=== tt_host_port_responder_flat ===
**tt_host_port_responder_flat: track usage over the die**

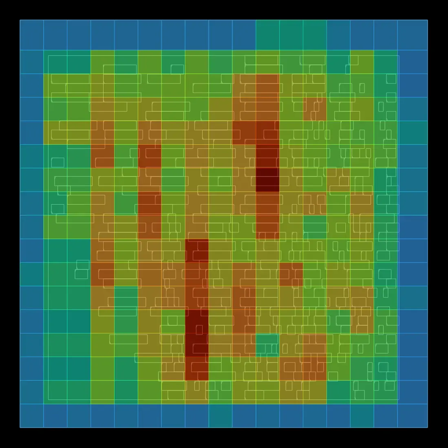

$ cat src/rtl/tt_hostport_pkg.sv
// ============================================================================
//  Module      : tt_hostport_pkg
//  Description : Shared state encoding and uio bit map for the host port.
//  Revision    : 1.0 - initial release
// ============================================================================
`default_nettype none

package tt_hostport_pkg;

    typedef logic [0:0] state_t;

    localparam state_t IDLE   = 1'b0;
    localparam state_t ACKING = 1'b1;

    localparam int REQ_BIT   = 0;
    localparam int RW_BIT    = 1;
    localparam int ACK_BIT   = 2;
    localparam int FULL_BIT  = 3;
    localparam int EMPTY_BIT = 4;
    localparam int ERR_BIT   = 5;
    localparam int STAT_BIT  = 6;

    localparam logic [7:0] UIO_OE_MASK = 8'h3C;

    function automatic logic [7:0] status_byte(input logic err, input logic full,
                                               input logic empty, input logic [3:0] cnt);
        return {err, full, empty, 1'b0, cnt};
    endfunction

endpackage

`default_nettype wire

$ cat src/rtl/tt_host_port_responder_if.sv
// ============================================================================
//  Module      : tt_host_port_responder_if
//  Description : TT pin bundle between the host driver and the responder.
//  Revision    : 1.0 - initial release
// ============================================================================
`default_nettype none

interface tt_host_port_responder_if;
    logic [7:0] ui_in;
    logic [7:0] uio_in;
    logic [7:0] uo_out;
    logic [7:0] uio_out;
    logic [7:0] uio_oe;

    modport master (output ui_in, output uio_in,
                    input  uo_out, input uio_out, input uio_oe);
    modport slave  (input  ui_in, input uio_in,
                    output uo_out, output uio_out, output uio_oe);
endinterface

`default_nettype wire

$ cat src/rtl/tt_hostport_fifo.sv
// ============================================================================
//  Module      : tt_hostport_fifo
//  Description : DEPTH x 8 circular FIFO with registered full/empty flags.
//  Revision    : 1.0 - initial release
// ============================================================================
`default_nettype none

module tt_hostport_fifo #(
    parameter int DEPTH = 8,
    parameter int CW    = $clog2(DEPTH) + 1
) (
    input  logic          clk,
    input  logic          rst_n,
    input  logic          push,
    input  logic [7:0]    wdata,
    input  logic          pop,
    output logic [7:0]    rdata,
    output logic          full,
    output logic          empty,
    output logic [CW-1:0] count
);
    localparam int AW = $clog2(DEPTH);

    logic [7:0]    mem_q [DEPTH];
    logic [AW-1:0] wr_ptr_q, wr_ptr_d, rd_ptr_q, rd_ptr_d;
    logic [CW-1:0] count_q, count_d;
    logic          full_q, full_d, empty_q, empty_d;
    logic          push_ok, pop_ok;

    assign push_ok = push && (count_q != CW'(DEPTH));
    assign pop_ok  = pop  && (count_q != '0);

    always_comb begin
        wr_ptr_d = wr_ptr_q;
        rd_ptr_d = rd_ptr_q;
        count_d  = count_q;
        if (push_ok) wr_ptr_d = wr_ptr_q + AW'(1);
        if (pop_ok)  rd_ptr_d = rd_ptr_q + AW'(1);
        case ({push_ok, pop_ok})
            2'b10:   count_d = count_q + CW'(1);
            2'b01:   count_d = count_q - CW'(1);
            default: count_d = count_q;
        endcase
        // Flags follow the settled count, one edge behind the push/pop.
        full_d  = (count_q == CW'(DEPTH));
        empty_d = (count_q == '0);
    end

    always_ff @(posedge clk) begin
        if (!rst_n) begin
            wr_ptr_q <= '0;
            rd_ptr_q <= '0;
            count_q  <= '0;
            full_q   <= 1'b0;
            empty_q  <= 1'b1;
        end else begin
            wr_ptr_q <= wr_ptr_d;
            rd_ptr_q <= rd_ptr_d;
            count_q  <= count_d;
            full_q   <= full_d;
            empty_q  <= empty_d;
        end
    end

    always_ff @(posedge clk) begin
        if (push_ok) mem_q[wr_ptr_q] <= wdata;
    end

    assign rdata = mem_q[rd_ptr_q];
    assign full  = full_q;
    assign empty = empty_q;
    assign count = count_q;

endmodule

`default_nettype wire

$ cat src/rtl/tt_host_port_responder.sv
// ============================================================================
//  Module      : tt_host_port_responder
//  Description : Four-phase REQ/ACK host responder over a byte FIFO.
//                Optional status read enabled by TT_HOSTPORT_STATUS_EN.
//  Revision    : 1.0 - initial release
// ============================================================================
`default_nettype none

module tt_host_port_responder
    import tt_hostport_pkg::*;
#(
    parameter int DEPTH       = 8,
    parameter int SYNC_STAGES = 2
) (
    input  logic                      clk,
    input  logic                      rst_n,
    input  logic                      ena,
    tt_host_port_responder_if.slave   hp
);
    localparam int CW = $clog2(DEPTH) + 1;

    logic [SYNC_STAGES-1:0] sync_q, sync_d, vld_q, vld_d;
    logic          req_s, req_p_q, req_p_d, start;
    state_t        state_q, state_d;
    logic          ack_q, ack_d, err_q, err_d;
    logic [7:0]    uo_q, uo_d;
    logic          fifo_push, fifo_pop, fifo_full, fifo_empty;
    logic [7:0]    fifo_rdata;
    logic [CW-1:0] fifo_count;
    logic          full_now, empty_now, is_read;
    logic          status_rd;
    logic [7:0]    status_val;
    logic          unused_bits;

    tt_hostport_fifo #(.DEPTH(DEPTH), .CW(CW)) u_fifo (
        .clk   (clk),
        .rst_n (rst_n),
        .push  (fifo_push),
        .wdata (hp.ui_in),
        .pop   (fifo_pop),
        .rdata (fifo_rdata),
        .full  (fifo_full),
        .empty (fifo_empty),
        .count (fifo_count)
    );

`ifdef TT_HOSTPORT_STATUS_EN
    logic [7:0] count_ext;
    assign count_ext   = 8'(fifo_count);
    assign status_rd   = hp.uio_in[STAT_BIT];
    assign status_val  = status_byte(err_q, fifo_full, fifo_empty, count_ext[3:0]);
    assign unused_bits = ^{hp.uio_in[7], hp.uio_in[5:2], count_ext[7:4]};
`else
    assign status_rd   = 1'b0;
    assign status_val  = 8'h00;
    assign unused_bits = ^{hp.uio_in[7:2]};
`endif

    assign req_s     = sync_q[SYNC_STAGES-1];
    assign full_now  = (fifo_count == CW'(DEPTH));
    assign empty_now = (fifo_count == '0);
    assign is_read   = hp.uio_in[RW_BIT];
    assign start     = (state_q == IDLE) && ena && req_s && !req_p_q;

    always_comb begin
        sync_d    = {sync_q[SYNC_STAGES-2:0], hp.uio_in[REQ_BIT]};
        vld_d     = {vld_q[SYNC_STAGES-2:0], 1'b1};
        // Until the synchronizer has refilled after reset, treat REQ as already
        // high so a level held across reset cannot look like a fresh edge.
        req_p_d   = vld_q[SYNC_STAGES-1] ? req_s : 1'b1;
        state_d   = state_q;
        ack_d     = ack_q;
        err_d     = err_q;
        uo_d      = uo_q;
        fifo_push = 1'b0;
        fifo_pop  = 1'b0;
        case (state_q)
            IDLE: begin
                if (start) begin
                    state_d = ACKING;
                    ack_d   = 1'b1;
                    if (is_read) begin
                        if (status_rd) begin
                            uo_d = status_val;
                        end else if (empty_now) begin
                            err_d = 1'b1;
                        end else begin
                            fifo_pop = 1'b1;
                            uo_d     = fifo_rdata;
                        end
                    end else if (full_now) begin
                        err_d = 1'b1;
                    end else begin
                        fifo_push = 1'b1;
                    end
                end
            end
            ACKING: begin
                if (!req_s) begin
                    state_d = IDLE;
                    ack_d   = 1'b0;
                end
            end
            default: begin
                state_d = IDLE;
                ack_d   = 1'b0;
            end
        endcase
    end

    always_ff @(posedge clk) begin
        if (!rst_n) begin
            sync_q  <= '0;
            vld_q   <= '0;
            req_p_q <= 1'b1;
            state_q <= IDLE;
            ack_q   <= 1'b0;
            err_q   <= 1'b0;
            uo_q    <= 8'h00;
        end else begin
            sync_q  <= sync_d;
            vld_q   <= vld_d;
            req_p_q <= req_p_d;
            state_q <= state_d;
            ack_q   <= ack_d;
            err_q   <= err_d;
            uo_q    <= uo_d;
        end
    end

    always_comb begin
        hp.uio_out            = 8'h00;
        hp.uio_out[ACK_BIT]   = ack_q;
        hp.uio_out[FULL_BIT]  = fifo_full;
        hp.uio_out[EMPTY_BIT] = fifo_empty;
        hp.uio_out[ERR_BIT]   = err_q;
    end

    assign hp.uo_out = uo_q;
    assign hp.uio_oe = UIO_OE_MASK;

endmodule

`default_nettype wire

$ cat src/flat_wrapper.sv
// flat-port wrapper written by rule: the top's interface ports become plain ports
module tt_host_port_responder_flat import tt_hostport_pkg::*;
#(
    parameter int DEPTH       = 8,
    parameter int SYNC_STAGES = 2
)
  (clk, rst_n, ena, hp_ui_in, hp_uio_in, hp_uo_out, hp_uio_out, hp_uio_oe);
  tt_host_port_responder_if hp_i ();
  input  logic clk;
  input  logic rst_n;
  input  logic ena;
  input wire logic [$bits(hp_i.ui_in)-1:0] hp_ui_in;
  input wire logic [$bits(hp_i.uio_in)-1:0] hp_uio_in;
  output wire logic [$bits(hp_i.uo_out)-1:0] hp_uo_out;
  output wire logic [$bits(hp_i.uio_out)-1:0] hp_uio_out;
  output wire logic [$bits(hp_i.uio_oe)-1:0] hp_uio_oe;
  assign hp_i.ui_in = hp_ui_in;
  assign hp_i.uio_in = hp_uio_in;
  assign hp_uo_out = hp_i.uo_out;
  assign hp_uio_out = hp_i.uio_out;
  assign hp_uio_oe = hp_i.uio_oe;
  tt_host_port_responder #(.DEPTH(DEPTH), .SYNC_STAGES(SYNC_STAGES)) u_core (.clk(clk), .rst_n(rst_n), .ena(ena), .hp(hp_i));
endmodule
$ cat config.mk
export PLATFORM = sky130hd
export DESIGN_NAME = tt_host_port_responder_flat
export DESIGN_NICKNAME = d
export VERILOG_FILES = /design/src/rtl/tt_hostport_pkg.sv /design/src/rtl/tt_host_port_responder_if.sv /design/src/rtl/tt_hostport_fifo.sv /design/src/rtl/tt_host_port_responder.sv /design/src/flat_wrapper.sv
export SDC_FILE = /design/constraint.sdc
export NUM_CORES = 1
export LEC_CHECK = 0
export CELL_PAD_IN_SITES_DETAIL_PLACEMENT = 2
export CELL_PAD_IN_SITES_GLOBAL_PLACEMENT = 2
export CORE_MARGIN = 8
export CORE_UTILIZATION = 37
export CTS_CLUSTER_DIAMETER = 40
export DETAILED_ROUTE_END_ITERATION = 8
export GPL_TIMING_DRIVEN = 0
export PLACE_DENSITY = 0.8
export SYNTH_ARGS = -nofsm -noshare
export SYNTH_HDL_FRONTEND = slang
export SYNTH_HIERARCHICAL = 1
export SYNTH_SLANG_ARGS = --single-unit
$ cat constraint.sdc
create_clock -name clk -period 2.4 [get_ports clk]
set_input_delay 0.24 -clock clk [delete_from_list [all_inputs] [get_ports clk]]
set_output_delay 0.24 -clock clk [all_outputs]
set_load 0.02 [all_outputs]
=== armleocpu_plic_scan_arbiter_flat ===
$ cat src/rtl/armleocpu_plic_scan_arbiter_if.sv
// Claim/complete handshake between the PLIC register block (master)
// and the arbitration core (slave).
interface armleocpu_plic_scan_arbiter_if #(
  parameter int CW  = 2,
  parameter int IDW = 6
);
  logic           claim_valid;
  logic [CW-1:0]  claim_context;
  logic           claim_ready;
  logic [IDW-1:0] claim_id;
  logic           complete_valid;
  logic [IDW-1:0] complete_id;

  modport master (
    output claim_valid, claim_context, complete_valid, complete_id,
    input  claim_ready, claim_id
  );

  modport slave (
    input  claim_valid, claim_context, complete_valid, complete_id,
    output claim_ready, claim_id
  );
endinterface

$ cat src/rtl/armleocpu_plic_scan_arbiter.sv
// PLIC arbitration core: per-source gateway state (pending/in_service),
// one priority comparator time-shared across all contexts by a serial
// source scan, and claim/complete servicing.
// Optional: define PLIC_EDGE_TRIGGER_EN for an edge-triggered gateway;
// the default build uses a level-sensitive gateway.
module armleocpu_plic_scan_arbiter #(
  parameter int CONTEXT_COUNT          = 4,
  parameter int INTERRUPT_SOURCE_COUNT = 32,
  parameter int PRIORITY_WIDTH         = 3,
  localparam int CW  = (CONTEXT_COUNT > 1) ? $clog2(CONTEXT_COUNT) : 1,
  localparam int IDW = $clog2(INTERRUPT_SOURCE_COUNT + 1)
) (
  input  logic                                         clk,
  input  logic                                         rst_n,
  input  logic [INTERRUPT_SOURCE_COUNT-1:0]            irq_in,
  input  logic [INTERRUPT_SOURCE_COUNT*PRIORITY_WIDTH-1:0] prio_flat,
  input  logic [CONTEXT_COUNT*INTERRUPT_SOURCE_COUNT-1:0]  enable_flat,
  input  logic [CONTEXT_COUNT*PRIORITY_WIDTH-1:0]      threshold_flat,
  armleocpu_plic_scan_arbiter_if.slave                 claim_bus,
  output logic [CONTEXT_COUNT-1:0]                     context_irq,
  output logic [CONTEXT_COUNT*IDW-1:0]                 context_best_id
);
  localparam int N  = INTERRUPT_SOURCE_COUNT;
  localparam int PW = PRIORITY_WIDTH;
  localparam int SW = (N > 1) ? $clog2(N) : 1;

  typedef enum logic {SCAN, COMMIT} state_t;
  state_t state, state_nxt;
  logic   scan_en, commit_en;

  logic [N-1:0]   pending, in_service, gw_set, claim_mask, complete_mask;
  logic [SW-1:0]  src;
  logic [CW-1:0]  ctx;
  logic [PW-1:0]  best_prio;
  logic [IDW-1:0] best_id;
  logic [IDW-1:0] best_id_q [CONTEXT_COUNT];
  logic [IDW-1:0] bid_nxt [CONTEXT_COUNT];
  logic [CONTEXT_COUNT-1:0] irq_nxt;

  logic [PW-1:0]  prio [N];
  logic [N-1:0]   en [CONTEXT_COUNT];
  logic [PW-1:0]  thr [CONTEXT_COUNT];

  logic [PW-1:0]  cur_prio, cur_thr;
  logic           cur_pend, cur_en, candidate, best_pend, commit_hit, commit_irq;
  logic [IDW-1:0] commit_id, claim_best;
  logic [N-1:0]   claim_row;
  logic           claim_ok;

  // Unpack the flat configuration buses into per-source / per-context views.
  always_comb begin
    for (int i = 0; i < N; i++) prio[i] = prio_flat[i*PW +: PW];
    for (int c = 0; c < CONTEXT_COUNT; c++) begin
      en[c]  = enable_flat[c*N +: N];
      thr[c] = threshold_flat[c*PW +: PW];
    end
  end

  // FSM state register.
  always_ff @(posedge clk or negedge rst_n) begin
    if (!rst_n) state <= SCAN;
    else        state <= state_nxt;
  end

  // FSM next state: scan every source of a context, then one commit cycle.
  always_comb begin
    state_nxt = state;
    case (state)
      SCAN:    if (src == SW'(N - 1)) state_nxt = COMMIT;
      COMMIT:  state_nxt = SCAN;
      default: state_nxt = SCAN;
    endcase
  end

  // FSM outputs.
  always_comb begin
    scan_en   = (state == SCAN);
    commit_en = (state == COMMIT);
  end

  // Comparator operands for the current (ctx, src) pair and the commit recheck.
  always_comb begin
    cur_prio  = prio[src];
    cur_pend  = pending[src];
    cur_en    = 1'b0;
    cur_thr   = '0;
    best_pend = 1'b0;
    for (int c = 0; c < CONTEXT_COUNT; c++) begin
      if (ctx == CW'(c)) begin
        cur_en  = en[c][src];
        cur_thr = thr[c];
      end
    end
    for (int i = 0; i < N; i++) begin
      if (best_id == IDW'(i + 1)) best_pend = pending[i];
    end
    // Strict compare: on equal priority the earlier (lower id) source is kept.
    candidate  = cur_pend && cur_en && (cur_prio != '0) && (cur_prio > best_prio);
    commit_hit = (best_id != '0) && best_pend;
    commit_id  = commit_hit ? best_id : '0;
    commit_irq = commit_hit && (best_prio > cur_thr);
  end

  // Claim and complete decode into one-hot source masks.
  always_comb begin
    claim_best    = '0;
    claim_row     = '0;
    claim_mask    = '0;
    complete_mask = '0;
    for (int c = 0; c < CONTEXT_COUNT; c++) begin
      if (claim_bus.claim_context == CW'(c)) begin
        claim_best = best_id_q[c];
        claim_row  = en[c];
      end
    end
    for (int i = 0; i < N; i++) begin
      if (claim_bus.claim_valid && (claim_best == IDW'(i + 1)) && pending[i] && claim_row[i])
        claim_mask[i] = 1'b1;
      if (claim_bus.complete_valid && (claim_bus.complete_id == IDW'(i + 1)) && in_service[i])
        complete_mask[i] = 1'b1;
    end
    claim_ok = |claim_mask;
  end

`ifdef PLIC_EDGE_TRIGGER_EN
  logic [N-1:0] irq_prev;

  // Delay the request lines by one cycle for rising-edge detection.
  always_ff @(posedge clk or negedge rst_n) begin
    if (!rst_n) irq_prev <= '0;
    else        irq_prev <= irq_in;
  end

  assign gw_set = irq_in & ~irq_prev & ~in_service;
`else
  assign gw_set = irq_in & ~pending & ~in_service;
`endif

  // Per-context results: commit first, then a successful claim scrubs its id
  // everywhere (including a value committed this same cycle).
  always_comb begin
    for (int c = 0; c < CONTEXT_COUNT; c++) begin
      bid_nxt[c] = best_id_q[c];
      irq_nxt[c] = context_irq[c];
      if (commit_en && (ctx == CW'(c))) begin
        bid_nxt[c] = commit_id;
        irq_nxt[c] = commit_irq;
      end
      if (claim_ok && (bid_nxt[c] == claim_best)) begin
        bid_nxt[c] = '0;
        irq_nxt[c] = 1'b0;
      end
    end
  end

  for (genvar g = 0; g < CONTEXT_COUNT; g++) begin : g_best_out
    assign context_best_id[g*IDW +: IDW] = best_id_q[g];
  end

  // Gateway state: a claim clears pending and wins over a same-cycle complete.
  always_ff @(posedge clk or negedge rst_n) begin
    if (!rst_n) begin
      pending    <= '0;
      in_service <= '0;
    end else begin
      pending    <= (pending | gw_set) & ~claim_mask;
      in_service <= (in_service & ~complete_mask) | claim_mask;
    end
  end

  // Published per-context best id and irq line.
  always_ff @(posedge clk or negedge rst_n) begin
    if (!rst_n) begin
      context_irq <= '0;
      for (int c = 0; c < CONTEXT_COUNT; c++) best_id_q[c] <= '0;
    end else begin
      context_irq <= irq_nxt;
      for (int c = 0; c < CONTEXT_COUNT; c++) best_id_q[c] <= bid_nxt[c];
    end
  end

  // Registered claim response, one strobe per request.
  always_ff @(posedge clk or negedge rst_n) begin
    if (!rst_n) begin
      claim_bus.claim_ready <= 1'b0;
      claim_bus.claim_id    <= '0;
    end else begin
      claim_bus.claim_ready <= claim_bus.claim_valid;
      claim_bus.claim_id    <= claim_ok ? claim_best : '0;
    end
  end

  // Scan pointers and running best for the context under evaluation.
  always_ff @(posedge clk or negedge rst_n) begin
    if (!rst_n) begin
      src       <= '0;
      ctx       <= '0;
      best_prio <= '0;
      best_id   <= '0;
    end else if (scan_en) begin
      if (candidate) begin
        best_prio <= cur_prio;
        best_id   <= IDW'(src) + IDW'(1);
      end
      if (src != SW'(N - 1)) src <= src + SW'(1);
    end else begin
      best_prio <= '0;
      best_id   <= '0;
      src       <= '0;
      ctx       <= (ctx == CW'(CONTEXT_COUNT - 1)) ? '0 : ctx + CW'(1);
    end
  end
endmodule

$ cat src/flat_wrapper.sv
// flat-port wrapper written by rule: the top's interface ports become plain ports
module armleocpu_plic_scan_arbiter_flat 
#(
  parameter int CONTEXT_COUNT          = 4,
  parameter int INTERRUPT_SOURCE_COUNT = 32,
  parameter int PRIORITY_WIDTH         = 3,
  localparam int CW  = (CONTEXT_COUNT > 1) ? $clog2(CONTEXT_COUNT) : 1,
  localparam int IDW = $clog2(INTERRUPT_SOURCE_COUNT + 1)
)
  (clk, rst_n, irq_in, prio_flat, enable_flat, threshold_flat, context_irq, context_best_id, claim_bus_claim_valid, claim_bus_claim_context, claim_bus_complete_valid, claim_bus_complete_id, claim_bus_claim_ready, claim_bus_claim_id);
  armleocpu_plic_scan_arbiter_if #(.CW((2)), .IDW((6))) claim_bus_i ();
  input  logic clk;
  input  logic rst_n;
  input  logic [INTERRUPT_SOURCE_COUNT-1:0] irq_in;
  input  logic [INTERRUPT_SOURCE_COUNT*PRIORITY_WIDTH-1:0] prio_flat;
  input  logic [CONTEXT_COUNT*INTERRUPT_SOURCE_COUNT-1:0] enable_flat;
  input  logic [CONTEXT_COUNT*PRIORITY_WIDTH-1:0] threshold_flat;
  output logic [CONTEXT_COUNT-1:0] context_irq;
  output logic [CONTEXT_COUNT*IDW-1:0] context_best_id;
  input wire logic [$bits(claim_bus_i.claim_valid)-1:0] claim_bus_claim_valid;
  input wire logic [$bits(claim_bus_i.claim_context)-1:0] claim_bus_claim_context;
  input wire logic [$bits(claim_bus_i.complete_valid)-1:0] claim_bus_complete_valid;
  input wire logic [$bits(claim_bus_i.complete_id)-1:0] claim_bus_complete_id;
  output wire logic [$bits(claim_bus_i.claim_ready)-1:0] claim_bus_claim_ready;
  output wire logic [$bits(claim_bus_i.claim_id)-1:0] claim_bus_claim_id;
  assign claim_bus_i.claim_valid = claim_bus_claim_valid;
  assign claim_bus_i.claim_context = claim_bus_claim_context;
  assign claim_bus_i.complete_valid = claim_bus_complete_valid;
  assign claim_bus_i.complete_id = claim_bus_complete_id;
  assign claim_bus_claim_ready = claim_bus_i.claim_ready;
  assign claim_bus_claim_id = claim_bus_i.claim_id;
  armleocpu_plic_scan_arbiter #(.CONTEXT_COUNT(CONTEXT_COUNT), .INTERRUPT_SOURCE_COUNT(INTERRUPT_SOURCE_COUNT), .PRIORITY_WIDTH(PRIORITY_WIDTH)) u_core (.clk(clk), .rst_n(rst_n), .irq_in(irq_in), .prio_flat(prio_flat), .enable_flat(enable_flat), .threshold_flat(threshold_flat), .claim_bus(claim_bus_i), .context_irq(context_irq), .context_best_id(context_best_id));
endmodule
$ cat config.mk
export PLATFORM = sky130hd
export DESIGN_NAME = armleocpu_plic_scan_arbiter_flat
export DESIGN_NICKNAME = d
export VERILOG_FILES = /design/src/rtl/armleocpu_plic_scan_arbiter_if.sv /design/src/rtl/armleocpu_plic_scan_arbiter.sv /design/src/flat_wrapper.sv
export SDC_FILE = /design/constraint.sdc
export NUM_CORES = 1
export LEC_CHECK = 0
export CORE_MARGIN = 2
export CORE_UTILIZATION = 35
export CTS_BUF_LIST = sky130_fd_sc_hd__clkbuf_8
export CTS_CLUSTER_SIZE = 30
export DETAILED_ROUTE_END_ITERATION = 10
export GPL_ROUTABILITY_DRIVEN = 1
export SYNTH_ARGS = -nofsm -noshare
export SYNTH_HDL_FRONTEND = slang
export SYNTH_SLANG_ARGS = --single-unit
$ cat constraint.sdc
create_clock -name clk -period 5.5 [get_ports clk]
set_input_delay 1.1 -clock clk [delete_from_list [all_inputs] [get_ports clk]]
set_output_delay 1.1 -clock clk [all_outputs]
set_load 0.05 [all_outputs]
=== motion_bbox_tracker ===
File: src/rtl/motion_bbox_tracker.sv
// Motion bounding-box tracker: accumulates the box and pixel count of nonzero mask pixels per frame.
// Optional `MOTION_DENOISE_EN: a pixel counts only if 2 of {x-1,x,x+1} in its line are motion.
module motion_bbox_tracker #(
  parameter int H_ACTIVE     = 800,
  parameter int V_ACTIVE     = 600,
  parameter int COUNT_THRESH = 64
) (
  input  logic        iCLK,
  input  logic        iRST,
  input  logic        iFVAL,
  input  logic        iDVAL,
  input  logic [9:0]  iMASK,
  input  logic        iREADY,
  output logic [10:0] oX_MIN,
  output logic [10:0] oX_MAX,
  output logic [10:0] oY_MIN,
  output logic [10:0] oY_MAX,
  output logic [19:0] oCOUNT,
  output logic        oMOTION,
  output logic        oVALID,
  output logic        oOVERRUN
);
  localparam logic [10:0] XLAST = 11'(H_ACTIVE - 1);
  localparam logic [10:0] YEND  = 11'(V_ACTIVE);
  localparam logic [19:0] THR   = 20'(COUNT_THRESH);

  typedef enum logic [1:0] {WAIT_FRAME, ACCUM, LATCH} state_t;
  state_t state_q;

  logic        fval_q;
  logic [10:0] x_q, y_q, xmin_q, xmax_q, ymin_q, ymax_q;
  logic [19:0] cnt_q, cnt_d;
  logic [10:0] rxmin_q, rxmax_q, rymin_q, rymax_q;
  logic [19:0] rcnt_q;
  logic        rmot_q, vld_q, ovr_q;

  logic        pix_en, cur, x_last, hit_a, hit_b, any_hit;
  logic [10:0] ax, lo_x, hi_x;
  logic [1:0]  inc;
  logic [20:0] cnt_sum;
`ifdef MOTION_DENOISE_EN
  logic        p1_q, p2_q;
  logic [1:0]  votes;
`endif

  always_comb begin
    pix_en = (state_q == ACCUM) && iDVAL && (y_q < YEND);
    cur    = |iMASK;
    x_last = (x_q == XLAST);
`ifdef MOTION_DENOISE_EN
    // hit_a decides centre x-1 now that its right neighbour has arrived; hit_b closes the line
    votes  = {1'b0, p2_q} + {1'b0, p1_q} + {1'b0, cur};
    hit_a  = pix_en && (x_q != 11'd0) && (votes >= 2'd2);
    hit_b  = pix_en && x_last && p1_q && cur;
    ax     = x_q - 11'd1;
`else
    hit_a  = pix_en && cur;
    hit_b  = 1'b0;
    ax     = x_q;
`endif
    any_hit = hit_a || hit_b;
    lo_x    = hit_a ? ax : x_q;
    hi_x    = hit_b ? x_q : ax;
    inc     = {1'b0, hit_a} + {1'b0, hit_b};
    cnt_sum = {1'b0, cnt_q} + {19'd0, inc};
    cnt_d   = cnt_sum[20] ? 20'hFFFFF : cnt_sum[19:0];
  end

  always_ff @(posedge iCLK or posedge iRST) begin
    if (iRST) begin
      state_q <= WAIT_FRAME;
      // fval_q comes out of reset high so a frame already running at release is not mistaken for a start
      fval_q  <= 1'b1;
      x_q     <= '0; y_q    <= '0; cnt_q  <= '0;
      xmin_q  <= '0; xmax_q <= '0; ymin_q <= '0; ymax_q <= '0;
      rxmin_q <= '0; rxmax_q <= '0; rymin_q <= '0; rymax_q <= '0;
      rcnt_q  <= '0; rmot_q <= 1'b0; vld_q <= 1'b0; ovr_q <= 1'b0;
`ifdef MOTION_DENOISE_EN
      p1_q <= 1'b0; p2_q <= 1'b0;
`endif
    end else begin
      fval_q <= iFVAL;
      if (vld_q && iREADY) vld_q <= 1'b0;
      case (state_q)
        WAIT_FRAME: if (!fval_q && iFVAL) begin
          state_q <= ACCUM;
          x_q <= '0; y_q <= '0; cnt_q <= '0;
          xmin_q <= 11'h7FF; ymin_q <= 11'h7FF; xmax_q <= '0; ymax_q <= '0;
`ifdef MOTION_DENOISE_EN
          p1_q <= 1'b0; p2_q <= 1'b0;
`endif
        end
        ACCUM: begin
          if (fval_q && !iFVAL) state_q <= LATCH;
          if (pix_en) begin
            if (x_last) begin
              x_q <= '0;
              y_q <= y_q + 11'd1;
            end else begin
              x_q <= x_q + 11'd1;
            end
`ifdef MOTION_DENOISE_EN
            p2_q <= x_last ? 1'b0 : p1_q;
            p1_q <= x_last ? 1'b0 : cur;
`endif
          end
          if (any_hit) begin
            cnt_q <= cnt_d;
            if (lo_x < xmin_q) xmin_q <= lo_x;
            if (hi_x > xmax_q) xmax_q <= hi_x;
            if (y_q < ymin_q)  ymin_q <= y_q;
            if (y_q > ymax_q)  ymax_q <= y_q;
          end
        end
        LATCH: begin
          state_q <= WAIT_FRAME;
          if (cnt_q == 20'd0) begin
            rxmin_q <= '0; rxmax_q <= '0; rymin_q <= '0; rymax_q <= '0;
          end else begin
            rxmin_q <= xmin_q; rxmax_q <= xmax_q; rymin_q <= ymin_q; rymax_q <= ymax_q;
          end
          rcnt_q <= cnt_q;
          rmot_q <= (cnt_q >= THR);
          vld_q  <= 1'b1;
          if (vld_q && !iREADY) ovr_q <= 1'b1;
        end
        default: state_q <= WAIT_FRAME;
      endcase
    end
  end

  assign oX_MIN   = rxmin_q;
  assign oX_MAX   = rxmax_q;
  assign oY_MIN   = rymin_q;
  assign oY_MAX   = rymax_q;
  assign oCOUNT   = rcnt_q;
  assign oMOTION  = rmot_q;
  assign oVALID   = vld_q;
  assign oOVERRUN = ovr_q;
endmodule

File: config.mk
export PLATFORM = sky130hd
export DESIGN_NAME = motion_bbox_tracker
export DESIGN_NICKNAME = d
export VERILOG_FILES = /design/src/rtl/motion_bbox_tracker.sv
export SDC_FILE = /design/constraint.sdc
export NUM_CORES = 1
export LEC_CHECK = 0
export ABC_AREA = 1
export CORE_ASPECT_RATIO = 0.75
export CORE_UTILIZATION = 44
export CTS_CLUSTER_SIZE = 14
export DETAILED_ROUTE_END_ITERATION = 10
export RECOVER_POWER = 25
export SLEW_MARGIN = 20
export SYNTH_ARGS = -nofsm -noshare
export SYNTH_HDL_FRONTEND = slang
export SYNTH_SLANG_ARGS = --single-unit
File: constraint.sdc
create_clock -name iCLK -period 6.25 [get_ports iCLK]
set_clock_uncertainty 0.1 [all_clocks]
set_input_delay 1.5625 -clock iCLK [delete_from_list [all_inputs] [get_ports iCLK]]
set_output_delay 1.5625 -clock iCLK [all_outputs]
set_load 0.005 [all_outputs]
**tt_host_port_responder_flat: placement by cell class**

Scale bar: 20 µm.
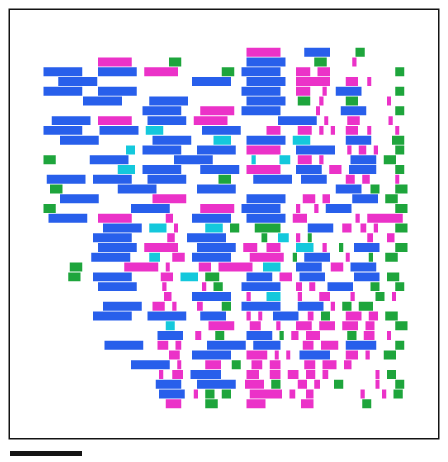
[all other logic] magenta | cells: 140
[flip-flops] blue | cells: 95
[clock drivers and dummy loads] cyan | cells: 16
[other buffers and delay cells] green | cells: 60
Core Box Area: 10,300 µm²
Core Util, Final: 46.0%
FP Rows: 37

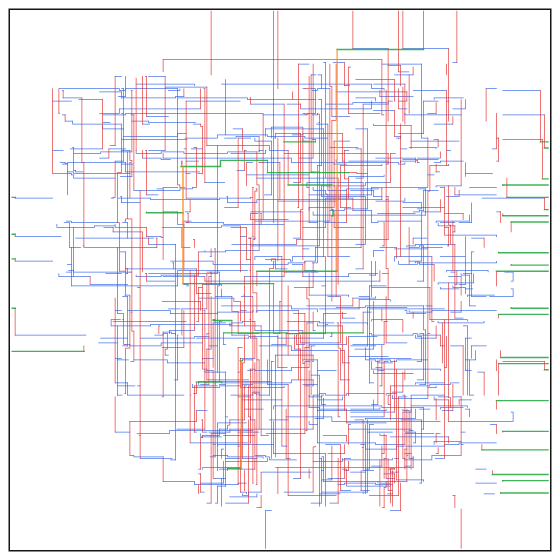
**Above:** tt_host_port_responder_flat (routed metal, one colour a layer).
[met1] blue | wire length: 4,120 µm
[met3] green | wire length: 367 µm
[met2] red | wire length: 4,460 µm
[met4] orange | wire length: 98.6 µm

## Picture notes: 'track usage over the die' of tt_host_port_responder_flat
Avg WL per Cell: 20.2 µm
GR met1 Demand/Resource: 16.6%
grt peak-use layer: met2
GR Util All Layers: 13.3%

==> results.tsv, tt_host_port_responder_flat <==
metric	value	unit
number of enable flip-flop cells	64	
Synth area leader	edfxtp_1	
largest class	sequential cells	
clk latency late pin	0.35	ns
Hold Startpoint	u_core/vld_q[1]$_SDFF_PN0_	
met3 GRT Util	3.73	%
RSZ-0062 raised after global routing	true	
most frequent cells in the layout	64 x edfxtp_1, 27 x buf_4, 26 x dfxtp_1	
footprint of the multi-input gates	1320	µm²
drt initial violations	70	
CTS tree	yes	
fp_density	38.2	%
worst vdd ir	0.262	mV
Signal buf overhead	10.7	%
mux share of post-synthesis cell area	15.5	%
share of power burned in registers	62.1	%
Critical Path End	u_core/u_fifo/count[2]$_SDFFE_PN0P_	
leakage dissipation	1.62	nW
CP Capture Type	register	
# clock sinks	95	
WHS Endpoint	u_core/req_p_q$_SDFF_PN1_	
status	finished clean	
mi-comb count	137	
Slew headroom	44.3	%
registers	95	
Switching Fraction	22.7	%
synthesis warning total	6	
f_max	428	MHz
max layer used	met4	
number of hold buffers added after cts	0	
final worst slack	0.0654	ns
AO/OA Area Share	2.03	%
Critical Path Most Common Cell	a21oi_2	
flop2flop setup slack	0.07	ns
yosys stat area	3940	µm²
router iterations before antenna repair	4	
count leader, synth	edfxtp_1	
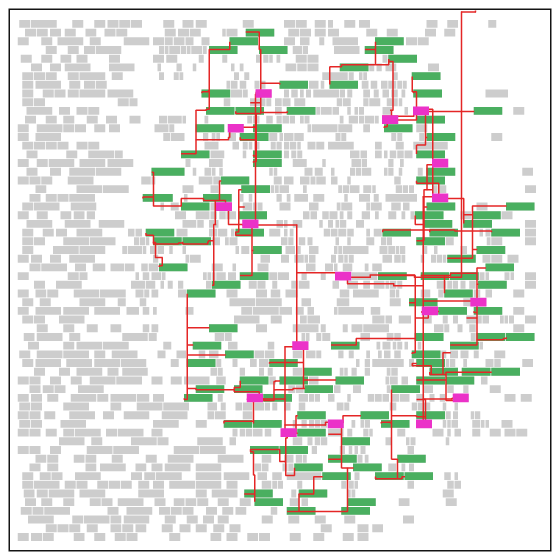
**Above:** armleocpu_plic_scan_arbiter_flat (routed clock nets over the placement).
[flip-flops] green | count: 116
[clock wires] red | length: 1,660 µm
[cells driving clock nets] magenta | count: 17
routed clock nets: 18
clock skew: 0.0173 ns
clk latency late pin: 0.46 ns

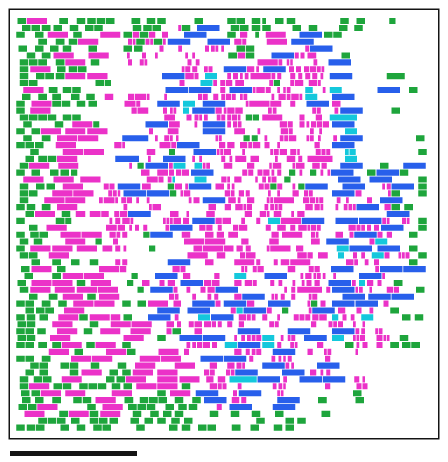
**Above:** armleocpu_plic_scan_arbiter_flat (placement by cell class).
Scale bar: 50 µm.
[clock drivers and dummy loads] cyan | cells: 32
[flip-flops] blue | cells: 116
[other buffers and delay cells] green | cells: 341
[all other logic] magenta | cells: 715

==> results.tsv, armleocpu_plic_scan_arbiter_flat <==
metric	value	unit
status	finished clean	
Largest logic family	multiplexers	
top cells, area	dfrtp_1 30%, mux4_2 28%, o21ai_0 3.7%	
WHS Endpoint	u_core.in_service[31]$_DFF_PN0_	
fp_density	35.5	%
sequential power	0.00121	W
GR met1 Demand/Resource	34.0	%
post-synthesis xor/xnor area fraction	0.828	%
flop2flop setup slack	0.83	ns
CTS tree	yes	
final hold vios	0	
Hold WS	0.482	ns
Flops after synth	116	
placed instance area	13000	µm²
Top pwr grp	combinational cells	
Signal buf overhead	25.0	%
fill count	2482	
AO/OA Area Share	17.5	%
grt peak-use layer	met2	
drt initial violations	695	
final worst slack	0.830	ns
share of cells above drive strength 1	16.7	%
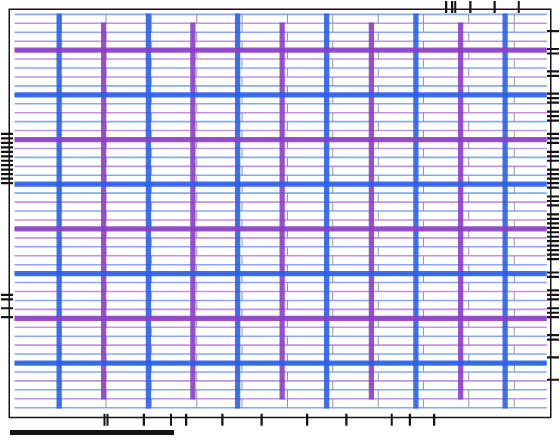
**Above:** motion_bbox_tracker (power grid).
Scale bar: 50 µm. Pins as bars on the die edge. Tap cells in grey.
[VSS] blue
[VDD] purple
rows: 44
met1 rails: 45
met4 straps: 11
signal pins: 82
met5 straps: 8
Die H: 124 µm
Core Box Area: 19,400 µm²
worst vdd ir: 0.161 mV
Die W: 164 µm

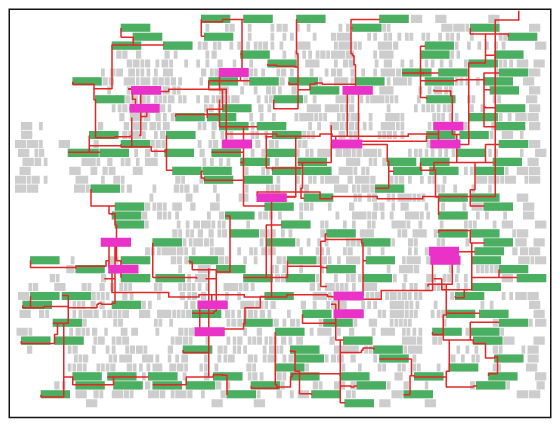
**Above:** motion_bbox_tracker (routed clock nets over the placement).
[flip-flops] green | count: 156
[cells driving clock nets] magenta | count: 17
[clock wires] red | length: 2,200 µm
flops lie: spread over the die
P_clk: 0.00101 W
clk latency late pin: 0.44 ns
clock share of power: 28.9%

==> results.tsv, motion_bbox_tracker <==
metric	value	unit
status	finished with violations	
failing checks	capacitance limit, slew limit	
synthesis-to-layout area growth	17.0	%
post-layout minimum cycle time	4.18	ns
grt peak-use layer	met1	
simple-gate share of the synthesized area	33.4	%
initial antenna violation count	0	
cell area after synthesis	8690	µm²
sequential share of cell area	38.4	%
max layer used	met4	
worst slack, placed	1.64	ns
grt total ovfl	0	
leakage dissipation	5.12	nW
Flop area	3910	µm²
Slew headroom	-54.9	%
vias in the first global route	6793	
Post-synth seq share	44.9	%
Post-Route M1 WL	12700	µm
top cell type's share of synthesized area	44.6	%
max_cap viols	2	
final hold vios	0	
met3 GRT Util	4.33	%
synthesis warning total	0	
WHS Endpoint	ymin_q[10]$_DFFE_PP0P_	
registers	156	
Comb/total area	39.7	%
Bufs on Longest Clock Path	2	
fp_density	44.9	%
GR Util met2	29.7	%
Core Util, Final	52.5	%
synth unique cells	41	
fin. max-slew vios	210	
Clock Tree Root	clkbuf_16	
ys cells	1171	
mux share of post-synthesis cell area	0	%
cell count along the critical path	13	
met2 wire length	8440	µm
drt total wl	22900	µm
Vias/cell	5.09	
via count	7633	
yosys stat area	8690	µm²
CP Capture Type	register	
Async SR Flop Fraction	100	%
Critical Path End	cnt_q[12]$_DFFE_PP0P_	
# clock sinks	156	
P_int	0.00219	W
critical path launch point type	input pin	
setup_tns	0	ns
footprint of the multi-input gates	4040	µm²
f_max	239	MHz
HP Class	reg -> reg	
sequential power	0.00137	W
placed instance area	9610	µm²
first-pass GRT wire length	36500	µm
number of cells on the worst reg-to-reg path	14	
Comb pwr share	31.9	%
Synth area leader	dfrtp_1	
GR met1 Demand/Resource	39.5	%
Cell Pwr Density	344	nW/µm²
Critical Path RT	6.50	ns
post-synthesis xor/xnor area fraction	1.11	%
Arr. time, crit path	4.43	ns
RSZ-0062 raised after global routing	false	
crit path kind	in -> reg	
number of enable flip-flop cells	0	
Non-Clock Inverter Count	132	

=== uart_rx ===
**uart_rx: routed metal, one colour a layer**

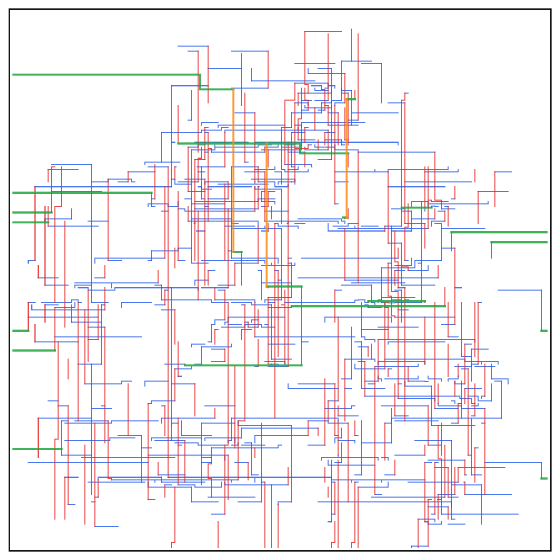

## src/rtl/uart_rx.sv

```systemverilog
`default_nettype none
// ============================================================================
// Module      : uart_rx
// Description : Oversampled UART receiver with start/data/parity/stop framing,
//               parity and stop checking, and one-cycle result strobes.
//               Optional macro UART_RX_MAJORITY_EN: 2-of-3 majority sampling.
// Revision    : 1.0  initial release
// ============================================================================
module uart_rx #(
    parameter int DATA_WIDTH = 8,
    parameter int PRESC_W    = 6
) (
    input  logic                  clk,
    input  logic                  rst,
    input  logic                  rx_in,
    input  logic [PRESC_W-1:0]    prescale,
    input  logic                  par_en,
    input  logic                  par_typ,
    output logic [DATA_WIDTH-1:0] p_data,
    output logic                  data_valid,
    output logic                  par_err,
    output logic                  stp_err
);
    localparam int c_BIT_W = (DATA_WIDTH > 1) ? $clog2(DATA_WIDTH) : 1;

    typedef enum logic [2:0] {
        S_IDLE   = 3'd0,
        S_START  = 3'd1,
        S_DATA   = 3'd2,
        S_PARITY = 3'd3,
        S_STOP   = 3'd4
    } state_t;

    state_t                r_state;
    state_t                w_next;
    logic [PRESC_W-1:0]    r_edge_cnt;
    logic [c_BIT_W-1:0]    r_bit_cnt;
    logic [PRESC_W-1:0]    r_presc;
    logic                  r_par_en;
    logic                  r_par_typ;
    logic [DATA_WIDTH-1:0] r_shift;
    logic                  r_pend_par;
    logic                  r_pend_stp;

    logic [PRESC_W-1:0]    w_half;
    logic                  w_last_edge;
    logic                  w_last_bit;
    logic                  w_sample_tick;
    logic                  w_bit;
    logic                  w_exp_par;

    assign w_half      = r_presc >> 1;
    assign w_last_edge = (r_edge_cnt == (r_presc - PRESC_W'(1)));
    assign w_last_bit  = (r_bit_cnt == c_BIT_W'(DATA_WIDTH - 1));
    assign w_exp_par   = r_par_typ ? ~(^r_shift) : (^r_shift);

`ifdef UART_RX_MAJORITY_EN
    logic r_early;
    logic r_centre;

    always_ff @(posedge clk or negedge rst) begin
        if (!rst) begin
            r_early  <= 1'b0;
            r_centre <= 1'b0;
        end else begin
            if (r_edge_cnt == (w_half - PRESC_W'(1))) r_early  <= rx_in;
            if (r_edge_cnt == w_half)                 r_centre <= rx_in;
        end
    end

    // The decision lands on the third sample, using the live line for it.
    assign w_sample_tick = (r_edge_cnt == (w_half + PRESC_W'(1)));
    assign w_bit         = (r_early & r_centre) | (r_early & rx_in) | (r_centre & rx_in);
`else
    assign w_sample_tick = (r_edge_cnt == w_half);
    assign w_bit         = rx_in;
`endif

    always_ff @(posedge clk or negedge rst) begin
        if (!rst) r_state <= S_IDLE;
        else      r_state <= w_next;
    end

    always_comb begin
        w_next = r_state;
        case (r_state)
            S_IDLE:   if (!rx_in) w_next = S_START;
            S_START: begin
                if (w_sample_tick && w_bit) w_next = S_IDLE;
                else if (w_last_edge)       w_next = S_DATA;
            end
            S_DATA:   if (w_last_edge && w_last_bit) w_next = r_par_en ? S_PARITY : S_STOP;
            S_PARITY: if (w_last_edge) w_next = S_STOP;
            S_STOP:   if (w_last_edge) w_next = S_IDLE;
            default:  w_next = S_IDLE;
        endcase
    end

    always_ff @(posedge clk or negedge rst) begin
        if (!rst) begin
            r_edge_cnt <= '0;
            r_bit_cnt  <= '0;
            r_presc    <= '0;
            r_par_en   <= 1'b0;
            r_par_typ  <= 1'b0;
            r_shift    <= '0;
            r_pend_par <= 1'b0;
            r_pend_stp <= 1'b0;
            p_data     <= '0;
            data_valid <= 1'b0;
            par_err    <= 1'b0;
            stp_err    <= 1'b0;
        end else begin
            data_valid <= 1'b0;
            par_err    <= 1'b0;
            stp_err    <= 1'b0;
            if (r_state == S_IDLE) begin
                r_bit_cnt <= '0;
                if (!rx_in) begin
                    // The detecting cycle is bit offset 0, so the count resumes at 1.
                    r_edge_cnt <= PRESC_W'(1);
                    r_presc    <= prescale;
                    r_par_en   <= par_en;
                    r_par_typ  <= par_typ;
                    r_pend_par <= 1'b0;
                    r_pend_stp <= 1'b0;
                end else begin
                    r_edge_cnt <= '0;
                end
            end else begin
                r_edge_cnt <= w_last_edge ? '0 : r_edge_cnt + PRESC_W'(1);
                if (r_state == S_DATA && w_last_edge)
                    r_bit_cnt <= w_last_bit ? '0 : r_bit_cnt + c_BIT_W'(1);
                if (w_sample_tick) begin
                    case (r_state)
                        S_DATA:   r_shift <= {w_bit, r_shift[DATA_WIDTH-1:1]};
                        S_PARITY: r_pend_par <= (w_bit != w_exp_par);
                        S_STOP:   r_pend_stp <= ~w_bit;
                        default:  ;
                    endcase
                end
                if (r_state == S_STOP && w_last_edge) begin
                    if (!r_pend_par && !r_pend_stp) begin
                        data_valid <= 1'b1;
                        p_data     <= r_shift;
                    end
                    par_err <= r_pend_par;
                    stp_err <= r_pend_stp;
                end
            end
        end
    end

endmodule
`default_nettype wire
```

## config.mk

```make
export PLATFORM = sky130hd
export DESIGN_NAME = uart_rx
export DESIGN_NICKNAME = d
export VERILOG_FILES = /design/src/rtl/uart_rx.sv
export SDC_FILE = /design/constraint.sdc
export NUM_CORES = 1
export LEC_CHECK = 0
export CAP_MARGIN = 20
export CORE_UTILIZATION = 40
export CTS_BUF_LIST = sky130_fd_sc_hd__clkbuf_4 sky130_fd_sc_hd__clkbuf_8
export DETAILED_ROUTE_END_ITERATION = 12
export DONT_BUFFER_PORTS = 1
export GPL_TIMING_DRIVEN = 0
export MAX_ROUTING_LAYER = met4
export PLACE_DENSITY_LB_ADDON = 0.12
export SLEW_MARGIN = 10
export SYNTH_ARGS = -nofsm -noshare
export SYNTH_HDL_FRONTEND = slang
export SYNTH_SLANG_ARGS = --single-unit
```

## constraint.sdc

```tcl
create_clock -name clk -period 5.4 [get_ports clk]
set_clock_uncertainty 0.2 [all_clocks]
set_input_delay 0.54 -clock clk [delete_from_list [all_inputs] [get_ports clk]]
set_output_delay 0.54 -clock clk [all_outputs]
set_load 0.02 [all_outputs]
```

=== maxpool_ctrl ===
[src/rtl/maxpool_ctrl.sv]
// rtl/maxpool_ctrl.sv - 2x2/stride-2 max-pool frame sequencer
// Optional stall counter enabled by MAXPOOL_CTRL_STALL_CNT_EN.
module maxpool_ctrl #(
    parameter int IMG_W    = 28,
    parameter int IMG_H    = 28,
    parameter int NUM_MAPS = 4,
    localparam int OR_W    = (IMG_H / 2 > 1) ? $clog2(IMG_H / 2) : 1,
    localparam int OC_W    = (IMG_W / 2 > 1) ? $clog2(IMG_W / 2) : 1,
    localparam int OM_W    = (NUM_MAPS > 1) ? $clog2(NUM_MAPS) : 1
) (
    input  logic            clk,
    input  logic            reset,
    input  logic            start,
    output logic            busy,
    output logic            done,
    input  logic            in_valid,
    output logic            in_ready,
    output logic            lb_en,
    output logic            lb_flush,
    output logic            pool_valid,
    input  logic            out_ready,
    output logic [OR_W-1:0] out_row,
    output logic [OC_W-1:0] out_col,
    output logic [OM_W-1:0] out_map,
    output logic [31:0]     stall_cnt
);
    localparam int RW = $clog2(IMG_H);
    localparam int CW = $clog2(IMG_W);
    localparam logic [RW-1:0]   ROW_LAST    = RW'(IMG_H - 1);
    localparam logic [CW-1:0]   COL_LAST    = CW'(IMG_W - 1);
    localparam logic [RW-1:0]   ROW_WIN_MAX = RW'(2 * (IMG_H / 2) - 1);
    localparam logic [CW-1:0]   COL_WIN_MAX = CW'(2 * (IMG_W / 2) - 1);
    localparam logic [OM_W-1:0] MAP_LAST    = OM_W'(NUM_MAPS - 1);

    typedef enum logic [1:0] {S_IDLE, S_RUN, S_FLUSH, S_DONE} state_t;

    state_t          state, state_nxt;
    logic [RW-1:0]   row;
    logic [CW-1:0]   col;
    logic [OM_W-1:0] map;
    logic            accept, start_acc, row_end, col_end, map_end, win_hit;

    // A held, unconsumed window blocks the upstream stream.
    assign in_ready  = (state == S_RUN) && !(pool_valid && !out_ready);
    assign lb_en     = in_valid && in_ready;
    assign accept    = lb_en;
    assign start_acc = (state == S_IDLE) && start;
    assign row_end   = (row == ROW_LAST);
    assign col_end   = (col == COL_LAST);
    assign map_end   = (map == MAP_LAST);
    assign win_hit   = accept && row[0] && col[0] && (row <= ROW_WIN_MAX) && (col <= COL_WIN_MAX);

    always_ff @(posedge clk or posedge reset) begin
        if (reset) begin
            state <= S_IDLE;
        end else begin
            state <= state_nxt;
        end
    end

    always_comb begin
        state_nxt = state;
        busy      = (state != S_IDLE);
        done      = 1'b0;
        case (state)
            S_IDLE:  if (start) state_nxt = S_RUN;
            S_RUN:   if (accept && row_end && col_end && map_end) state_nxt = S_FLUSH;
            S_FLUSH: if (!pool_valid || out_ready) state_nxt = S_DONE;
            S_DONE: begin
                done      = 1'b1;
                state_nxt = S_IDLE;
            end
            default: state_nxt = S_IDLE;
        endcase
    end

    always_ff @(posedge clk or posedge reset) begin
        if (reset) begin
            row <= '0;
            col <= '0;
            map <= '0;
        end else if (start_acc) begin
            row <= '0;
            col <= '0;
            map <= '0;
        end else if (accept) begin
            if (col_end) begin
                col <= '0;
                if (row_end) begin
                    row <= '0;
                    map <= map_end ? '0 : map + 1'b1;
                end else begin
                    row <= row + 1'b1;
                end
            end else begin
                col <= col + 1'b1;
            end
        end
    end

    // A new window overrides consumption of the old one, so no bubble appears.
    always_ff @(posedge clk or posedge reset) begin
        if (reset) begin
            lb_flush   <= 1'b0;
            pool_valid <= 1'b0;
            out_row    <= '0;
            out_col    <= '0;
            out_map    <= '0;
        end else begin
            lb_flush <= accept && row_end && col_end;
            if (win_hit) begin
                pool_valid <= 1'b1;
                out_row    <= OR_W'(row >> 1);
                out_col    <= OC_W'(col >> 1);
                out_map    <= map;
            end else if (out_ready) begin
                pool_valid <= 1'b0;
            end
        end
    end

`ifdef MAXPOOL_CTRL_STALL_CNT_EN
    always_ff @(posedge clk or posedge reset) begin
        if (reset) begin
            stall_cnt <= '0;
        end else if (start_acc) begin
            stall_cnt <= '0;
        end else if ((state == S_RUN) && in_valid && !in_ready && (stall_cnt != '1)) begin
            stall_cnt <= stall_cnt + 32'd1;
        end
    end
`else
    assign stall_cnt = '0;
`endif

endmodule
[config.mk]
export PLATFORM = sky130hd
export DESIGN_NAME = maxpool_ctrl
export DESIGN_NICKNAME = d
export VERILOG_FILES = /design/src/rtl/maxpool_ctrl.sv
export SDC_FILE = /design/constraint.sdc
export NUM_CORES = 1
export LEC_CHECK = 0
export ABC_AREA = 1
export ABC_CLOCK_PERIOD_IN_PS = 2100
export CAP_MARGIN = 20
export CORE_MARGIN = 4
export CORE_UTILIZATION = 46
export DETAILED_ROUTE_END_ITERATION = 8
export PLACE_DENSITY = 0.79
export SYNTH_ARGS = -nofsm -noshare
export SYNTH_HDL_FRONTEND = slang
export SYNTH_SLANG_ARGS = --single-unit
[constraint.sdc]
create_clock -name clk -period 2.1 [get_ports clk]
set_clock_uncertainty 0.2 [all_clocks]
set_input_delay 0.42 -clock clk [delete_from_list [all_inputs] [get_ports clk]]
set_output_delay 0.42 -clock clk [all_outputs]
set_load 0.01 [all_outputs]
=== register_file ===
<file path="src/rtl/register_file_pkg.sv">
// Shared TinyCPU register-file definitions: default geometry and architectural register names.
package register_file_pkg;

  localparam int TC_WIDTH = 8;
  localparam int TC_DEPTH = 4;

  typedef enum logic [1:0] {
    R0 = 2'd0,
    R1 = 2'd1,
    R2 = 2'd2,
    R3 = 2'd3
  } tc_reg_e;

endpackage

</file>
<file path="src/rtl/register_file_scoreboard.sv">
// Per-entry busy bits for hazard detection; a new producer (set) beats a retiring write (clr).
module register_file_scoreboard
  import register_file_pkg::*;
#(
  parameter int DEPTH = TC_DEPTH,
  localparam int AW = $clog2(DEPTH)
) (
  input  logic             Clock,
  input  logic             Clr,
  input  logic             set,
  input  logic [AW-1:0]    set_addr,
  input  logic             clr,
  input  logic [AW-1:0]    clr_addr,
  output logic [DEPTH-1:0] busy_vec
);

  always_ff @(posedge Clock or posedge Clr) begin
    if (Clr) begin
      busy_vec <= '0;
    end else begin
      for (int i = 0; i < DEPTH; i++) begin
        if (set && set_addr == AW'(i))
          busy_vec[i] <= 1'b1;
        else if (clr && clr_addr == AW'(i))
          busy_vec[i] <= 1'b0;
      end
    end
  end

endmodule

</file>
<file path="src/rtl/register_file.sv">
// TinyCPU register file: 1 write port, 2 combinational read ports with optional bypass,
// optional hardwired zero entry, and a busy scoreboard for decode hazard checks.
module register_file
  import register_file_pkg::*;
#(
  parameter int WIDTH   = TC_WIDTH,
  parameter int DEPTH   = TC_DEPTH,
  parameter int BYPASS  = 1,
  parameter int R0_ZERO = 0,
  localparam int AW = $clog2(DEPTH)
) (
  input  logic             Clock,
  input  logic             Clr,
  input  logic             Enable,
  input  logic             WrEn,
  input  logic [AW-1:0]    WrAddr,
  input  logic [WIDTH-1:0] WrData,
  input  logic [AW-1:0]    RdAddrA,
  output logic [WIDTH-1:0] RdDataA,
  input  logic [AW-1:0]    RdAddrB,
  output logic [WIDTH-1:0] RdDataB,
  input  logic             SetBusy,
  input  logic [AW-1:0]    SetBusyAddr,
  output logic             BusyA,
  output logic             BusyB
);

  logic [WIDTH-1:0] mem [DEPTH];
  logic [DEPTH-1:0] busy_vec;
  logic             wcommit;
  logic             scommit;

  function automatic logic addr_valid(input logic [AW-1:0] a);
    return int'(a) < DEPTH;
  endfunction

  function automatic logic is_zero_reg(input logic [AW-1:0] a);
    return (R0_ZERO != 0) && (a == AW'(R0));
  endfunction

  // Clr is folded in so a bypassed write cannot leak onto the read ports during reset.
  assign wcommit = ~Clr & Enable & WrEn & addr_valid(WrAddr) & ~is_zero_reg(WrAddr);
  assign scommit = ~Clr & Enable & SetBusy & addr_valid(SetBusyAddr) & ~is_zero_reg(SetBusyAddr);

  always_ff @(posedge Clock or posedge Clr) begin
    if (Clr) begin
      for (int i = 0; i < DEPTH; i++)
        mem[i] <= '0;
    end else if (wcommit) begin
      mem[WrAddr] <= WrData;
    end
  end

  register_file_scoreboard #(
    .DEPTH(DEPTH)
  ) u_scoreboard (
    .Clock   (Clock),
    .Clr     (Clr),
    .set     (scommit),
    .set_addr(SetBusyAddr),
    .clr     (wcommit),
    .clr_addr(WrAddr),
    .busy_vec(busy_vec)
  );

  function automatic logic hit_write(input logic [AW-1:0] a);
    return (BYPASS != 0) && wcommit && (WrAddr == a);
  endfunction

  function automatic logic [WIDTH-1:0] read_data(input logic [AW-1:0] a);
    logic [WIDTH-1:0] d;
    d = '0;
    if (Clr || !addr_valid(a) || is_zero_reg(a))
      d = '0;
    else if (hit_write(a))
      d = WrData;
    else
      d = mem[a];
    return d;
  endfunction

  function automatic logic read_busy(input logic [AW-1:0] a);
    logic b;
    b = 1'b0;
    if (!Clr && addr_valid(a))
      b = busy_vec[a] & ~hit_write(a);
    return b;
  endfunction

  always_comb begin
    RdDataA = read_data(RdAddrA);
    RdDataB = read_data(RdAddrB);
    BusyA   = read_busy(RdAddrA);
    BusyB   = read_busy(RdAddrB);
  end

endmodule

</file>
<file path="config.mk">
export PLATFORM = sky130hd
export DESIGN_NAME = register_file
export DESIGN_NICKNAME = d
export VERILOG_FILES = /design/src/rtl/register_file_pkg.sv /design/src/rtl/register_file_scoreboard.sv /design/src/rtl/register_file.sv
export SDC_FILE = /design/constraint.sdc
export NUM_CORES = 1
export LEC_CHECK = 0
export CAP_MARGIN = 10
export CORE_ASPECT_RATIO = 0.8
export CORE_UTILIZATION = 53
export DETAILED_ROUTE_END_ITERATION = 8
export PLACE_DENSITY = 0.8
export SYNTH_ARGS = -nofsm -noshare
export SYNTH_HDL_FRONTEND = slang
export SYNTH_SLANG_ARGS = --single-unit
</file>
<file path="constraint.sdc">
create_clock -name Clock -period 2.3 [get_ports Clock]
set_input_delay 0.345 -clock Clock [delete_from_list [all_inputs] [get_ports Clock]]
set_output_delay 0.345 -clock Clock [all_outputs]
set_load 0.005 [all_outputs]
</file>
**register_file: routed clock nets over the placement**

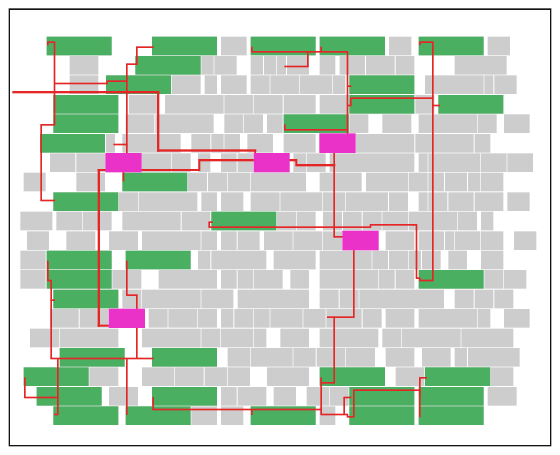
[clock wires] red | length: 472 µm
[flip-flops] green | count: 36
[cells driving clock nets] magenta | count: 5
routed clock nets: 6

==> results.tsv, register_file <==
metric	value	unit
Critical Path RT	1.96	ns
largest register by flop count	mem	
max FFs per register	32	
chip area	4590	µm²
leakage dissipation	1.44	nW
status	finished with violations	
mi-comb count	121	
Flop area	901	µm²
synthesis-to-layout area growth	45.0	%
critical path's largest stage delay	0.46	ns
Largest regs	mem: 32 flops, u_scoreboard.busy_vec: 4 flops	
Residual DRC	0	
met3 GRT Util	10.3	%
simple-gate share of the synthesized area	8.58	%
registers	36	
final worst slack	-0.0853	ns
Largest logic family	multiplexers	
Clock transition at path regs	0.06	ns
number of cells on the worst reg-to-reg path	1	
first-pass GRT wire length	11600	µm
failing checks	setup timing	
# clock sinks	36	
f_max	419	MHz
worst flop-to-flop path endpoint	mem[8]$_DFFE_PP0P_	
share of cells above drive strength 1	52.4	%
synthesis warning total	0	
Non-Clock Inverter Count	4	
Post-Route M1 WL	2980	µm
largest class	combinational gates	
top cell type's share of synthesized area	39.4	%
Core Util, Final	83.9	%
worst-path fanout max	6	
hpwl dp	4400	µm
fin. max-slew vios	0	
Hold Startpoint	mem[22]$_DFFE_PP0P_	
share of power burned in registers	40.7	%
Top pwr grp	sequential cells	
placed instance area	2980	µm²
Num CTS Buffers	5	
RR Startpoint	mem[8]$_DFFE_PP0P_	
sequential share of cell area	27.1	%
Final Setup Violations	2	
I/O pins	39	
router iterations before antenna repair	5	
clock share of power	21.5	%
Vias/cell	7.03	
P_int	0.00151	W
Avg WL per Cell	25.6	µm
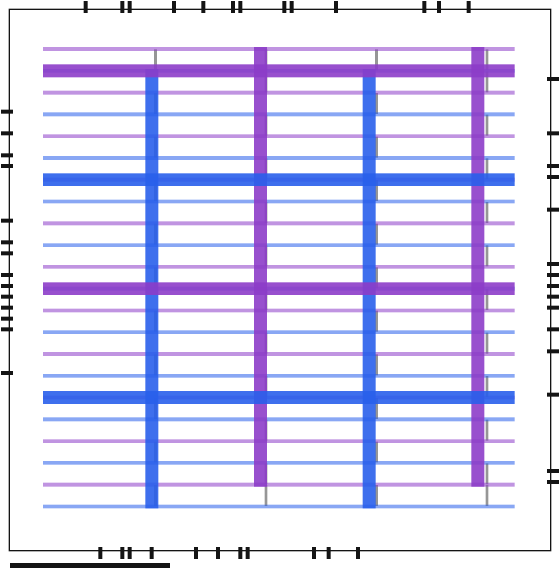
**Above:** maxpool_ctrl (power grid).
Scale bar: 20 µm. Pins as bars on the die edge. Tap cells in grey.
[VSS] blue
[VDD] purple
met4 straps: 4
signal pins: 53
Die H: 67.4 µm
Core Box Area: 3360 µm²
worst vdd ir: 0.587 mV
Die W: 67.4 µm

==> results.tsv, maxpool_ctrl <==
metric	value	unit
status	finished clean	
post-synthesis xor/xnor area fraction	0.539	%
synth unique cells	24	
Final Setup Violations	0	
Avg Cell Area, Syn	8.38	µm²
fp_density	48.3	%
registers	26	
ys cells	194	
final worst slack	0.158	ns
CTS tree	yes	
grt peak-use layer	met2	
Clock Tree Root	clkbuf_4	
first-pass GRT wire length	4660	µm
DRT antenna net count	0	
Synth Instances	194	
Residual DRC	0	
post-layout minimum cycle time	1.94	ns
origin of the worst setup path	state[1]$_DFFE_PP0P_	
fill count	326	
most frequent cells in the layout	35 x nand2_1, 32 x conb_1, 26 x inv_1, 26 x dfrtp_1, 16 x clkdlybuf4s50_1	
Flops after synth	26	
Post-CTS Setup Bufs	0	
worst-path fanout max	3	
critical path's largest stage delay	0.40	ns
GP Congestion	0.797	
sequential power	0.000782	W
Clock transition at path regs	0.15	ns
drt total wl	2740	µm
Ant. Diodes	0	
cell count along the critical path	5	
Top FF cell, synth	dfrtp_1	
crit path kind	reg -> out	
clkbuf count	3	
P_int	0.00124	W
Top pwr grp	combinational cells	
setup_tns	0	ns
number of cells on the worst reg-to-reg path	9	
Non-Filler Instances	270	
crit path buf inv count	3	
router iterations before antenna repair	4	
count leader, synth	nand2_1	
Net count, final	238	
comb pwr	0.000903	W
critical path launch point type	register	
Hold WS	0.221	ns
fin crit share	92.5	%
synthesis warning total	0	
GR Util All Layers	13.3	%
htree depth	1	
Cells after DPL	266	
met2 wire length	1310	µm
flop2flop setup slack	0.31	ns
NetSw	0.000797	W
number of hold buffers added after cts	0	
PortBufs	20	
mi-comb count	137	
synthesis-to-layout area growth	14.2	%
initial antenna violation count	0	
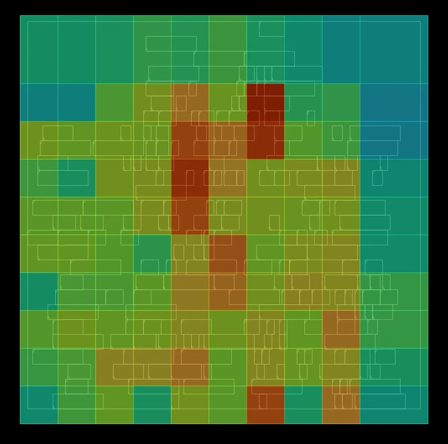
**Above:** uart_rx (track usage over the die).
GR Util All Layers: 17.0%
grt peak-use layer: met2
GR met1 Demand/Resource: 19.9%

About 'routed metal, one colour a layer' of uart_rx:
[met1] blue | wire length: 1,800 µm
[met4] orange | wire length: 58.5 µm
[met3] green | wire length: 180 µm
[met2] red | wire length: 1,930 µm

==> results.tsv, uart_rx <==
metric	value	unit
Signal buf overhead	3.52	%
chip area	5560	µm²
RSZ-0062 raised after global routing	false	
Hold Startpoint	prescale[4]	
FP Rows	26	
P_clk	0.000202	W
Buffers, non-clock	14	
most used logic cell in the final layout	dfrtp_1	
Post-CTS Setup Bufs	0	
Clock Tree Root	clkbuf_8	
Final Setup Violations	0	
status	finished clean	
synthesis-to-layout area growth	9.93	%
max_cap viols	0	
top cell type's share of synthesized area	48.8	%
adder share	2.38	%
fp_density	41.5	%
Avg WL per Cell	14.5	µm
GP Congestion	0.808	
share of cells above drive strength 1	16.3	%
Tot Pwr	0.00124	W
Slew headroom	44.7	%

=== register_word_reader ===
**register_word_reader: power grid**

Scale bar: 20 µm. Pins as bars on the die edge. Tap cells in grey.
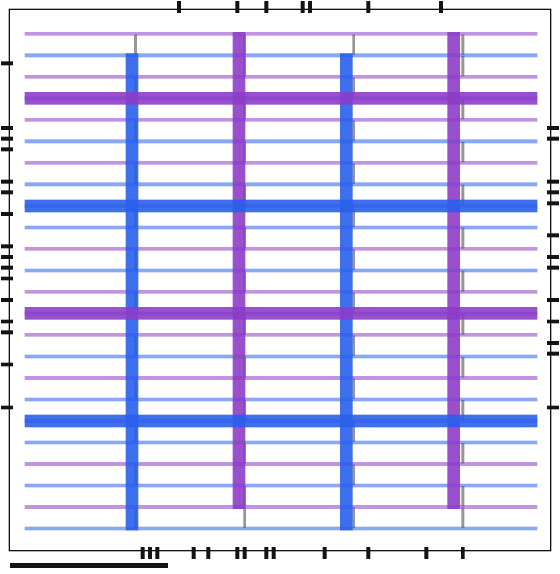

<file path="src/rtl/register_word_reader.sv">
// ---------------------------------------------------------------------------
// register_word_reader
//
// Purpose:
//   Captures one DATA_W-bit word on a load strobe and unloads it as a
//   sequence of CHUNK_W-bit pieces over a VALID/READY stream, so that wide
//   pipeline register stages can feed narrower consumers such as serial
//   links or byte-wide buffers.
//
// Ports:
//   CLK    in   1        clock, all state changes on the rising edge
//   RST    in   1        synchronous active-low reset (0 = reset)
//   EN     in   1        load strobe, Din captured when EN=1 and BUSY=0
//   Din    in   DATA_W   word to unload
//   BUSY   out  1        a word is held and not yet fully transferred
//   Dout   out  CHUNK_W  current piece, 0 when VALID=0
//   VALID  out  1        Dout holds a piece offered to the consumer
//   READY  in   1        consumer accepts, transfer = VALID & READY at edge
//   IDX    out  IDX_W    index of the piece on Dout (0 = first sent)
//   DONE   out  1        one-cycle pulse in the cycle after the last transfer
//
// Configuration:
//   REGISTER_WORD_READER_MSB_FIRST_EN
//     defined   : the most significant piece is sent first
//     undefined : the least significant piece is sent first
//   Handshake, latency and DONE timing are the same in both builds.
// ---------------------------------------------------------------------------
module register_word_reader #(
    parameter int DATA_W  = 32,
    parameter int CHUNK_W = 8,
    localparam int NUM_CH = DATA_W / CHUNK_W,
    localparam int IDX_W  = (NUM_CH > 1) ? $clog2(NUM_CH) : 1
) (
    input  logic               CLK,
    input  logic               RST,
    input  logic               EN,
    input  logic [DATA_W-1:0]  Din,
    output logic               BUSY,
    output logic [CHUNK_W-1:0] Dout,
    output logic               VALID,
    input  logic               READY,
    output logic [IDX_W-1:0]   IDX,
    output logic               DONE
);

    // The word must split into a whole number of pieces.
    if (DATA_W % CHUNK_W != 0) begin : g_width_check
        $error("register_word_reader: DATA_W must be a multiple of CHUNK_W");
    end

    localparam logic [IDX_W-1:0] LAST_IDX = IDX_W'(NUM_CH - 1);

    typedef enum logic {
        IDLE,
        SEND
    } state_t;

    state_t               state_q, state_d;
    logic [DATA_W-1:0]    shadow_q, shadow_d;
    logic [IDX_W-1:0]     idx_q, idx_d;
    logic [CHUNK_W-1:0]   dout_q, dout_d;
    logic                 done_q, done_d;

    // Picks piece k of a word. A shift is used rather than a variable
    // part-select so the selection stays width-clean for any IDX_W.
    function automatic logic [CHUNK_W-1:0] select_piece(
        input logic [DATA_W-1:0] word,
        input logic [IDX_W-1:0]  k
    );
        logic [DATA_W-1:0] shifted;
`ifdef REGISTER_WORD_READER_MSB_FIRST_EN
        shifted = word << (int'(k) * CHUNK_W);
        return shifted[DATA_W-1 -: CHUNK_W];
`else
        shifted = word >> (int'(k) * CHUNK_W);
        return shifted[CHUNK_W-1:0];
`endif
    endfunction

    // Next-state logic. Dout is computed from the next shadow word and
    // index so that the piece is registered alongside the state, keeping
    // READY and EN off any combinational path to the outputs.
    always_comb begin
        state_d  = state_q;
        shadow_d = shadow_q;
        idx_d    = idx_q;
        done_d   = 1'b0;
        dout_d   = '0;

        case (state_q)
            IDLE: begin
                // A load in the DONE cycle is legal: DONE is only a pulse,
                // the state is already IDLE.
                if (EN) begin
                    shadow_d = Din;
                    idx_d    = '0;
                    state_d  = SEND;
                end
            end
            SEND: begin
                // EN is ignored here, so the shadow word stays untouched
                // until the last piece has been accepted.
                if (READY) begin
                    if (idx_q == LAST_IDX) begin
                        idx_d   = '0;
                        done_d  = 1'b1;
                        state_d = IDLE;
                    end else begin
                        idx_d = idx_q + IDX_W'(1);
                    end
                end
            end
            default: begin
                state_d = IDLE;
                idx_d   = '0;
            end
        endcase

        if (state_d == SEND) begin
            dout_d = select_piece(shadow_d, idx_d);
        end
    end

    // State register with synchronous active-low reset. Reset drops any
    // word in flight without producing DONE.
    always_ff @(posedge CLK) begin
        if (!RST) begin
            state_q  <= IDLE;
            shadow_q <= '0;
            idx_q    <= '0;
            dout_q   <= '0;
            done_q   <= 1'b0;
        end else begin
            state_q  <= state_d;
            shadow_q <= shadow_d;
            idx_q    <= idx_d;
            dout_q   <= dout_d;
            done_q   <= done_d;
        end
    end

    assign VALID = (state_q == SEND);
    assign BUSY  = (state_q == SEND);
    assign Dout  = dout_q;
    assign IDX   = idx_q;
    assign DONE  = done_q;

endmodule

</file>
<file path="config.mk">
export PLATFORM = sky130hd
export DESIGN_NAME = register_word_reader
export DESIGN_NICKNAME = d
export VERILOG_FILES = /design/src/rtl/register_word_reader.sv
export SDC_FILE = /design/constraint.sdc
export NUM_CORES = 1
export LEC_CHECK = 0
export CORE_MARGIN = 1.5
export CORE_UTILIZATION = 55
export CTS_CLUSTER_DIAMETER = 100
export DETAILED_ROUTE_END_ITERATION = 8
export PLACE_DENSITY = 0.81
export SLEW_MARGIN = 15
export SYNTH_ARGS = -nofsm -noshare
export SYNTH_HDL_FRONTEND = slang
export SYNTH_SLANG_ARGS = --single-unit
export TNS_END_PERCENT = 50
</file>
<file path="constraint.sdc">
create_clock -name CLK -period 5.1 [get_ports CLK]
set_clock_uncertainty 0.15 [all_clocks]
set_input_delay 1.275 -clock CLK [delete_from_list [all_inputs] [get_ports CLK]]
set_output_delay 1.275 -clock CLK [all_outputs]
set_load 0.01 [all_outputs]
</file>
=== tli4970_array_flat ===
--- src/rtl/tli4970_pkg.sv ---
// Shared definitions for the TLI4970 multi-sensor readout: frame layout,
// current offset, sweep FSM encoding and frame helpers.
package tli4970_pkg;

  localparam int FRAME_W          = 16;
  localparam int FRAME_TYPE_BIT   = 15;
  localparam int FRAME_PARITY_BIT = 14;
  localparam int CURRENT_W        = 13;
  localparam logic [CURRENT_W-1:0] CURRENT_OFFSET = 13'd4096;

  typedef enum logic [1:0] {
    ST_IDLE     = 2'd0,
    ST_SELECT   = 2'd1,
    ST_SHIFT    = 2'd2,
    ST_DESELECT = 2'd3
  } state_t;

  // Bit 14 makes the whole frame even-weight when the sensor sent it intact.
  function automatic logic frame_parity_ok(input logic [FRAME_W-1:0] frame);
    return ~^frame;
  endfunction

  function automatic logic [CURRENT_W-1:0] decode_current(
      input logic [FRAME_W-1:0] frame, input logic signed_out);
    logic [CURRENT_W-1:0] raw;
    raw = frame[CURRENT_W-1:0];
    return signed_out ? (raw - CURRENT_OFFSET) : raw;
  endfunction

endpackage

--- src/rtl/tli4970_if.sv ---
// Sensor-side SPI pins: shared SCK and MISO, one active-low chip select per sensor.
interface tli4970_if #(
  parameter int NUM_CH = 4
);
  logic              spi_clk;
  logic [NUM_CH-1:0] spi_cs;
  logic              spi_miso;

  modport master (output spi_clk, output spi_cs, input  spi_miso);
  modport slave  (input  spi_clk, input  spi_cs, output spi_miso);
endinterface

--- src/rtl/tli4970_spi_rx16.sv ---
// Half-period divider, SCK generator and 16-bit MSB-first receiver.
// MISO is captured on the clk edge where SCK falls.
module spi_rx16
  import tli4970_pkg::*;
#(
  parameter int CLK_DIV = 8
) (
  input  logic               clk,
  input  logic               rst,
  input  logic               i_div_en,
  input  logic               i_sck_en,
  input  logic               i_miso,
  output logic               o_half_tick,
  output logic               o_sck,
  output logic               o_bits_done,
  output logic               o_frame_done,
  output logic [FRAME_W-1:0] o_frame
);

  localparam int DIV_W = $clog2(CLK_DIV);

  logic [DIV_W-1:0]   r_div;
  logic               r_sck;
  logic [4:0]         r_cnt;
  logic [FRAME_W-1:0] r_sr;
  logic               r_done;
  logic               w_half_tick;

  assign w_half_tick = i_div_en && (r_div == DIV_W'(CLK_DIV - 1));

  always_ff @(posedge clk or posedge rst) begin
    if (rst) begin
      r_div <= '0;
    end else if (!i_div_en || w_half_tick) begin
      r_div <= '0;
    end else begin
      r_div <= r_div + DIV_W'(1);
    end
  end

  // r_cnt counts completed bits; SCK is not raised again once all 16 are in.
  always_ff @(posedge clk or posedge rst) begin
    if (rst) begin
      r_sck  <= 1'b0;
      r_cnt  <= '0;
      r_sr   <= '0;
      r_done <= 1'b0;
    end else begin
      r_done <= 1'b0;
      if (!i_sck_en) begin
        r_sck <= 1'b0;
        r_cnt <= '0;
      end else if (w_half_tick) begin
        if (r_sck) begin
          r_sck  <= 1'b0;
          r_sr   <= {r_sr[FRAME_W-2:0], i_miso};
          r_cnt  <= r_cnt + 5'd1;
          r_done <= (r_cnt == 5'(FRAME_W - 1));
        end else if (r_cnt != 5'(FRAME_W)) begin
          r_sck <= 1'b1;
        end
      end
    end
  end

  assign o_half_tick  = w_half_tick;
  assign o_sck        = r_sck;
  assign o_bits_done  = (r_cnt == 5'(FRAME_W));
  assign o_frame_done = r_done;
  assign o_frame      = r_sr;

endmodule

--- src/rtl/tli4970_array.sv ---
// Periodic sweep over NUM_CH TLI4970 sensors on a shared SPI bus; decodes each
// frame into a per-channel current or status word with parity checking.
module tli4970_array
  import tli4970_pkg::*;
#(
  parameter int NUM_CH        = 4,
  parameter int CLK_DIV       = 8,
  parameter int UPDATE_PERIOD = 10000,
  parameter int CS_GAP        = 2,
  parameter int SIGNED_OUT    = 1
) (
  input  logic                  clk,
  input  logic                  rst,
  input  logic                  i_enable,
  input  logic                  i_clear_flags,
  tli4970_if.master             spi,
  output logic [13*NUM_CH-1:0]  o_current,
  output logic [NUM_CH-1:0]     o_current_valid,
  output logic [16*NUM_CH-1:0]  o_status_word,
  output logic [NUM_CH-1:0]     o_status_valid,
  output logic [NUM_CH-1:0]     o_parity_err,
  output logic                  o_overrun
);

  localparam int CH_W  = (NUM_CH > 1) ? $clog2(NUM_CH) : 1;
  localparam int PER_W = $clog2(UPDATE_PERIOD + 1);
  localparam int GAP_W = $clog2(CS_GAP + 1);

  state_t             r_state, w_state_next;
  logic [CH_W-1:0]    r_ch, w_ch_next;
  logic [GAP_W-1:0]   r_gap, w_gap_next;
  logic [PER_W-1:0]   r_period;
  logic               r_overrun;
  logic               w_tick, w_half_tick, w_bits_done, w_frame_done;
  logic               w_selected, w_parity_ok;
  logic [FRAME_W-1:0] w_frame;
  logic [NUM_CH-1:0]  w_cs;

  spi_rx16 #(.CLK_DIV(CLK_DIV)) u_rx (
    .clk          (clk),
    .rst          (rst),
    .i_div_en     (r_state != ST_IDLE),
    .i_sck_en     (w_selected),
    .i_miso       (spi.spi_miso),
    .o_half_tick  (w_half_tick),
    .o_sck        (spi.spi_clk),
    .o_bits_done  (w_bits_done),
    .o_frame_done (w_frame_done),
    .o_frame      (w_frame)
  );

  assign w_tick      = (r_period == PER_W'(UPDATE_PERIOD - 1));
  assign w_selected  = (r_state == ST_SELECT) || (r_state == ST_SHIFT);
  assign w_parity_ok = frame_parity_ok(w_frame);

  always_ff @(posedge clk or posedge rst) begin
    if (rst) begin
      r_period <= '0;
    end else if (w_tick) begin
      r_period <= '0;
    end else begin
      r_period <= r_period + PER_W'(1);
    end
  end

  always_ff @(posedge clk or posedge rst) begin
    if (rst) begin
      r_state <= ST_IDLE;
      r_ch    <= '0;
      r_gap   <= '0;
    end else begin
      r_state <= w_state_next;
      r_ch    <= w_ch_next;
      r_gap   <= w_gap_next;
    end
  end

  always_comb begin
    w_state_next = r_state;
    w_ch_next    = r_ch;
    w_gap_next   = r_gap;
    case (r_state)
      ST_IDLE: begin
        if (w_tick && i_enable) begin
          w_state_next = ST_SELECT;
          w_ch_next    = '0;
        end
      end
      ST_SELECT: begin
        if (w_half_tick) w_state_next = ST_SHIFT;
      end
      ST_SHIFT: begin
        if (w_half_tick && w_bits_done) begin
          w_state_next = ST_DESELECT;
          w_gap_next   = '0;
        end
      end
      ST_DESELECT: begin
        if (w_half_tick) begin
          if (r_gap != GAP_W'(CS_GAP - 1)) begin
            w_gap_next = r_gap + GAP_W'(1);
          end else if (r_ch == CH_W'(NUM_CH - 1)) begin
            w_state_next = ST_IDLE;
          end else begin
            w_state_next = ST_SELECT;
            w_ch_next    = r_ch + CH_W'(1);
          end
        end
      end
      default: w_state_next = ST_IDLE;
    endcase
  end

  // A tick that finds a sweep still running is dropped and flagged.
  always_ff @(posedge clk or posedge rst) begin
    if (rst) begin
      r_overrun <= 1'b0;
    end else if (w_tick && (r_state != ST_IDLE)) begin
      r_overrun <= 1'b1;
    end else if (i_clear_flags) begin
      r_overrun <= 1'b0;
    end
  end

  assign o_overrun = r_overrun;
  assign spi.spi_cs = w_cs;

  generate
    for (genvar gi = 0; gi < NUM_CH; gi++) begin : g_ch
      logic                 w_hit;
      logic [CURRENT_W-1:0] r_current;
      logic [FRAME_W-1:0]   r_status;
      logic                 r_current_valid, r_status_valid, r_parity_err;

      assign w_cs[gi] = ~(w_selected && (r_ch == CH_W'(gi)));
      assign w_hit    = w_frame_done && (r_ch == CH_W'(gi));

      always_ff @(posedge clk or posedge rst) begin
        if (rst) begin
          r_current       <= '0;
          r_status        <= '0;
          r_current_valid <= 1'b0;
          r_status_valid  <= 1'b0;
          r_parity_err    <= 1'b0;
        end else begin
          r_current_valid <= 1'b0;
          r_status_valid  <= 1'b0;
          if (w_hit && w_parity_ok && !w_frame[FRAME_TYPE_BIT]) begin
            r_current       <= decode_current(w_frame, SIGNED_OUT != 0);
            r_current_valid <= 1'b1;
          end
          if (w_hit && w_parity_ok && w_frame[FRAME_TYPE_BIT]) begin
            r_status       <= w_frame;
            r_status_valid <= 1'b1;
          end
          if (w_hit && !w_parity_ok) begin
            r_parity_err <= 1'b1;
          end else if (i_clear_flags) begin
            r_parity_err <= 1'b0;
          end
        end
      end

      assign o_current[13*gi +: 13]     = r_current;
      assign o_status_word[16*gi +: 16] = r_status;
      assign o_current_valid[gi]        = r_current_valid;
      assign o_status_valid[gi]         = r_status_valid;
      assign o_parity_err[gi]           = r_parity_err;
    end
  endgenerate

endmodule

--- src/flat_wrapper.sv ---
// flat-port wrapper written by rule: the top's interface ports become plain ports
module tli4970_array_flat import tli4970_pkg::*;
#(
  parameter int NUM_CH        = 4,
  parameter int CLK_DIV       = 8,
  parameter int UPDATE_PERIOD = 10000,
  parameter int CS_GAP        = 2,
  parameter int SIGNED_OUT    = 1
)
  (clk, rst, i_enable, i_clear_flags, o_current, o_current_valid, o_status_word, o_status_valid, o_parity_err, o_overrun, spi_spi_clk, spi_spi_cs, spi_spi_miso);
  tli4970_if #(.NUM_CH(NUM_CH)) spi_i ();
  input  logic clk;
  input  logic rst;
  input  logic i_enable;
  input  logic i_clear_flags;
  output logic [13*NUM_CH-1:0] o_current;
  output logic [NUM_CH-1:0] o_current_valid;
  output logic [16*NUM_CH-1:0] o_status_word;
  output logic [NUM_CH-1:0] o_status_valid;
  output logic [NUM_CH-1:0] o_parity_err;
  output logic o_overrun;
  output wire logic [$bits(spi_i.spi_clk)-1:0] spi_spi_clk;
  output wire logic [$bits(spi_i.spi_cs)-1:0] spi_spi_cs;
  input wire logic [$bits(spi_i.spi_miso)-1:0] spi_spi_miso;
  assign spi_spi_clk = spi_i.spi_clk;
  assign spi_spi_cs = spi_i.spi_cs;
  assign spi_i.spi_miso = spi_spi_miso;
  tli4970_array #(.NUM_CH(NUM_CH), .CLK_DIV(CLK_DIV), .UPDATE_PERIOD(UPDATE_PERIOD), .CS_GAP(CS_GAP), .SIGNED_OUT(SIGNED_OUT)) u_core (.clk(clk), .rst(rst), .i_enable(i_enable), .i_clear_flags(i_clear_flags), .spi(spi_i), .o_current(o_current), .o_current_valid(o_current_valid), .o_status_word(o_status_word), .o_status_valid(o_status_valid), .o_parity_err(o_parity_err), .o_overrun(o_overrun));
endmodule
--- config.mk ---
export PLATFORM = sky130hd
export DESIGN_NAME = tli4970_array_flat
export DESIGN_NICKNAME = d
export VERILOG_FILES = /design/src/rtl/tli4970_pkg.sv /design/src/rtl/tli4970_if.sv /design/src/rtl/tli4970_spi_rx16.sv /design/src/rtl/tli4970_array.sv /design/src/flat_wrapper.sv
export SDC_FILE = /design/constraint.sdc
export NUM_CORES = 1
export LEC_CHECK = 0
export ABC_AREA = 1
export CAP_MARGIN = 20
export CORE_AREA = 2 2 127 129
export DETAILED_ROUTE_END_ITERATION = 7
export DIE_AREA = 0 0 129 131
export GPL_TIMING_DRIVEN = 1
export PLACE_DENSITY = 0.79
export SETUP_SLACK_MARGIN = 0.5
export SLEW_MARGIN = 20
export SYNTH_ARGS = -nofsm -noshare
export SYNTH_HDL_FRONTEND = slang
export SYNTH_SLANG_ARGS = --single-unit
--- constraint.sdc ---
create_clock -name clk -period 8.9 [get_ports clk]
set_input_delay 2.225 -clock clk [delete_from_list [all_inputs] [get_ports clk]]
set_output_delay 2.225 -clock clk [all_outputs]
set_load 0.1 [all_outputs]
=== mem_wb_stage_flat ===
$ cat src/rtl/mem_wb_stage_if.sv
`default_nettype none
// ----------------------------------------------------------------------------
// mem_wb_stage_if : data-memory request/acknowledge bus
// Rev 1.0
// ----------------------------------------------------------------------------
interface mem_wb_stage_if #(
  parameter int DPW = 32
);
  logic             dmem_req;
  logic             dmem_we;
  logic [DPW-1:0]   dmem_addr;
  logic [DPW/8-1:0] dmem_be;
  logic [DPW-1:0]   dmem_wdata;
  logic             dmem_ack;
  logic [DPW-1:0]   dmem_rdata;

  modport master (
    output dmem_req, dmem_we, dmem_addr, dmem_be, dmem_wdata,
    input  dmem_ack, dmem_rdata
  );

  modport slave (
    input  dmem_req, dmem_we, dmem_addr, dmem_be, dmem_wdata,
    output dmem_ack, dmem_rdata
  );
endinterface
`default_nettype wire

$ cat src/rtl/mem_wb_stage.sv
`default_nettype none
// ----------------------------------------------------------------------------
// mem_wb_stage : rv32i memory/writeback stage with variable-latency dmem bus
// Rev 1.0
// ----------------------------------------------------------------------------
module mem_wb_stage #(
  parameter int DPW           = 32,
  parameter int ADW           = 5,
  parameter int TimeoutCycles = 16
) (
  input  logic             clk,
  input  logic             rst,
  input  logic             validM,
  input  logic             regwriteM,
  input  logic             resultsrcM,
  input  logic             memwriteM,
  input  logic [2:0]       funct3M,
  input  logic [DPW-1:0]   aluresultM,
  input  logic [DPW-1:0]   Rd2M,
  input  logic [ADW-1:0]   RdM,
  output logic             stallM,
  mem_wb_stage_if.master   dmem,
  output logic             validW,
  output logic             regwriteW,
  output logic             resultsrcW,
  output logic [DPW-1:0]   aluresultW,
  output logic [DPW-1:0]   ReadDataW,
  output logic [ADW-1:0]   RdW,
  output logic             misalignW,
  output logic             buserrW
);
  localparam int BEW  = DPW / 8;
  localparam int OFFW = $clog2(BEW);
  localparam int CNTW = $clog2(TimeoutCycles);
  localparam logic [CNTW-1:0] c_cnt_last = CNTW'(TimeoutCycles - 1);

  typedef enum logic [0:0] {
    S_IDLE = 1'b0,
    S_WAIT = 1'b1
  } state_t;

  state_t          r_state, w_state_nxt;
  logic [CNTW-1:0] r_cnt, w_cnt_nxt;

  logic [OFFW-1:0] w_off;
  logic [OFFW-1:0] w_amask;
  logic [1:0]      w_lg;
  logic [3:0]      w_nbytes;
  logic            w_legal;
  logic            w_memop, w_misalign, w_go, w_load, w_timeout;
  logic [BEW-1:0]  w_be;
  logic [DPW-1:0]  w_wdata, w_rsh, w_mask, w_ld;
  logic            w_sbit;

  assign w_off = aluresultM[OFFW-1:0];

  // Illegal encodings are clamped to byte size so lane math stays in range.
  always_comb begin
    w_lg    = 2'd0;
    w_legal = 1'b1;
    case (funct3M)
      3'b000, 3'b100: w_lg = 2'd0;
      3'b001, 3'b101: w_lg = 2'd1;
      3'b010:         w_lg = 2'd2;
      3'b110: begin
        w_lg    = (DPW == 64) ? 2'd2 : 2'd0;
        w_legal = (DPW == 64);
      end
      3'b011: begin
        w_lg    = (DPW == 64) ? 2'd3 : 2'd0;
        w_legal = (DPW == 64);
      end
      default: w_legal = 1'b0;
    endcase
  end

  assign w_nbytes   = 4'd1 << w_lg;
  assign w_amask    = OFFW'(w_nbytes - 4'd1);
  assign w_memop    = validM & (resultsrcM | memwriteM);
  assign w_misalign = w_memop & (~w_legal | (|(w_off & w_amask)));
  assign w_go       = w_memop & ~w_misalign;
  assign w_load     = w_go & ~memwriteM;
  assign w_timeout  = (r_state == S_WAIT) & w_go & ~dmem.dmem_ack & (r_cnt == c_cnt_last);
  assign stallM     = w_go & ~dmem.dmem_ack & ~w_timeout;

  // Request fields come straight from M, which upstream holds while stalled.
  assign dmem.dmem_req   = w_go & ~rst;
  assign dmem.dmem_we    = w_go & memwriteM;
  assign dmem.dmem_addr  = {aluresultM[DPW-1:OFFW], {OFFW{1'b0}}};
  assign dmem.dmem_be    = w_be;
  assign dmem.dmem_wdata = w_wdata;

  always_comb begin
    w_be = '0;
    for (int i = 0; i < BEW; i++) begin
      if (w_go && (i >= int'(w_off)) && (i < int'(w_off) + int'(w_nbytes)))
        w_be[i] = 1'b1;
    end
  end

  always_comb begin
    w_wdata = Rd2M;
    case (w_lg)
      2'd0: for (int i = 0; i < DPW / 8; i++)  w_wdata[8*i +: 8]   = Rd2M[7:0];
      2'd1: for (int i = 0; i < DPW / 16; i++) w_wdata[16*i +: 16] = Rd2M[15:0];
      2'd2: for (int i = 0; i < DPW / 32; i++) w_wdata[32*i +: 32] = Rd2M[31:0];
      default: w_wdata = Rd2M;
    endcase
  end

  assign w_rsh = dmem.dmem_rdata >> {w_off, 3'b000};

  always_comb begin
    w_mask = '1;
    w_sbit = w_rsh[DPW-1];
    case (w_lg)
      2'd0: begin w_mask = DPW'(8'hFF);         w_sbit = w_rsh[7];  end
      2'd1: begin w_mask = DPW'(16'hFFFF);      w_sbit = w_rsh[15]; end
      2'd2: begin w_mask = DPW'(32'hFFFF_FFFF); w_sbit = w_rsh[31]; end
      default: begin w_mask = '1; w_sbit = w_rsh[DPW-1]; end
    endcase
  end

  assign w_ld = (w_rsh & w_mask) | ({DPW{w_sbit & ~funct3M[2]}} & ~w_mask);

  always_ff @(posedge clk or posedge rst) begin
    if (rst) begin
      r_state <= S_IDLE;
      r_cnt   <= '0;
    end else begin
      r_state <= w_state_nxt;
      r_cnt   <= w_cnt_nxt;
    end
  end

  always_comb begin
    w_state_nxt = r_state;
    w_cnt_nxt   = r_cnt;
    case (r_state)
      S_IDLE: begin
        if (w_go && !dmem.dmem_ack) begin
          w_state_nxt = S_WAIT;
          w_cnt_nxt   = CNTW'(1);
        end
      end
      S_WAIT: begin
        if (!w_go || dmem.dmem_ack || w_timeout) begin
          w_state_nxt = S_IDLE;
          w_cnt_nxt   = '0;
        end else begin
          w_cnt_nxt = r_cnt + CNTW'(1);
        end
      end
      default: begin
        w_state_nxt = S_IDLE;
        w_cnt_nxt   = '0;
      end
    endcase
  end

  // A stalled cycle sends a bubble; data fields keep their last value.
  always_ff @(posedge clk or posedge rst) begin
    if (rst) begin
      validW     <= 1'b0;
      regwriteW  <= 1'b0;
      resultsrcW <= 1'b0;
      aluresultW <= '0;
      ReadDataW  <= '0;
      RdW        <= '0;
      misalignW  <= 1'b0;
      buserrW    <= 1'b0;
    end else if (stallM) begin
      validW    <= 1'b0;
      regwriteW <= 1'b0;
    end else begin
      validW     <= validM;
      regwriteW  <= regwriteM & validM & ~w_misalign & ~w_timeout;
      resultsrcW <= resultsrcM;
      aluresultW <= aluresultM;
      ReadDataW  <= (w_load & dmem.dmem_ack) ? w_ld : '0;
      RdW        <= RdM;
      misalignW  <= w_misalign;
      buserrW    <= w_timeout;
    end
  end
endmodule
`default_nettype wire
$ cat src/flat_wrapper.sv
// flat-port wrapper written by rule: the top's interface ports become plain ports
module mem_wb_stage_flat 
#(
  parameter int DPW           = 32,
  parameter int ADW           = 5,
  parameter int TimeoutCycles = 16
)
  (clk, rst, validM, regwriteM, resultsrcM, memwriteM, funct3M, aluresultM, Rd2M, RdM, stallM, validW, regwriteW, resultsrcW, aluresultW, ReadDataW, RdW, misalignW, buserrW, dmem_dmem_req, dmem_dmem_we, dmem_dmem_addr, dmem_dmem_be, dmem_dmem_wdata, dmem_dmem_ack, dmem_dmem_rdata);
  mem_wb_stage_if #(.DPW(DPW)) dmem_i ();
  input  logic clk;
  input  logic rst;
  input  logic validM;
  input  logic regwriteM;
  input  logic resultsrcM;
  input  logic memwriteM;
  input  logic [2:0] funct3M;
  input  logic [DPW-1:0] aluresultM;
  input  logic [DPW-1:0] Rd2M;
  input  logic [ADW-1:0] RdM;
  output logic stallM;
  output logic validW;
  output logic regwriteW;
  output logic resultsrcW;
  output logic [DPW-1:0] aluresultW;
  output logic [DPW-1:0] ReadDataW;
  output logic [ADW-1:0] RdW;
  output logic misalignW;
  output logic buserrW;
  output wire logic [$bits(dmem_i.dmem_req)-1:0] dmem_dmem_req;
  output wire logic [$bits(dmem_i.dmem_we)-1:0] dmem_dmem_we;
  output wire logic [$bits(dmem_i.dmem_addr)-1:0] dmem_dmem_addr;
  output wire logic [$bits(dmem_i.dmem_be)-1:0] dmem_dmem_be;
  output wire logic [$bits(dmem_i.dmem_wdata)-1:0] dmem_dmem_wdata;
  input wire logic [$bits(dmem_i.dmem_ack)-1:0] dmem_dmem_ack;
  input wire logic [$bits(dmem_i.dmem_rdata)-1:0] dmem_dmem_rdata;
  assign dmem_dmem_req = dmem_i.dmem_req;
  assign dmem_dmem_we = dmem_i.dmem_we;
  assign dmem_dmem_addr = dmem_i.dmem_addr;
  assign dmem_dmem_be = dmem_i.dmem_be;
  assign dmem_dmem_wdata = dmem_i.dmem_wdata;
  assign dmem_i.dmem_ack = dmem_dmem_ack;
  assign dmem_i.dmem_rdata = dmem_dmem_rdata;
  mem_wb_stage #(.DPW(DPW), .ADW(ADW), .TimeoutCycles(TimeoutCycles)) u_core (.clk(clk), .rst(rst), .validM(validM), .regwriteM(regwriteM), .resultsrcM(resultsrcM), .memwriteM(memwriteM), .funct3M(funct3M), .aluresultM(aluresultM), .Rd2M(Rd2M), .RdM(RdM), .stallM(stallM), .dmem(dmem_i), .validW(validW), .regwriteW(regwriteW), .resultsrcW(resultsrcW), .aluresultW(aluresultW), .ReadDataW(ReadDataW), .RdW(RdW), .misalignW(misalignW), .buserrW(buserrW));
endmodule
$ cat config.mk
export PLATFORM = sky130hd
export DESIGN_NAME = mem_wb_stage_flat
export DESIGN_NICKNAME = d
export VERILOG_FILES = /design/src/rtl/mem_wb_stage_if.sv /design/src/rtl/mem_wb_stage.sv /design/src/flat_wrapper.sv
export SDC_FILE = /design/constraint.sdc
export NUM_CORES = 1
export LEC_CHECK = 0
export CAP_MARGIN = 20
export CORE_MARGIN = 2
export CORE_UTILIZATION = 35
export DETAILED_ROUTE_END_ITERATION = 12
export PLACE_DENSITY = 0.85
export SLEW_MARGIN = 30
export SYNTH_ARGS = -nofsm -noshare
export SYNTH_HDL_FRONTEND = slang
export SYNTH_SLANG_ARGS = --single-unit
$ cat constraint.sdc
create_clock -name clk -period 2.5 [get_ports clk]
set_clock_uncertainty 0.1 [all_clocks]
set_input_delay 0.375 -clock clk [delete_from_list [all_inputs] [get_ports clk]]
set_output_delay 0.375 -clock clk [all_outputs]
set_load 0.01 [all_outputs]
=== line_draw ===
--- src/rtl/line_draw.sv ---
// Bresenham line engine feeding a single-pixel display write port, paced by the driver's busy state.
// Build option: define LINE_DRAW_LAST_PIXEL_EN to also draw the endpoint pixel.
module line_draw #(
    parameter int unsigned WAIT_CYCLES = 2
) (
    input  logic       clk,
    input  logic       rst,
    input  logic       start,
    input  logic [6:0] x0,
    input  logic [6:0] x1,
    input  logic [5:0] y0,
    input  logic [5:0] y1,
    input  logic       color,
    output logic       busy,
    output logic       done,
    output logic       pixel,
    output logic [6:0] x,
    output logic [5:0] y,
    output logic       pixel_we,
    input  logic [1:0] pixel_state
);

    localparam int unsigned XW        = 7;
    localparam int unsigned YW        = 6;
    localparam int unsigned EW        = 10;
    localparam int unsigned CW        = (WAIT_CYCLES < 2) ? 1 : $clog2(WAIT_CYCLES);
    localparam int unsigned WAIT_LAST = (WAIT_CYCLES == 0) ? 0 : WAIT_CYCLES - 1;

    typedef enum logic [2:0] {
        S_IDLE,
        S_SETUP,
        S_ISSUE,
        S_WAIT,
        S_STEP,
        S_DONE
    } state_t;

    state_t                r_state;
    logic [XW-1:0]         r_x0, r_x1, r_x;
    logic [YW-1:0]         r_y0, r_y1, r_y;
    logic                  r_color, r_pixel, r_busy, r_done, r_we;
    logic                  r_sx, r_sy;
    logic signed [EW-1:0]  r_dx, r_dy, r_err;
    logic [CW-1:0]         r_cnt;

    logic [XW-1:0]         w_adx;
    logic [YW-1:0]         w_ady;
    logic signed [EW-1:0]  w_e2, w_nerr;
    logic [XW-1:0]         w_nx;
    logic [YW-1:0]         w_ny;

    assign busy     = r_busy;
    assign done     = r_done;
    assign pixel    = r_pixel;
    assign x        = r_x;
    assign y        = r_y;
    assign pixel_we = r_we;

    assign w_adx = (r_x1 >= r_x0) ? r_x1 - r_x0 : r_x0 - r_x1;
    assign w_ady = (r_y1 >= r_y0) ? r_y1 - r_y0 : r_y0 - r_y1;
    assign w_e2  = r_err <<< 1;

    // One Bresenham step; both axis tests use the same pre-update e2.
    always_comb begin
        w_nx   = r_x;
        w_ny   = r_y;
        w_nerr = r_err;
        if (w_e2 >= r_dy) begin
            w_nerr = w_nerr + r_dy;
            w_nx   = r_sx ? r_x - XW'(1) : r_x + XW'(1);
        end
        if (w_e2 <= r_dx) begin
            w_nerr = w_nerr + r_dx;
            w_ny   = r_sy ? r_y - YW'(1) : r_y + YW'(1);
        end
    end

    always_ff @(posedge clk or posedge rst) begin
        if (rst) begin
            r_state <= S_IDLE;
            r_x0    <= '0;
            r_x1    <= '0;
            r_y0    <= '0;
            r_y1    <= '0;
            r_x     <= '0;
            r_y     <= '0;
            r_color <= 1'b0;
            r_pixel <= 1'b0;
            r_busy  <= 1'b0;
            r_done  <= 1'b0;
            r_we    <= 1'b0;
            r_sx    <= 1'b0;
            r_sy    <= 1'b0;
            r_dx    <= '0;
            r_dy    <= '0;
            r_err   <= '0;
            r_cnt   <= '0;
        end else begin
            r_we   <= 1'b0;
            r_done <= 1'b0;
            case (r_state)
                S_IDLE: begin
                    if (start) begin
                        r_x0    <= x0;
                        r_x1    <= x1;
                        r_y0    <= y0;
                        r_y1    <= y1;
                        r_color <= color;
                        r_busy  <= 1'b1;
                        r_state <= S_SETUP;
                    end
                end
                S_SETUP: begin
                    r_x     <= r_x0;
                    r_y     <= r_y0;
                    r_pixel <= r_color;
                    r_sx    <= (r_x1 < r_x0);
                    r_sy    <= (r_y1 < r_y0);
                    r_dx    <= EW'(w_adx);
                    r_dy    <= EW'(0) - EW'(w_ady);
                    r_err   <= EW'(w_adx) - EW'(w_ady);
`ifdef LINE_DRAW_LAST_PIXEL_EN
                    r_state <= S_ISSUE;
`else
                    // Zero-length line draws nothing when the endpoint is excluded.
                    if (r_x0 == r_x1 && r_y0 == r_y1) begin
                        r_done  <= 1'b1;
                        r_busy  <= 1'b0;
                        r_state <= S_DONE;
                    end else begin
                        r_state <= S_ISSUE;
                    end
`endif
                end
                S_ISSUE: begin
                    if (pixel_state == 2'b00) begin
                        r_we    <= 1'b1;
                        r_cnt   <= '0;
                        r_state <= S_WAIT;
                    end
                end
                S_WAIT: begin
                    if (r_cnt < CW'(WAIT_LAST)) begin
                        r_cnt <= r_cnt + CW'(1);
                    end else if (pixel_state == 2'b00) begin
                        r_state <= S_STEP;
                    end
                end
                S_STEP: begin
`ifdef LINE_DRAW_LAST_PIXEL_EN
                    if (r_x == r_x1 && r_y == r_y1) begin
                        r_done  <= 1'b1;
                        r_busy  <= 1'b0;
                        r_state <= S_DONE;
                    end else begin
                        r_x     <= w_nx;
                        r_y     <= w_ny;
                        r_err   <= w_nerr;
                        r_state <= S_ISSUE;
                    end
`else
                    // Endpoint test looks ahead so the endpoint itself is never issued.
                    r_x   <= w_nx;
                    r_y   <= w_ny;
                    r_err <= w_nerr;
                    if (w_nx == r_x1 && w_ny == r_y1) begin
                        r_done  <= 1'b1;
                        r_busy  <= 1'b0;
                        r_state <= S_DONE;
                    end else begin
                        r_state <= S_ISSUE;
                    end
`endif
                end
                S_DONE: begin
                    r_state <= S_IDLE;
                end
                default: begin
                    r_state <= S_IDLE;
                end
            endcase
        end
    end

endmodule

--- config.mk ---
export PLATFORM = sky130hd
export DESIGN_NAME = line_draw
export DESIGN_NICKNAME = d
export VERILOG_FILES = /design/src/rtl/line_draw.sv
export SDC_FILE = /design/constraint.sdc
export NUM_CORES = 1
export LEC_CHECK = 0
export CAP_MARGIN = 30
export CORE_MARGIN = 4
export CORE_UTILIZATION = 50
export DETAILED_ROUTE_END_ITERATION = 8
export PLACE_DENSITY = 0.78
export SYNTH_ARGS = -nofsm -noshare
export SYNTH_HDL_FRONTEND = slang
export SYNTH_SLANG_ARGS = --single-unit
--- constraint.sdc ---
create_clock -name clk -period 9.4 [get_ports clk]
set_input_delay 1.41 -clock clk [delete_from_list [all_inputs] [get_ports clk]]
set_output_delay 1.41 -clock clk [all_outputs]
set_load 0.01 [all_outputs]

==> gallery <==
Routed clock nets over the placement.
image #1
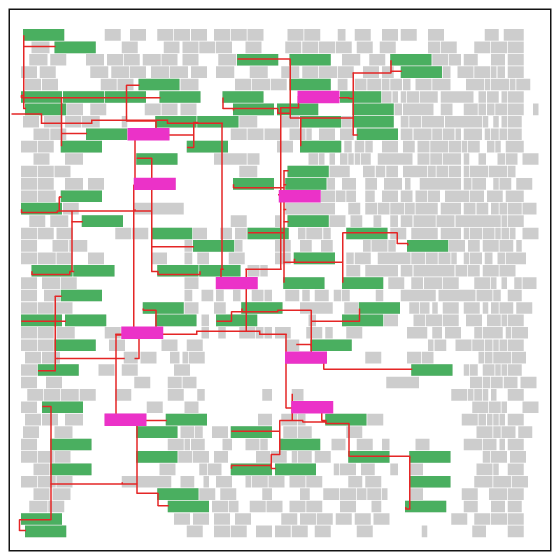
image #2
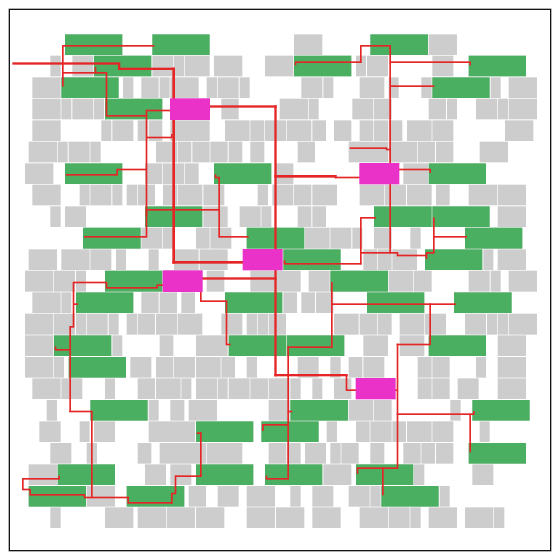
image #3
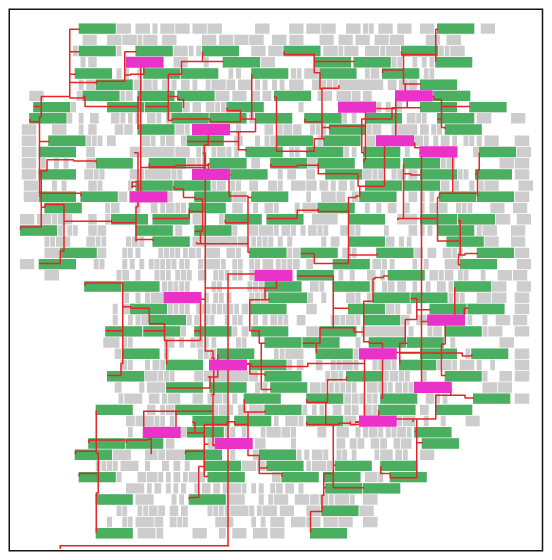
image #4
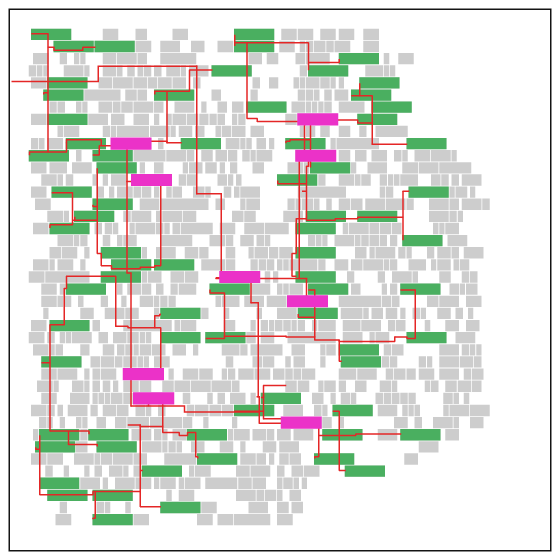
Of these, fewest sequential cells: image #2
Of these, most sequential cells: image #3
image #1 -> mem_wb_stage_flat
image #3 -> tli4970_array_flat
image #4 -> line_draw
image #2 -> register_word_reader

Key to image #4:
[flip-flops] green | count: 73
[clock wires] red | length: 1,080 µm
[cells driving clock nets] magenta | count: 9
routed clock nets: 10

**line_draw: track usage over the die**

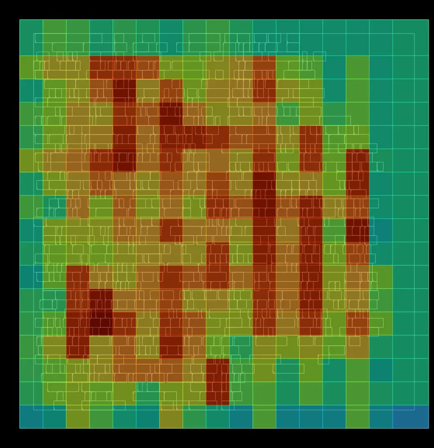
GR met1 Demand/Resource: 33.1%
grt peak-use layer: met2
GR Util All Layers: 25.5%

==> results.tsv, line_draw <==
metric	value	unit
Non-Filler Instances	959	
# resized after CTS	0	
hpwl dp	13800	µm
FP Rows	41	
Async SR Flop Fraction	100	%
most used logic cell in the final layout	nand2_1	
number of cells on the worst reg-to-reg path	18	
Avg Cell Area, Syn	8.66	µm²
Bufs on Longest Clock Path	2	
Ant. Diodes	0	
grt total ovfl	0	
clkbuf count	10	
status	finished clean	
Num CTS Buffers	9	
worst slack, placed	5.18	ns
Arr. time, crit path	4.57	ns
Avg WL per Cell	19.1	µm
clk latency late pin	0.34	ns
Hold WS	0.474	ns
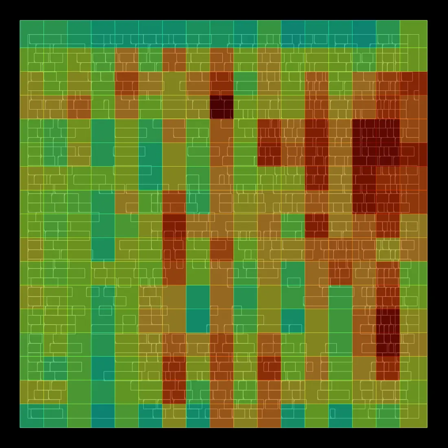
**Above:** mem_wb_stage_flat (track usage over the die).
grt peak-use layer: met2
Avg WL per Cell: 18.8 µm
GR met1 Demand/Resource: 23.0%
GR Util met2: 43.4%

==> results.tsv, mem_wb_stage_flat <==
metric	value	unit
number of enable flip-flop cells	0	
# resized after CTS	83	
number of cells on the worst reg-to-reg path	8	
max layer used	met4	
Clock transition at path regs	0.06	ns
HP Class	reg -> reg	
Clock buf/inv share	4.38	%
failing checks	setup timing	
hpwl dp	12800	µm
post-layout minimum cycle time	2.66	ns
worst flop-to-flop path endpoint	u_core.aluresultW[15]$_DFFE_PP0N_	
met3 WL	1490	µm
critical path launch point type	input pin	
worst slack, placed	-1.03	ns
fp_density	36.1	%
Core Util, Final	62.0	%
Worst-Margin Slew	0.599	ns
share of cells above drive strength 1	21.8	%
status	finished with violations	
WHS Endpoint	u_core.aluresultW[26]$_DFFE_PP0N_	
Final Setup Violations	3	
final instance area	7860	µm²
Core Box Area	12700	µm²
Ant. Diodes	1	
fill count	1030	
tool warnings	30	
worst-path fanout max	3	
crit path buf inv count	4	
final worst slack	-0.160	ns
Critical Path RT	2.03	ns
Hold Startpoint	u_core.aluresultW[26]$_DFFE_PP0N_	
flop2flop setup slack	0.40	ns
fin. max-slew vios	0	
clk latency late pin	0.33	ns
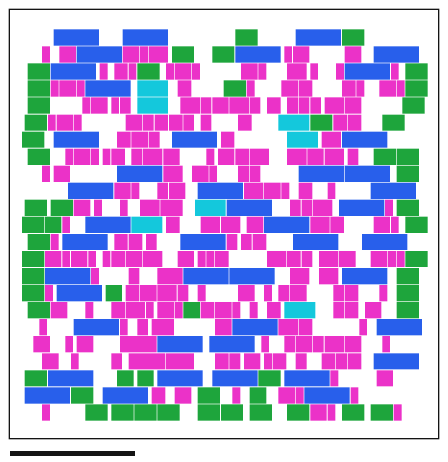
**Above:** register_word_reader (placement by cell class).
Scale bar: 20 µm.
[clock drivers and dummy loads] cyan | cells: 7
[all other logic] magenta | cells: 218
[other buffers and delay cells] green | cells: 54
[flip-flops] blue | cells: 44
final instance area: 2890 µm²
Core Box Area: 4060 µm²
sequential share of cell area: 30.5%
FP Rows: 23
Core Util, Final: 71.2%

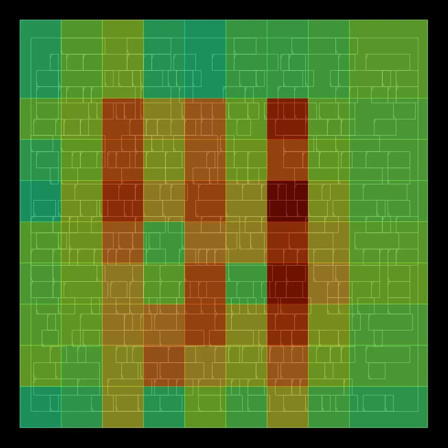
**Above:** register_word_reader (track usage over the die).
GR Util met2: 43.9%
met3 GRT Util: 4.11%
grt peak-use layer: met2
GR met1 Demand/Resource: 35.8%

About 'power grid' of register_word_reader:
[VDD] purple
[VSS] blue
met1 rails: 24
rows: 23

==> results.tsv, register_word_reader <==
metric	value	unit
status	finished clean	
mux share of post-synthesis cell area	0.480	%
fin crit share	63.2	%
met3 WL	309	µm
# clock sinks	44	
clkbuf count	7	
fill count	349	
crit path buf inv count	1	
Avg WL per Cell	15.3	µm
HP Class	reg -> reg	
Arr. time, crit path	3.32	ns
max_cap viols	0	
footprint of the multi-input gates	1320	µm²
Synth area leader	dfxtp_1	
mi-comb count	217	
Signal buf overhead	18.2	%
CP delay by family, top	buffers and inverters	
critical path launch point type	input pin	
Non-Filler Instances	373	
origin of the worst setup path	READY	
hold depth	2	
chip area	4660	µm²
yosys stat area	2340	µm²
Flops after synth	44	
critical path's largest stage delay	0.65	ns
Worst-Margin Slew	0.874	ns
htree depth	2	
fin. max-slew vios	0	
number of hold buffers added after cts	0	
adder share	0.534	%
Post-synth seq share	37.6	%
Num CTS Buffers	5	
drt initial violations	231	
Ant. Diodes	0	
Hold Startpoint	shadow_q[19]$_SDFF_PN0_	
via count	2155	
most frequent cells in the layout	64 x nand2_1, 48 x clkdlybuf4s50_1, 44 x dfxtp_1	
CTS tree	yes	
slowest cell on the critical path	clkdlybuf4s50_1	
final hold vios	0	
worst-path fanout max	8	
Slew headroom	41.7	%
largest net degree at the start of global routing	59	
Syn Nets	327	
Die W	68.3	µm
Post-CTS Setup Bufs	0	
grt total ovfl	0	
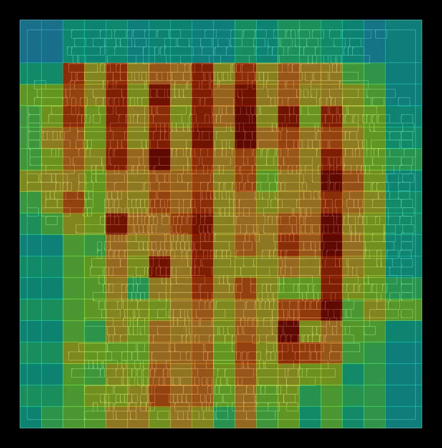
**Above:** tli4970_array_flat (track usage over the die).
GR Util All Layers: 24.8%
met3 GRT Util: 4.40%
Avg WL per Cell: 16.2 µm

==> results.tsv, tli4970_array_flat <==
metric	value	unit
Post-Route M1 WL	8370	µm
FP Rows	46	
placed instance area	9300	µm²
Bufs on Longest Clock Path	2	
Cells after DPL	1215	
WHS Endpoint	u_core.u_rx.r_div[0]$_DFF_PP0_	
mux share of post-synthesis cell area	0	%
Clock Tree Root	clkbuf_16	
Tapcell Cnt	216	
crit path buf inv count	2	
setup_tns	0	ns
tool warnings	33	
status	finished clean	
GR Util met2	39.1	%
HP Class	reg -> reg	

=== vram_access_ctrl ===
**vram_access_ctrl: power grid**

Scale bar: 20 µm. Pins as bars on the die edge. Tap cells in grey.
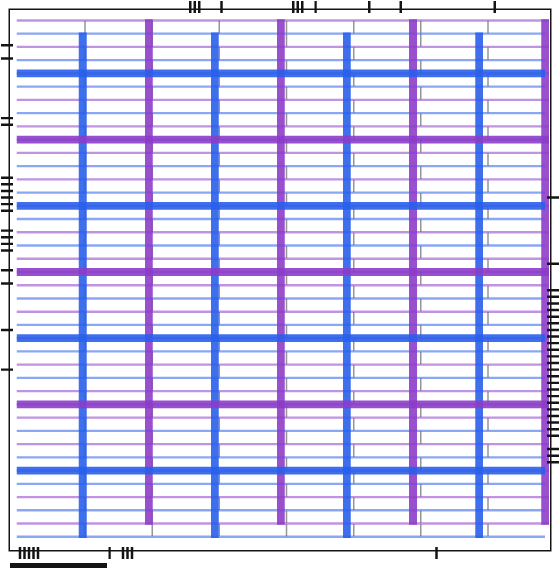
**vram_access_ctrl: placement by cell class**

Scale bar: 20 µm.
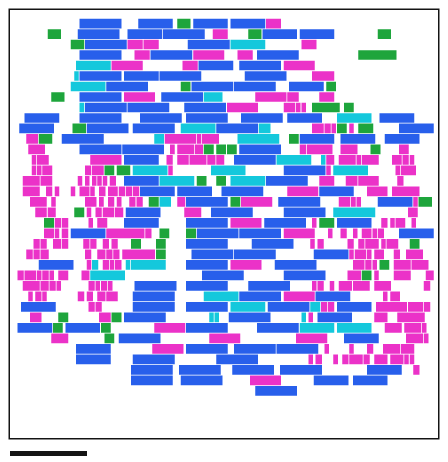
==> config.mk <==
export PLATFORM = sky130hd
export DESIGN_NAME = vram_access_ctrl
export DESIGN_NICKNAME = d
export VERILOG_FILES = /design/src/rtl/vram_access_ctrl_pkg.sv /design/src/rtl/vram_wr_fifo.sv /design/src/rtl/vram_access_ctrl.sv
export SDC_FILE = /design/constraint.sdc
export NUM_CORES = 1
export LEC_CHECK = 0
export CAP_MARGIN = 10
export CORE_UTILIZATION = 45
export DETAILED_ROUTE_END_ITERATION = 6
export DONT_BUFFER_PORTS = 1
export MAX_ROUTING_LAYER = met4
export PLACE_DENSITY = 0.67
export SLEW_MARGIN = 5
export SYNTH_ARGS = -nofsm -noshare
export SYNTH_HDL_FRONTEND = slang
export SYNTH_SLANG_ARGS = --single-unit
==> constraint.sdc <==
create_clock -name clk -period 2.1 [get_ports clk]
set_input_delay 0.315 -clock clk [delete_from_list [all_inputs] [get_ports clk]]
set_output_delay 0.315 -clock clk [all_outputs]
set_load 0.01 [all_outputs]
==> src/rtl/vram_access_ctrl_pkg.sv <==
// Shared constants, register codes, write-FSM states and the fetch-address helper
// for the name-table access controller.
package vram_access_ctrl_pkg;

  localparam int unsigned CELLS = 1200;
  localparam int unsigned COLS  = 40;
  localparam int unsigned ROWS  = 30;

  localparam logic [1:0] CPU_REG_DATA = 2'd0;
  localparam logic [1:0] CPU_REG_LO   = 2'd1;
  localparam logic [1:0] CPU_REG_HI   = 2'd2;
  localparam logic [1:0] CPU_REG_RSVD = 2'd3;

  typedef enum logic [1:0] {
    ST_IDLE   = 2'd0,
    ST_SETUP  = 2'd1,
    ST_STROBE = 2'd2,
    ST_HOLD   = 2'd3
  } wr_state_t;

  // row*40 + col without a multiplier
  function automatic logic [10:0] fetch_addr(input logic [4:0] row, input logic [5:0] col);
    return ({6'd0, row} << 5) + ({6'd0, row} << 3) + {5'd0, col};
  endfunction

endpackage

==> src/rtl/vram_wr_fifo.sv <==
// Synchronous FIFO holding queued CPU name-table writes as {addr, data}.
// Full flag is registered and reflects the occupancy after each cycle's push/pop.
module vram_wr_fifo #(
  parameter int unsigned DEPTH = 4,
  parameter int unsigned WIDTH = 19
) (
  input  logic                     clk,
  input  logic                     reset_n,
  input  logic                     push,
  input  logic                     pop,
  input  logic [WIDTH-1:0]         wdata,
  output logic [WIDTH-1:0]         rdata,
  output logic                     full,
  output logic                     empty,
  output logic [$clog2(DEPTH):0]   count
);

  localparam int unsigned AW = $clog2(DEPTH);
  localparam int unsigned CW = AW + 1;
  localparam logic [CW-1:0] DEPTH_C = CW'(DEPTH);

  logic [WIDTH-1:0] mem_r [DEPTH];
  logic [AW-1:0]    wr_ptr_r;
  logic [AW-1:0]    rd_ptr_r;
  logic [CW-1:0]    count_r;
  logic [CW-1:0]    count_nxt_s;
  logic             full_r;
  logic             do_push_s;
  logic             do_pop_s;

  assign do_push_s = push && !full_r;
  assign do_pop_s  = pop && (count_r != CW'(0));

  // Next occupancy; simultaneous push and pop leave it unchanged
  always_comb begin
    count_nxt_s = count_r;
    if (do_push_s && !do_pop_s) begin
      count_nxt_s = count_r + CW'(1);
    end else if (!do_push_s && do_pop_s) begin
      count_nxt_s = count_r - CW'(1);
    end else begin
      count_nxt_s = count_r;
    end
  end

  // Pointer, occupancy and full-flag registers
  always_ff @(posedge clk or negedge reset_n) begin
    if (!reset_n) begin
      wr_ptr_r <= AW'(0);
      rd_ptr_r <= AW'(0);
      count_r  <= CW'(0);
      full_r   <= 1'b0;
    end else begin
      if (do_push_s) wr_ptr_r <= wr_ptr_r + AW'(1);
      if (do_pop_s)  rd_ptr_r <= rd_ptr_r + AW'(1);
      count_r <= count_nxt_s;
      full_r  <= (count_nxt_s == DEPTH_C);
    end
  end

  // Entry storage
  always_ff @(posedge clk) begin
    if (do_push_s) mem_r[wr_ptr_r] <= wdata;
  end

  assign rdata = mem_r[rd_ptr_r];
  assign full  = full_r;
  assign empty = (count_r == CW'(0));
  assign count = count_r;

endmodule

==> src/rtl/vram_access_ctrl.sv <==
// Arbitrates the name-table RAM port between display tile fetch and queued CPU
// writes, which are only drained during blanking; also owns the CPU cursor.
module vram_access_ctrl #(
  parameter int unsigned FIFO_DEPTH   = 4,
  parameter int unsigned WR_LAST_HPOS = 795,
  parameter int unsigned CELLS        = 1200
) (
  input  logic        clk,
  input  logic        reset_n,
  input  logic [9:0]  hpos,
  input  logic [9:0]  vpos,
  input  logic        display_on,
  input  logic        cpu_wr,
  input  logic [1:0]  cpu_reg,
  input  logic [7:0]  cpu_data,
  output logic        cpu_full,
  output logic        cpu_overflow,
  output logic [10:0] cpu_cursor,
  output logic [10:0] ram_addr,
  output logic [7:0]  ram_din,
  output logic        ram_we
);

  import vram_access_ctrl_pkg::*;

  localparam int unsigned CNT_W = $clog2(FIFO_DEPTH) + 1;
  localparam logic [10:0] LAST_CELL_C = 11'(CELLS - 1);
  localparam logic [10:0] CELLS_C     = 11'(CELLS);
  localparam logic [9:0]  WR_LAST_C   = 10'(WR_LAST_HPOS);

  wr_state_t        state_r;
  logic [10:0]      cursor_r;
  logic             overflow_r;
  logic             fifo_push_s;
  logic             fifo_pop_s;
  logic             fifo_full_s;
  logic             fifo_empty_s;
  logic [18:0]      fifo_head_s;
  logic [CNT_W-1:0] fifo_count_s;
  logic [10:0]      cursor_lo_s;
  logic [10:0]      cursor_hi_s;
  logic [10:0]      fetch_addr_s;
  logic             cell_start_s;
  logic             wr_window_s;
  logic             unused_s;

  assign fifo_push_s  = cpu_wr && (cpu_reg == CPU_REG_DATA) && !fifo_full_s;
  assign fifo_pop_s   = (state_r == ST_HOLD);
  assign cursor_lo_s  = {cursor_r[10:8], cpu_data};
  assign cursor_hi_s  = {cpu_data[2:0], cursor_r[7:0]};
  assign fetch_addr_s = fetch_addr(vpos[8:4], hpos[9:4]);
  assign cell_start_s = display_on && (hpos[3:0] == 4'd0);
  // Last start point keeps the 3-cycle write clear of the next line's first fetch
  assign wr_window_s  = !fifo_empty_s && !display_on && (hpos <= WR_LAST_C);
  assign unused_s     = ^{vpos[9], vpos[3:0], fifo_count_s};

  vram_wr_fifo #(
    .DEPTH (FIFO_DEPTH),
    .WIDTH (19)
  ) u_fifo (
    .clk     (clk),
    .reset_n (reset_n),
    .push    (fifo_push_s),
    .pop     (fifo_pop_s),
    .wdata   ({cursor_r, cpu_data}),
    .rdata   (fifo_head_s),
    .full    (fifo_full_s),
    .empty   (fifo_empty_s),
    .count   (fifo_count_s)
  );

  // CPU register writes: cursor update and sticky overflow
  always_ff @(posedge clk or negedge reset_n) begin
    if (!reset_n) begin
      cursor_r   <= 11'd0;
      overflow_r <= 1'b0;
    end else if (cpu_wr) begin
      case (cpu_reg)
        CPU_REG_DATA: begin
          if (!fifo_full_s) cursor_r <= (cursor_r == LAST_CELL_C) ? 11'd0 : cursor_r + 11'd1;
          else              overflow_r <= 1'b1;
        end
        CPU_REG_LO: cursor_r <= (cursor_lo_s >= CELLS_C) ? 11'd0 : cursor_lo_s;
        CPU_REG_HI: cursor_r <= (cursor_hi_s >= CELLS_C) ? 11'd0 : cursor_hi_s;
        default: cursor_r <= cursor_r;
      endcase
    end
  end

  // Write FSM and registered RAM port; fetch address always takes precedence
  always_ff @(posedge clk or negedge reset_n) begin
    if (!reset_n) begin
      state_r  <= ST_IDLE;
      ram_addr <= 11'd0;
      ram_din  <= 8'd0;
      ram_we   <= 1'b0;
    end else begin
      if (cell_start_s) ram_addr <= fetch_addr_s;
      case (state_r)
        ST_IDLE: begin
          ram_we <= 1'b0;
          if (wr_window_s) begin
            state_r  <= ST_SETUP;
            ram_addr <= fifo_head_s[18:8];
            ram_din  <= fifo_head_s[7:0];
          end
        end
        ST_SETUP: begin
          if (display_on) begin
            state_r <= ST_IDLE;
            ram_we  <= 1'b0;
          end else begin
            state_r <= ST_STROBE;
            ram_we  <= 1'b1;
          end
        end
        ST_STROBE: begin
          state_r <= ST_HOLD;
          ram_we  <= 1'b0;
        end
        ST_HOLD: begin
          state_r <= ST_IDLE;
          ram_we  <= 1'b0;
        end
        default: begin
          state_r <= ST_IDLE;
          ram_we  <= 1'b0;
        end
      endcase
    end
  end

  assign cpu_cursor   = cursor_r;
  assign cpu_overflow = overflow_r;
  assign cpu_full     = fifo_full_s;

endmodule

==> results.tsv <==
metric	value	unit
status	finished with violations	
failing checks	DRC	
Final Setup Violations	0	
Non-Clock Inverter Count	22	
Clock buf/inv share	8.68	%
critical path's largest stage delay	0.36	ns
share of cells above drive strength 1	24.9	%
Synth Instances	373	
post-synthesis xor/xnor area fraction	1.15	%
ys cells	373	
fin crit share	99.4	%
max_cap viols	0	
cell count along the critical path	8	
I/O pins	67	
fill count	910	
Clock transition at path regs	0.05	ns
vias in the first global route	3475	
hpwl dp	7490	µm
Residual DRC	10	
Top FF cell, synth	edfxtp_1	
yosys stat area	5340	µm²
clkbuf count	23	
origin of the worst setup path	u_fifo.count[0]$_DFF_PN0_	
Syn Nets	431	
number of cells on the worst reg-to-reg path	8	
simple-gate share of the synthesized area	8.39	%
Signal buf overhead	5.98	%
Post-Route M1 WL	4570	µm
# clock sinks	118	
CP delay by family, top	simple AND/OR/NAND/NOR gates	
router iterations before antenna repair	6	
count leader, synth	edfxtp_1	
Vias/cell	5.58	
critical path launch point type	register	
number of hold buffers added after cts	11	
drt total wl	11100	µm
Critical Path End	u_fifo.full$_DFF_PN0_	
About 'power grid' of vram_access_ctrl:
[VSS] blue
[VDD] purple
met1 rails: 40
signal pins: 67
tap cells: 143
met4 straps: 8
Die W: 111 µm
Core Box Area: 11,500 µm²
Die H: 111 µm
worst vdd ir: 0.552 mV

About 'placement by cell class' of vram_access_ctrl:
[clock drivers and dummy loads] cyan | cells: 32
[all other logic] magenta | cells: 244
[other buffers and delay cells] green | cells: 43
[flip-flops] blue | cells: 118
FP Rows: 39
sequential share of cell area: 51.4%
Core Util, Final: 56.3%
final instance area: 6480 µm²



==> gallery <==
Track usage over the die.
(a)
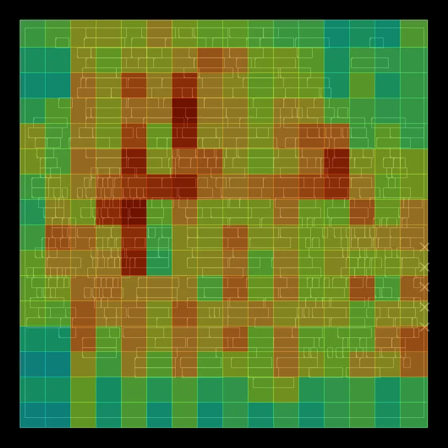
(b)
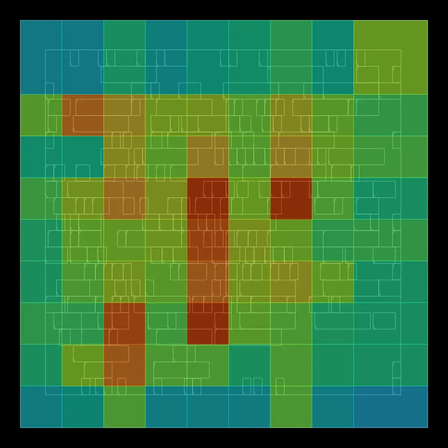
(c)
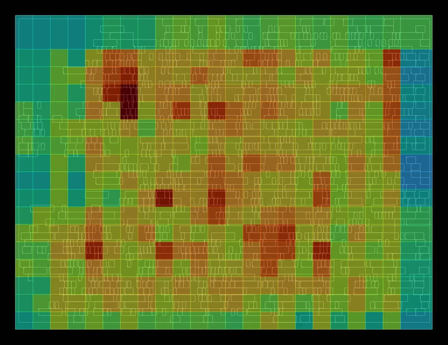
(d)
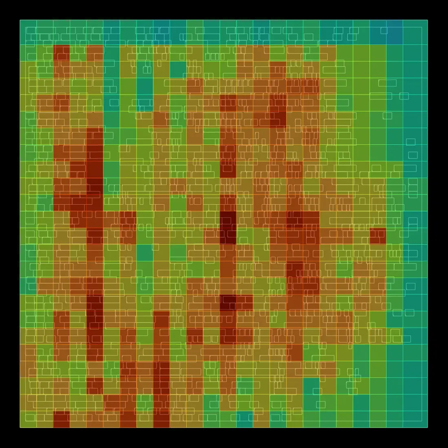
(e)
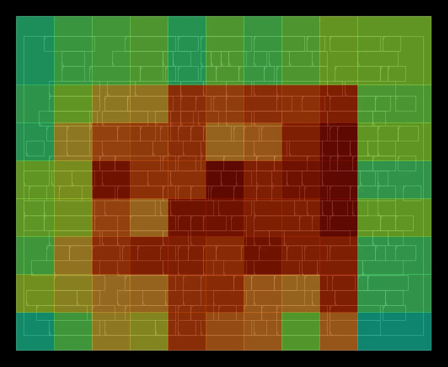
Of these, lowest track usage: (b)
Of these, least wire per cell: (b)
(a) comes from vram_access_ctrl.
(b) comes from maxpool_ctrl.
(e) comes from register_file.
(d) comes from armleocpu_plic_scan_arbiter_flat.
(c) comes from motion_bbox_tracker.


==> screenshots <==
Power grid.
picture 1
Scale bar: 20 µm. Pins as bars on the die edge. Tap cells in grey.
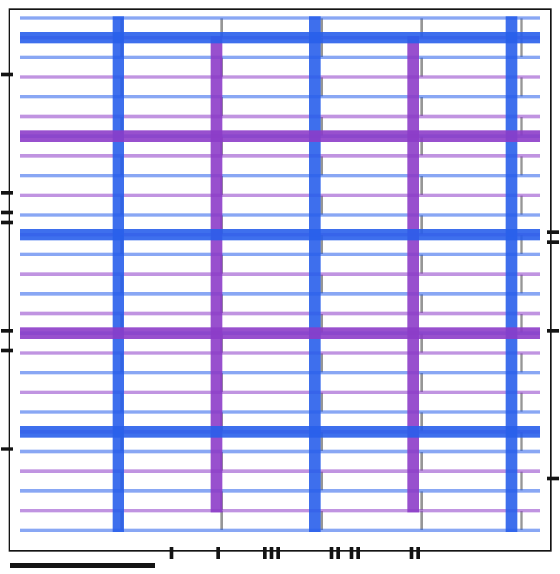
picture 2
Scale bar: 20 µm. Pins as bars on the die edge. Tap cells in grey.
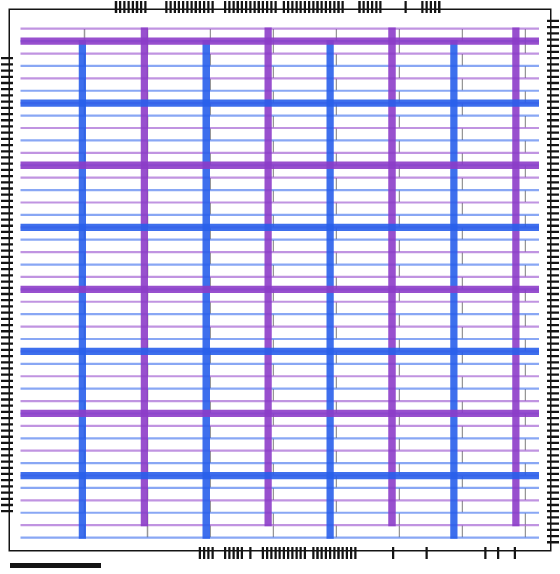
picture 3
Scale bar: 50 µm. Pins as bars on the die edge. Tap cells in grey.
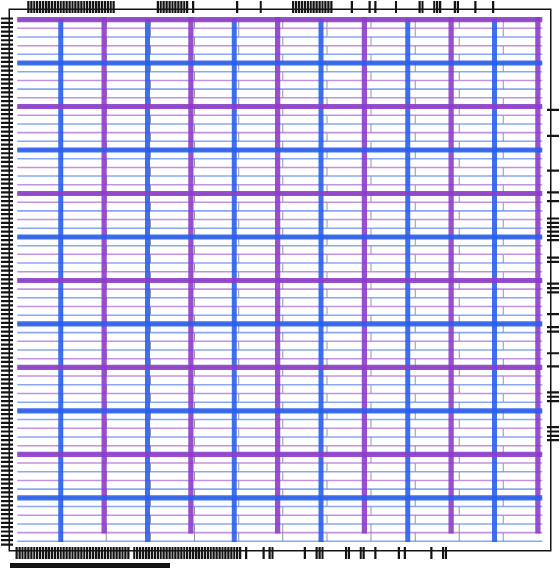
picture 4
Scale bar: 50 µm. Pins as bars on the die edge. Tap cells in grey.
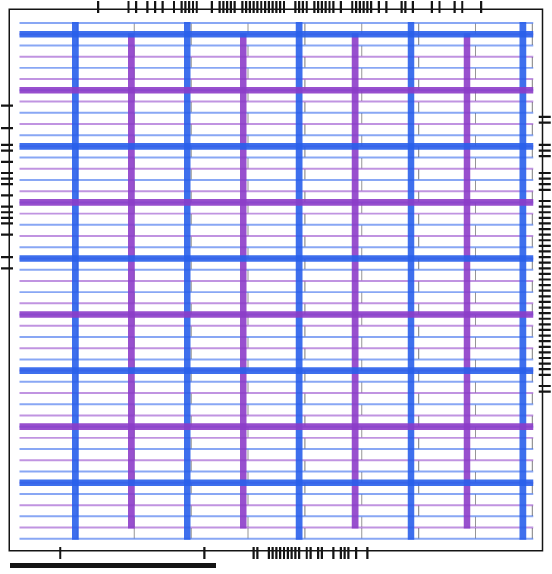
picture 5
Scale bar: 20 µm. Pins as bars on the die edge. Tap cells in grey.
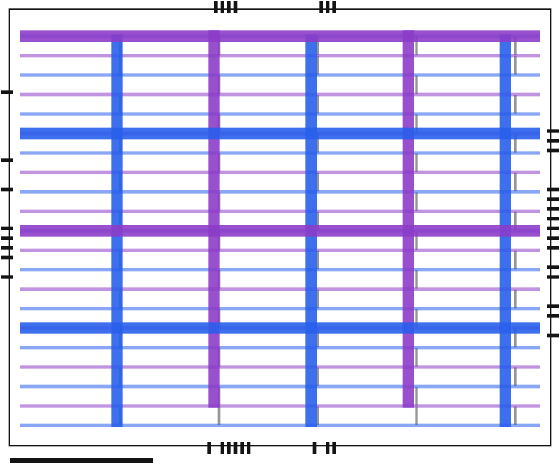
picture 6
Scale bar: 20 µm. Pins as bars on the die edge. Tap cells in grey.
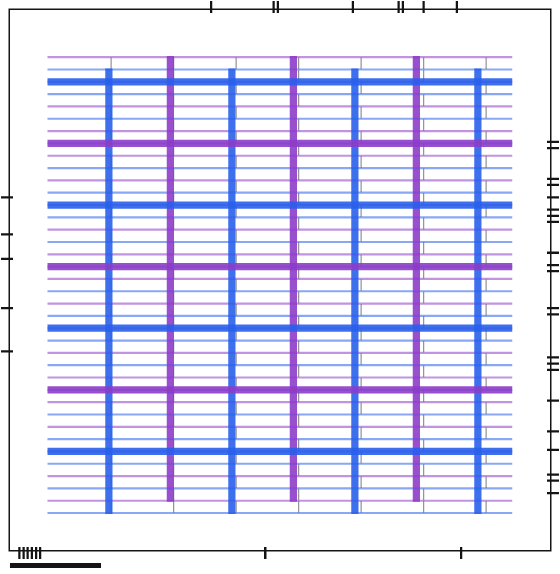
For uart_rx, see picture 1.
For register_file, see picture 5.
For tli4970_array_flat, see picture 4.
For armleocpu_plic_scan_arbiter_flat, see picture 3.
For tt_host_port_responder_flat, see picture 6.
For mem_wb_stage_flat, see picture 2.

Key to picture 3:
[VSS] blue
[VDD] purple
tap cells: 341
met4 straps: 12

No activity file was given, so power comes from the tool's default toggle rates.
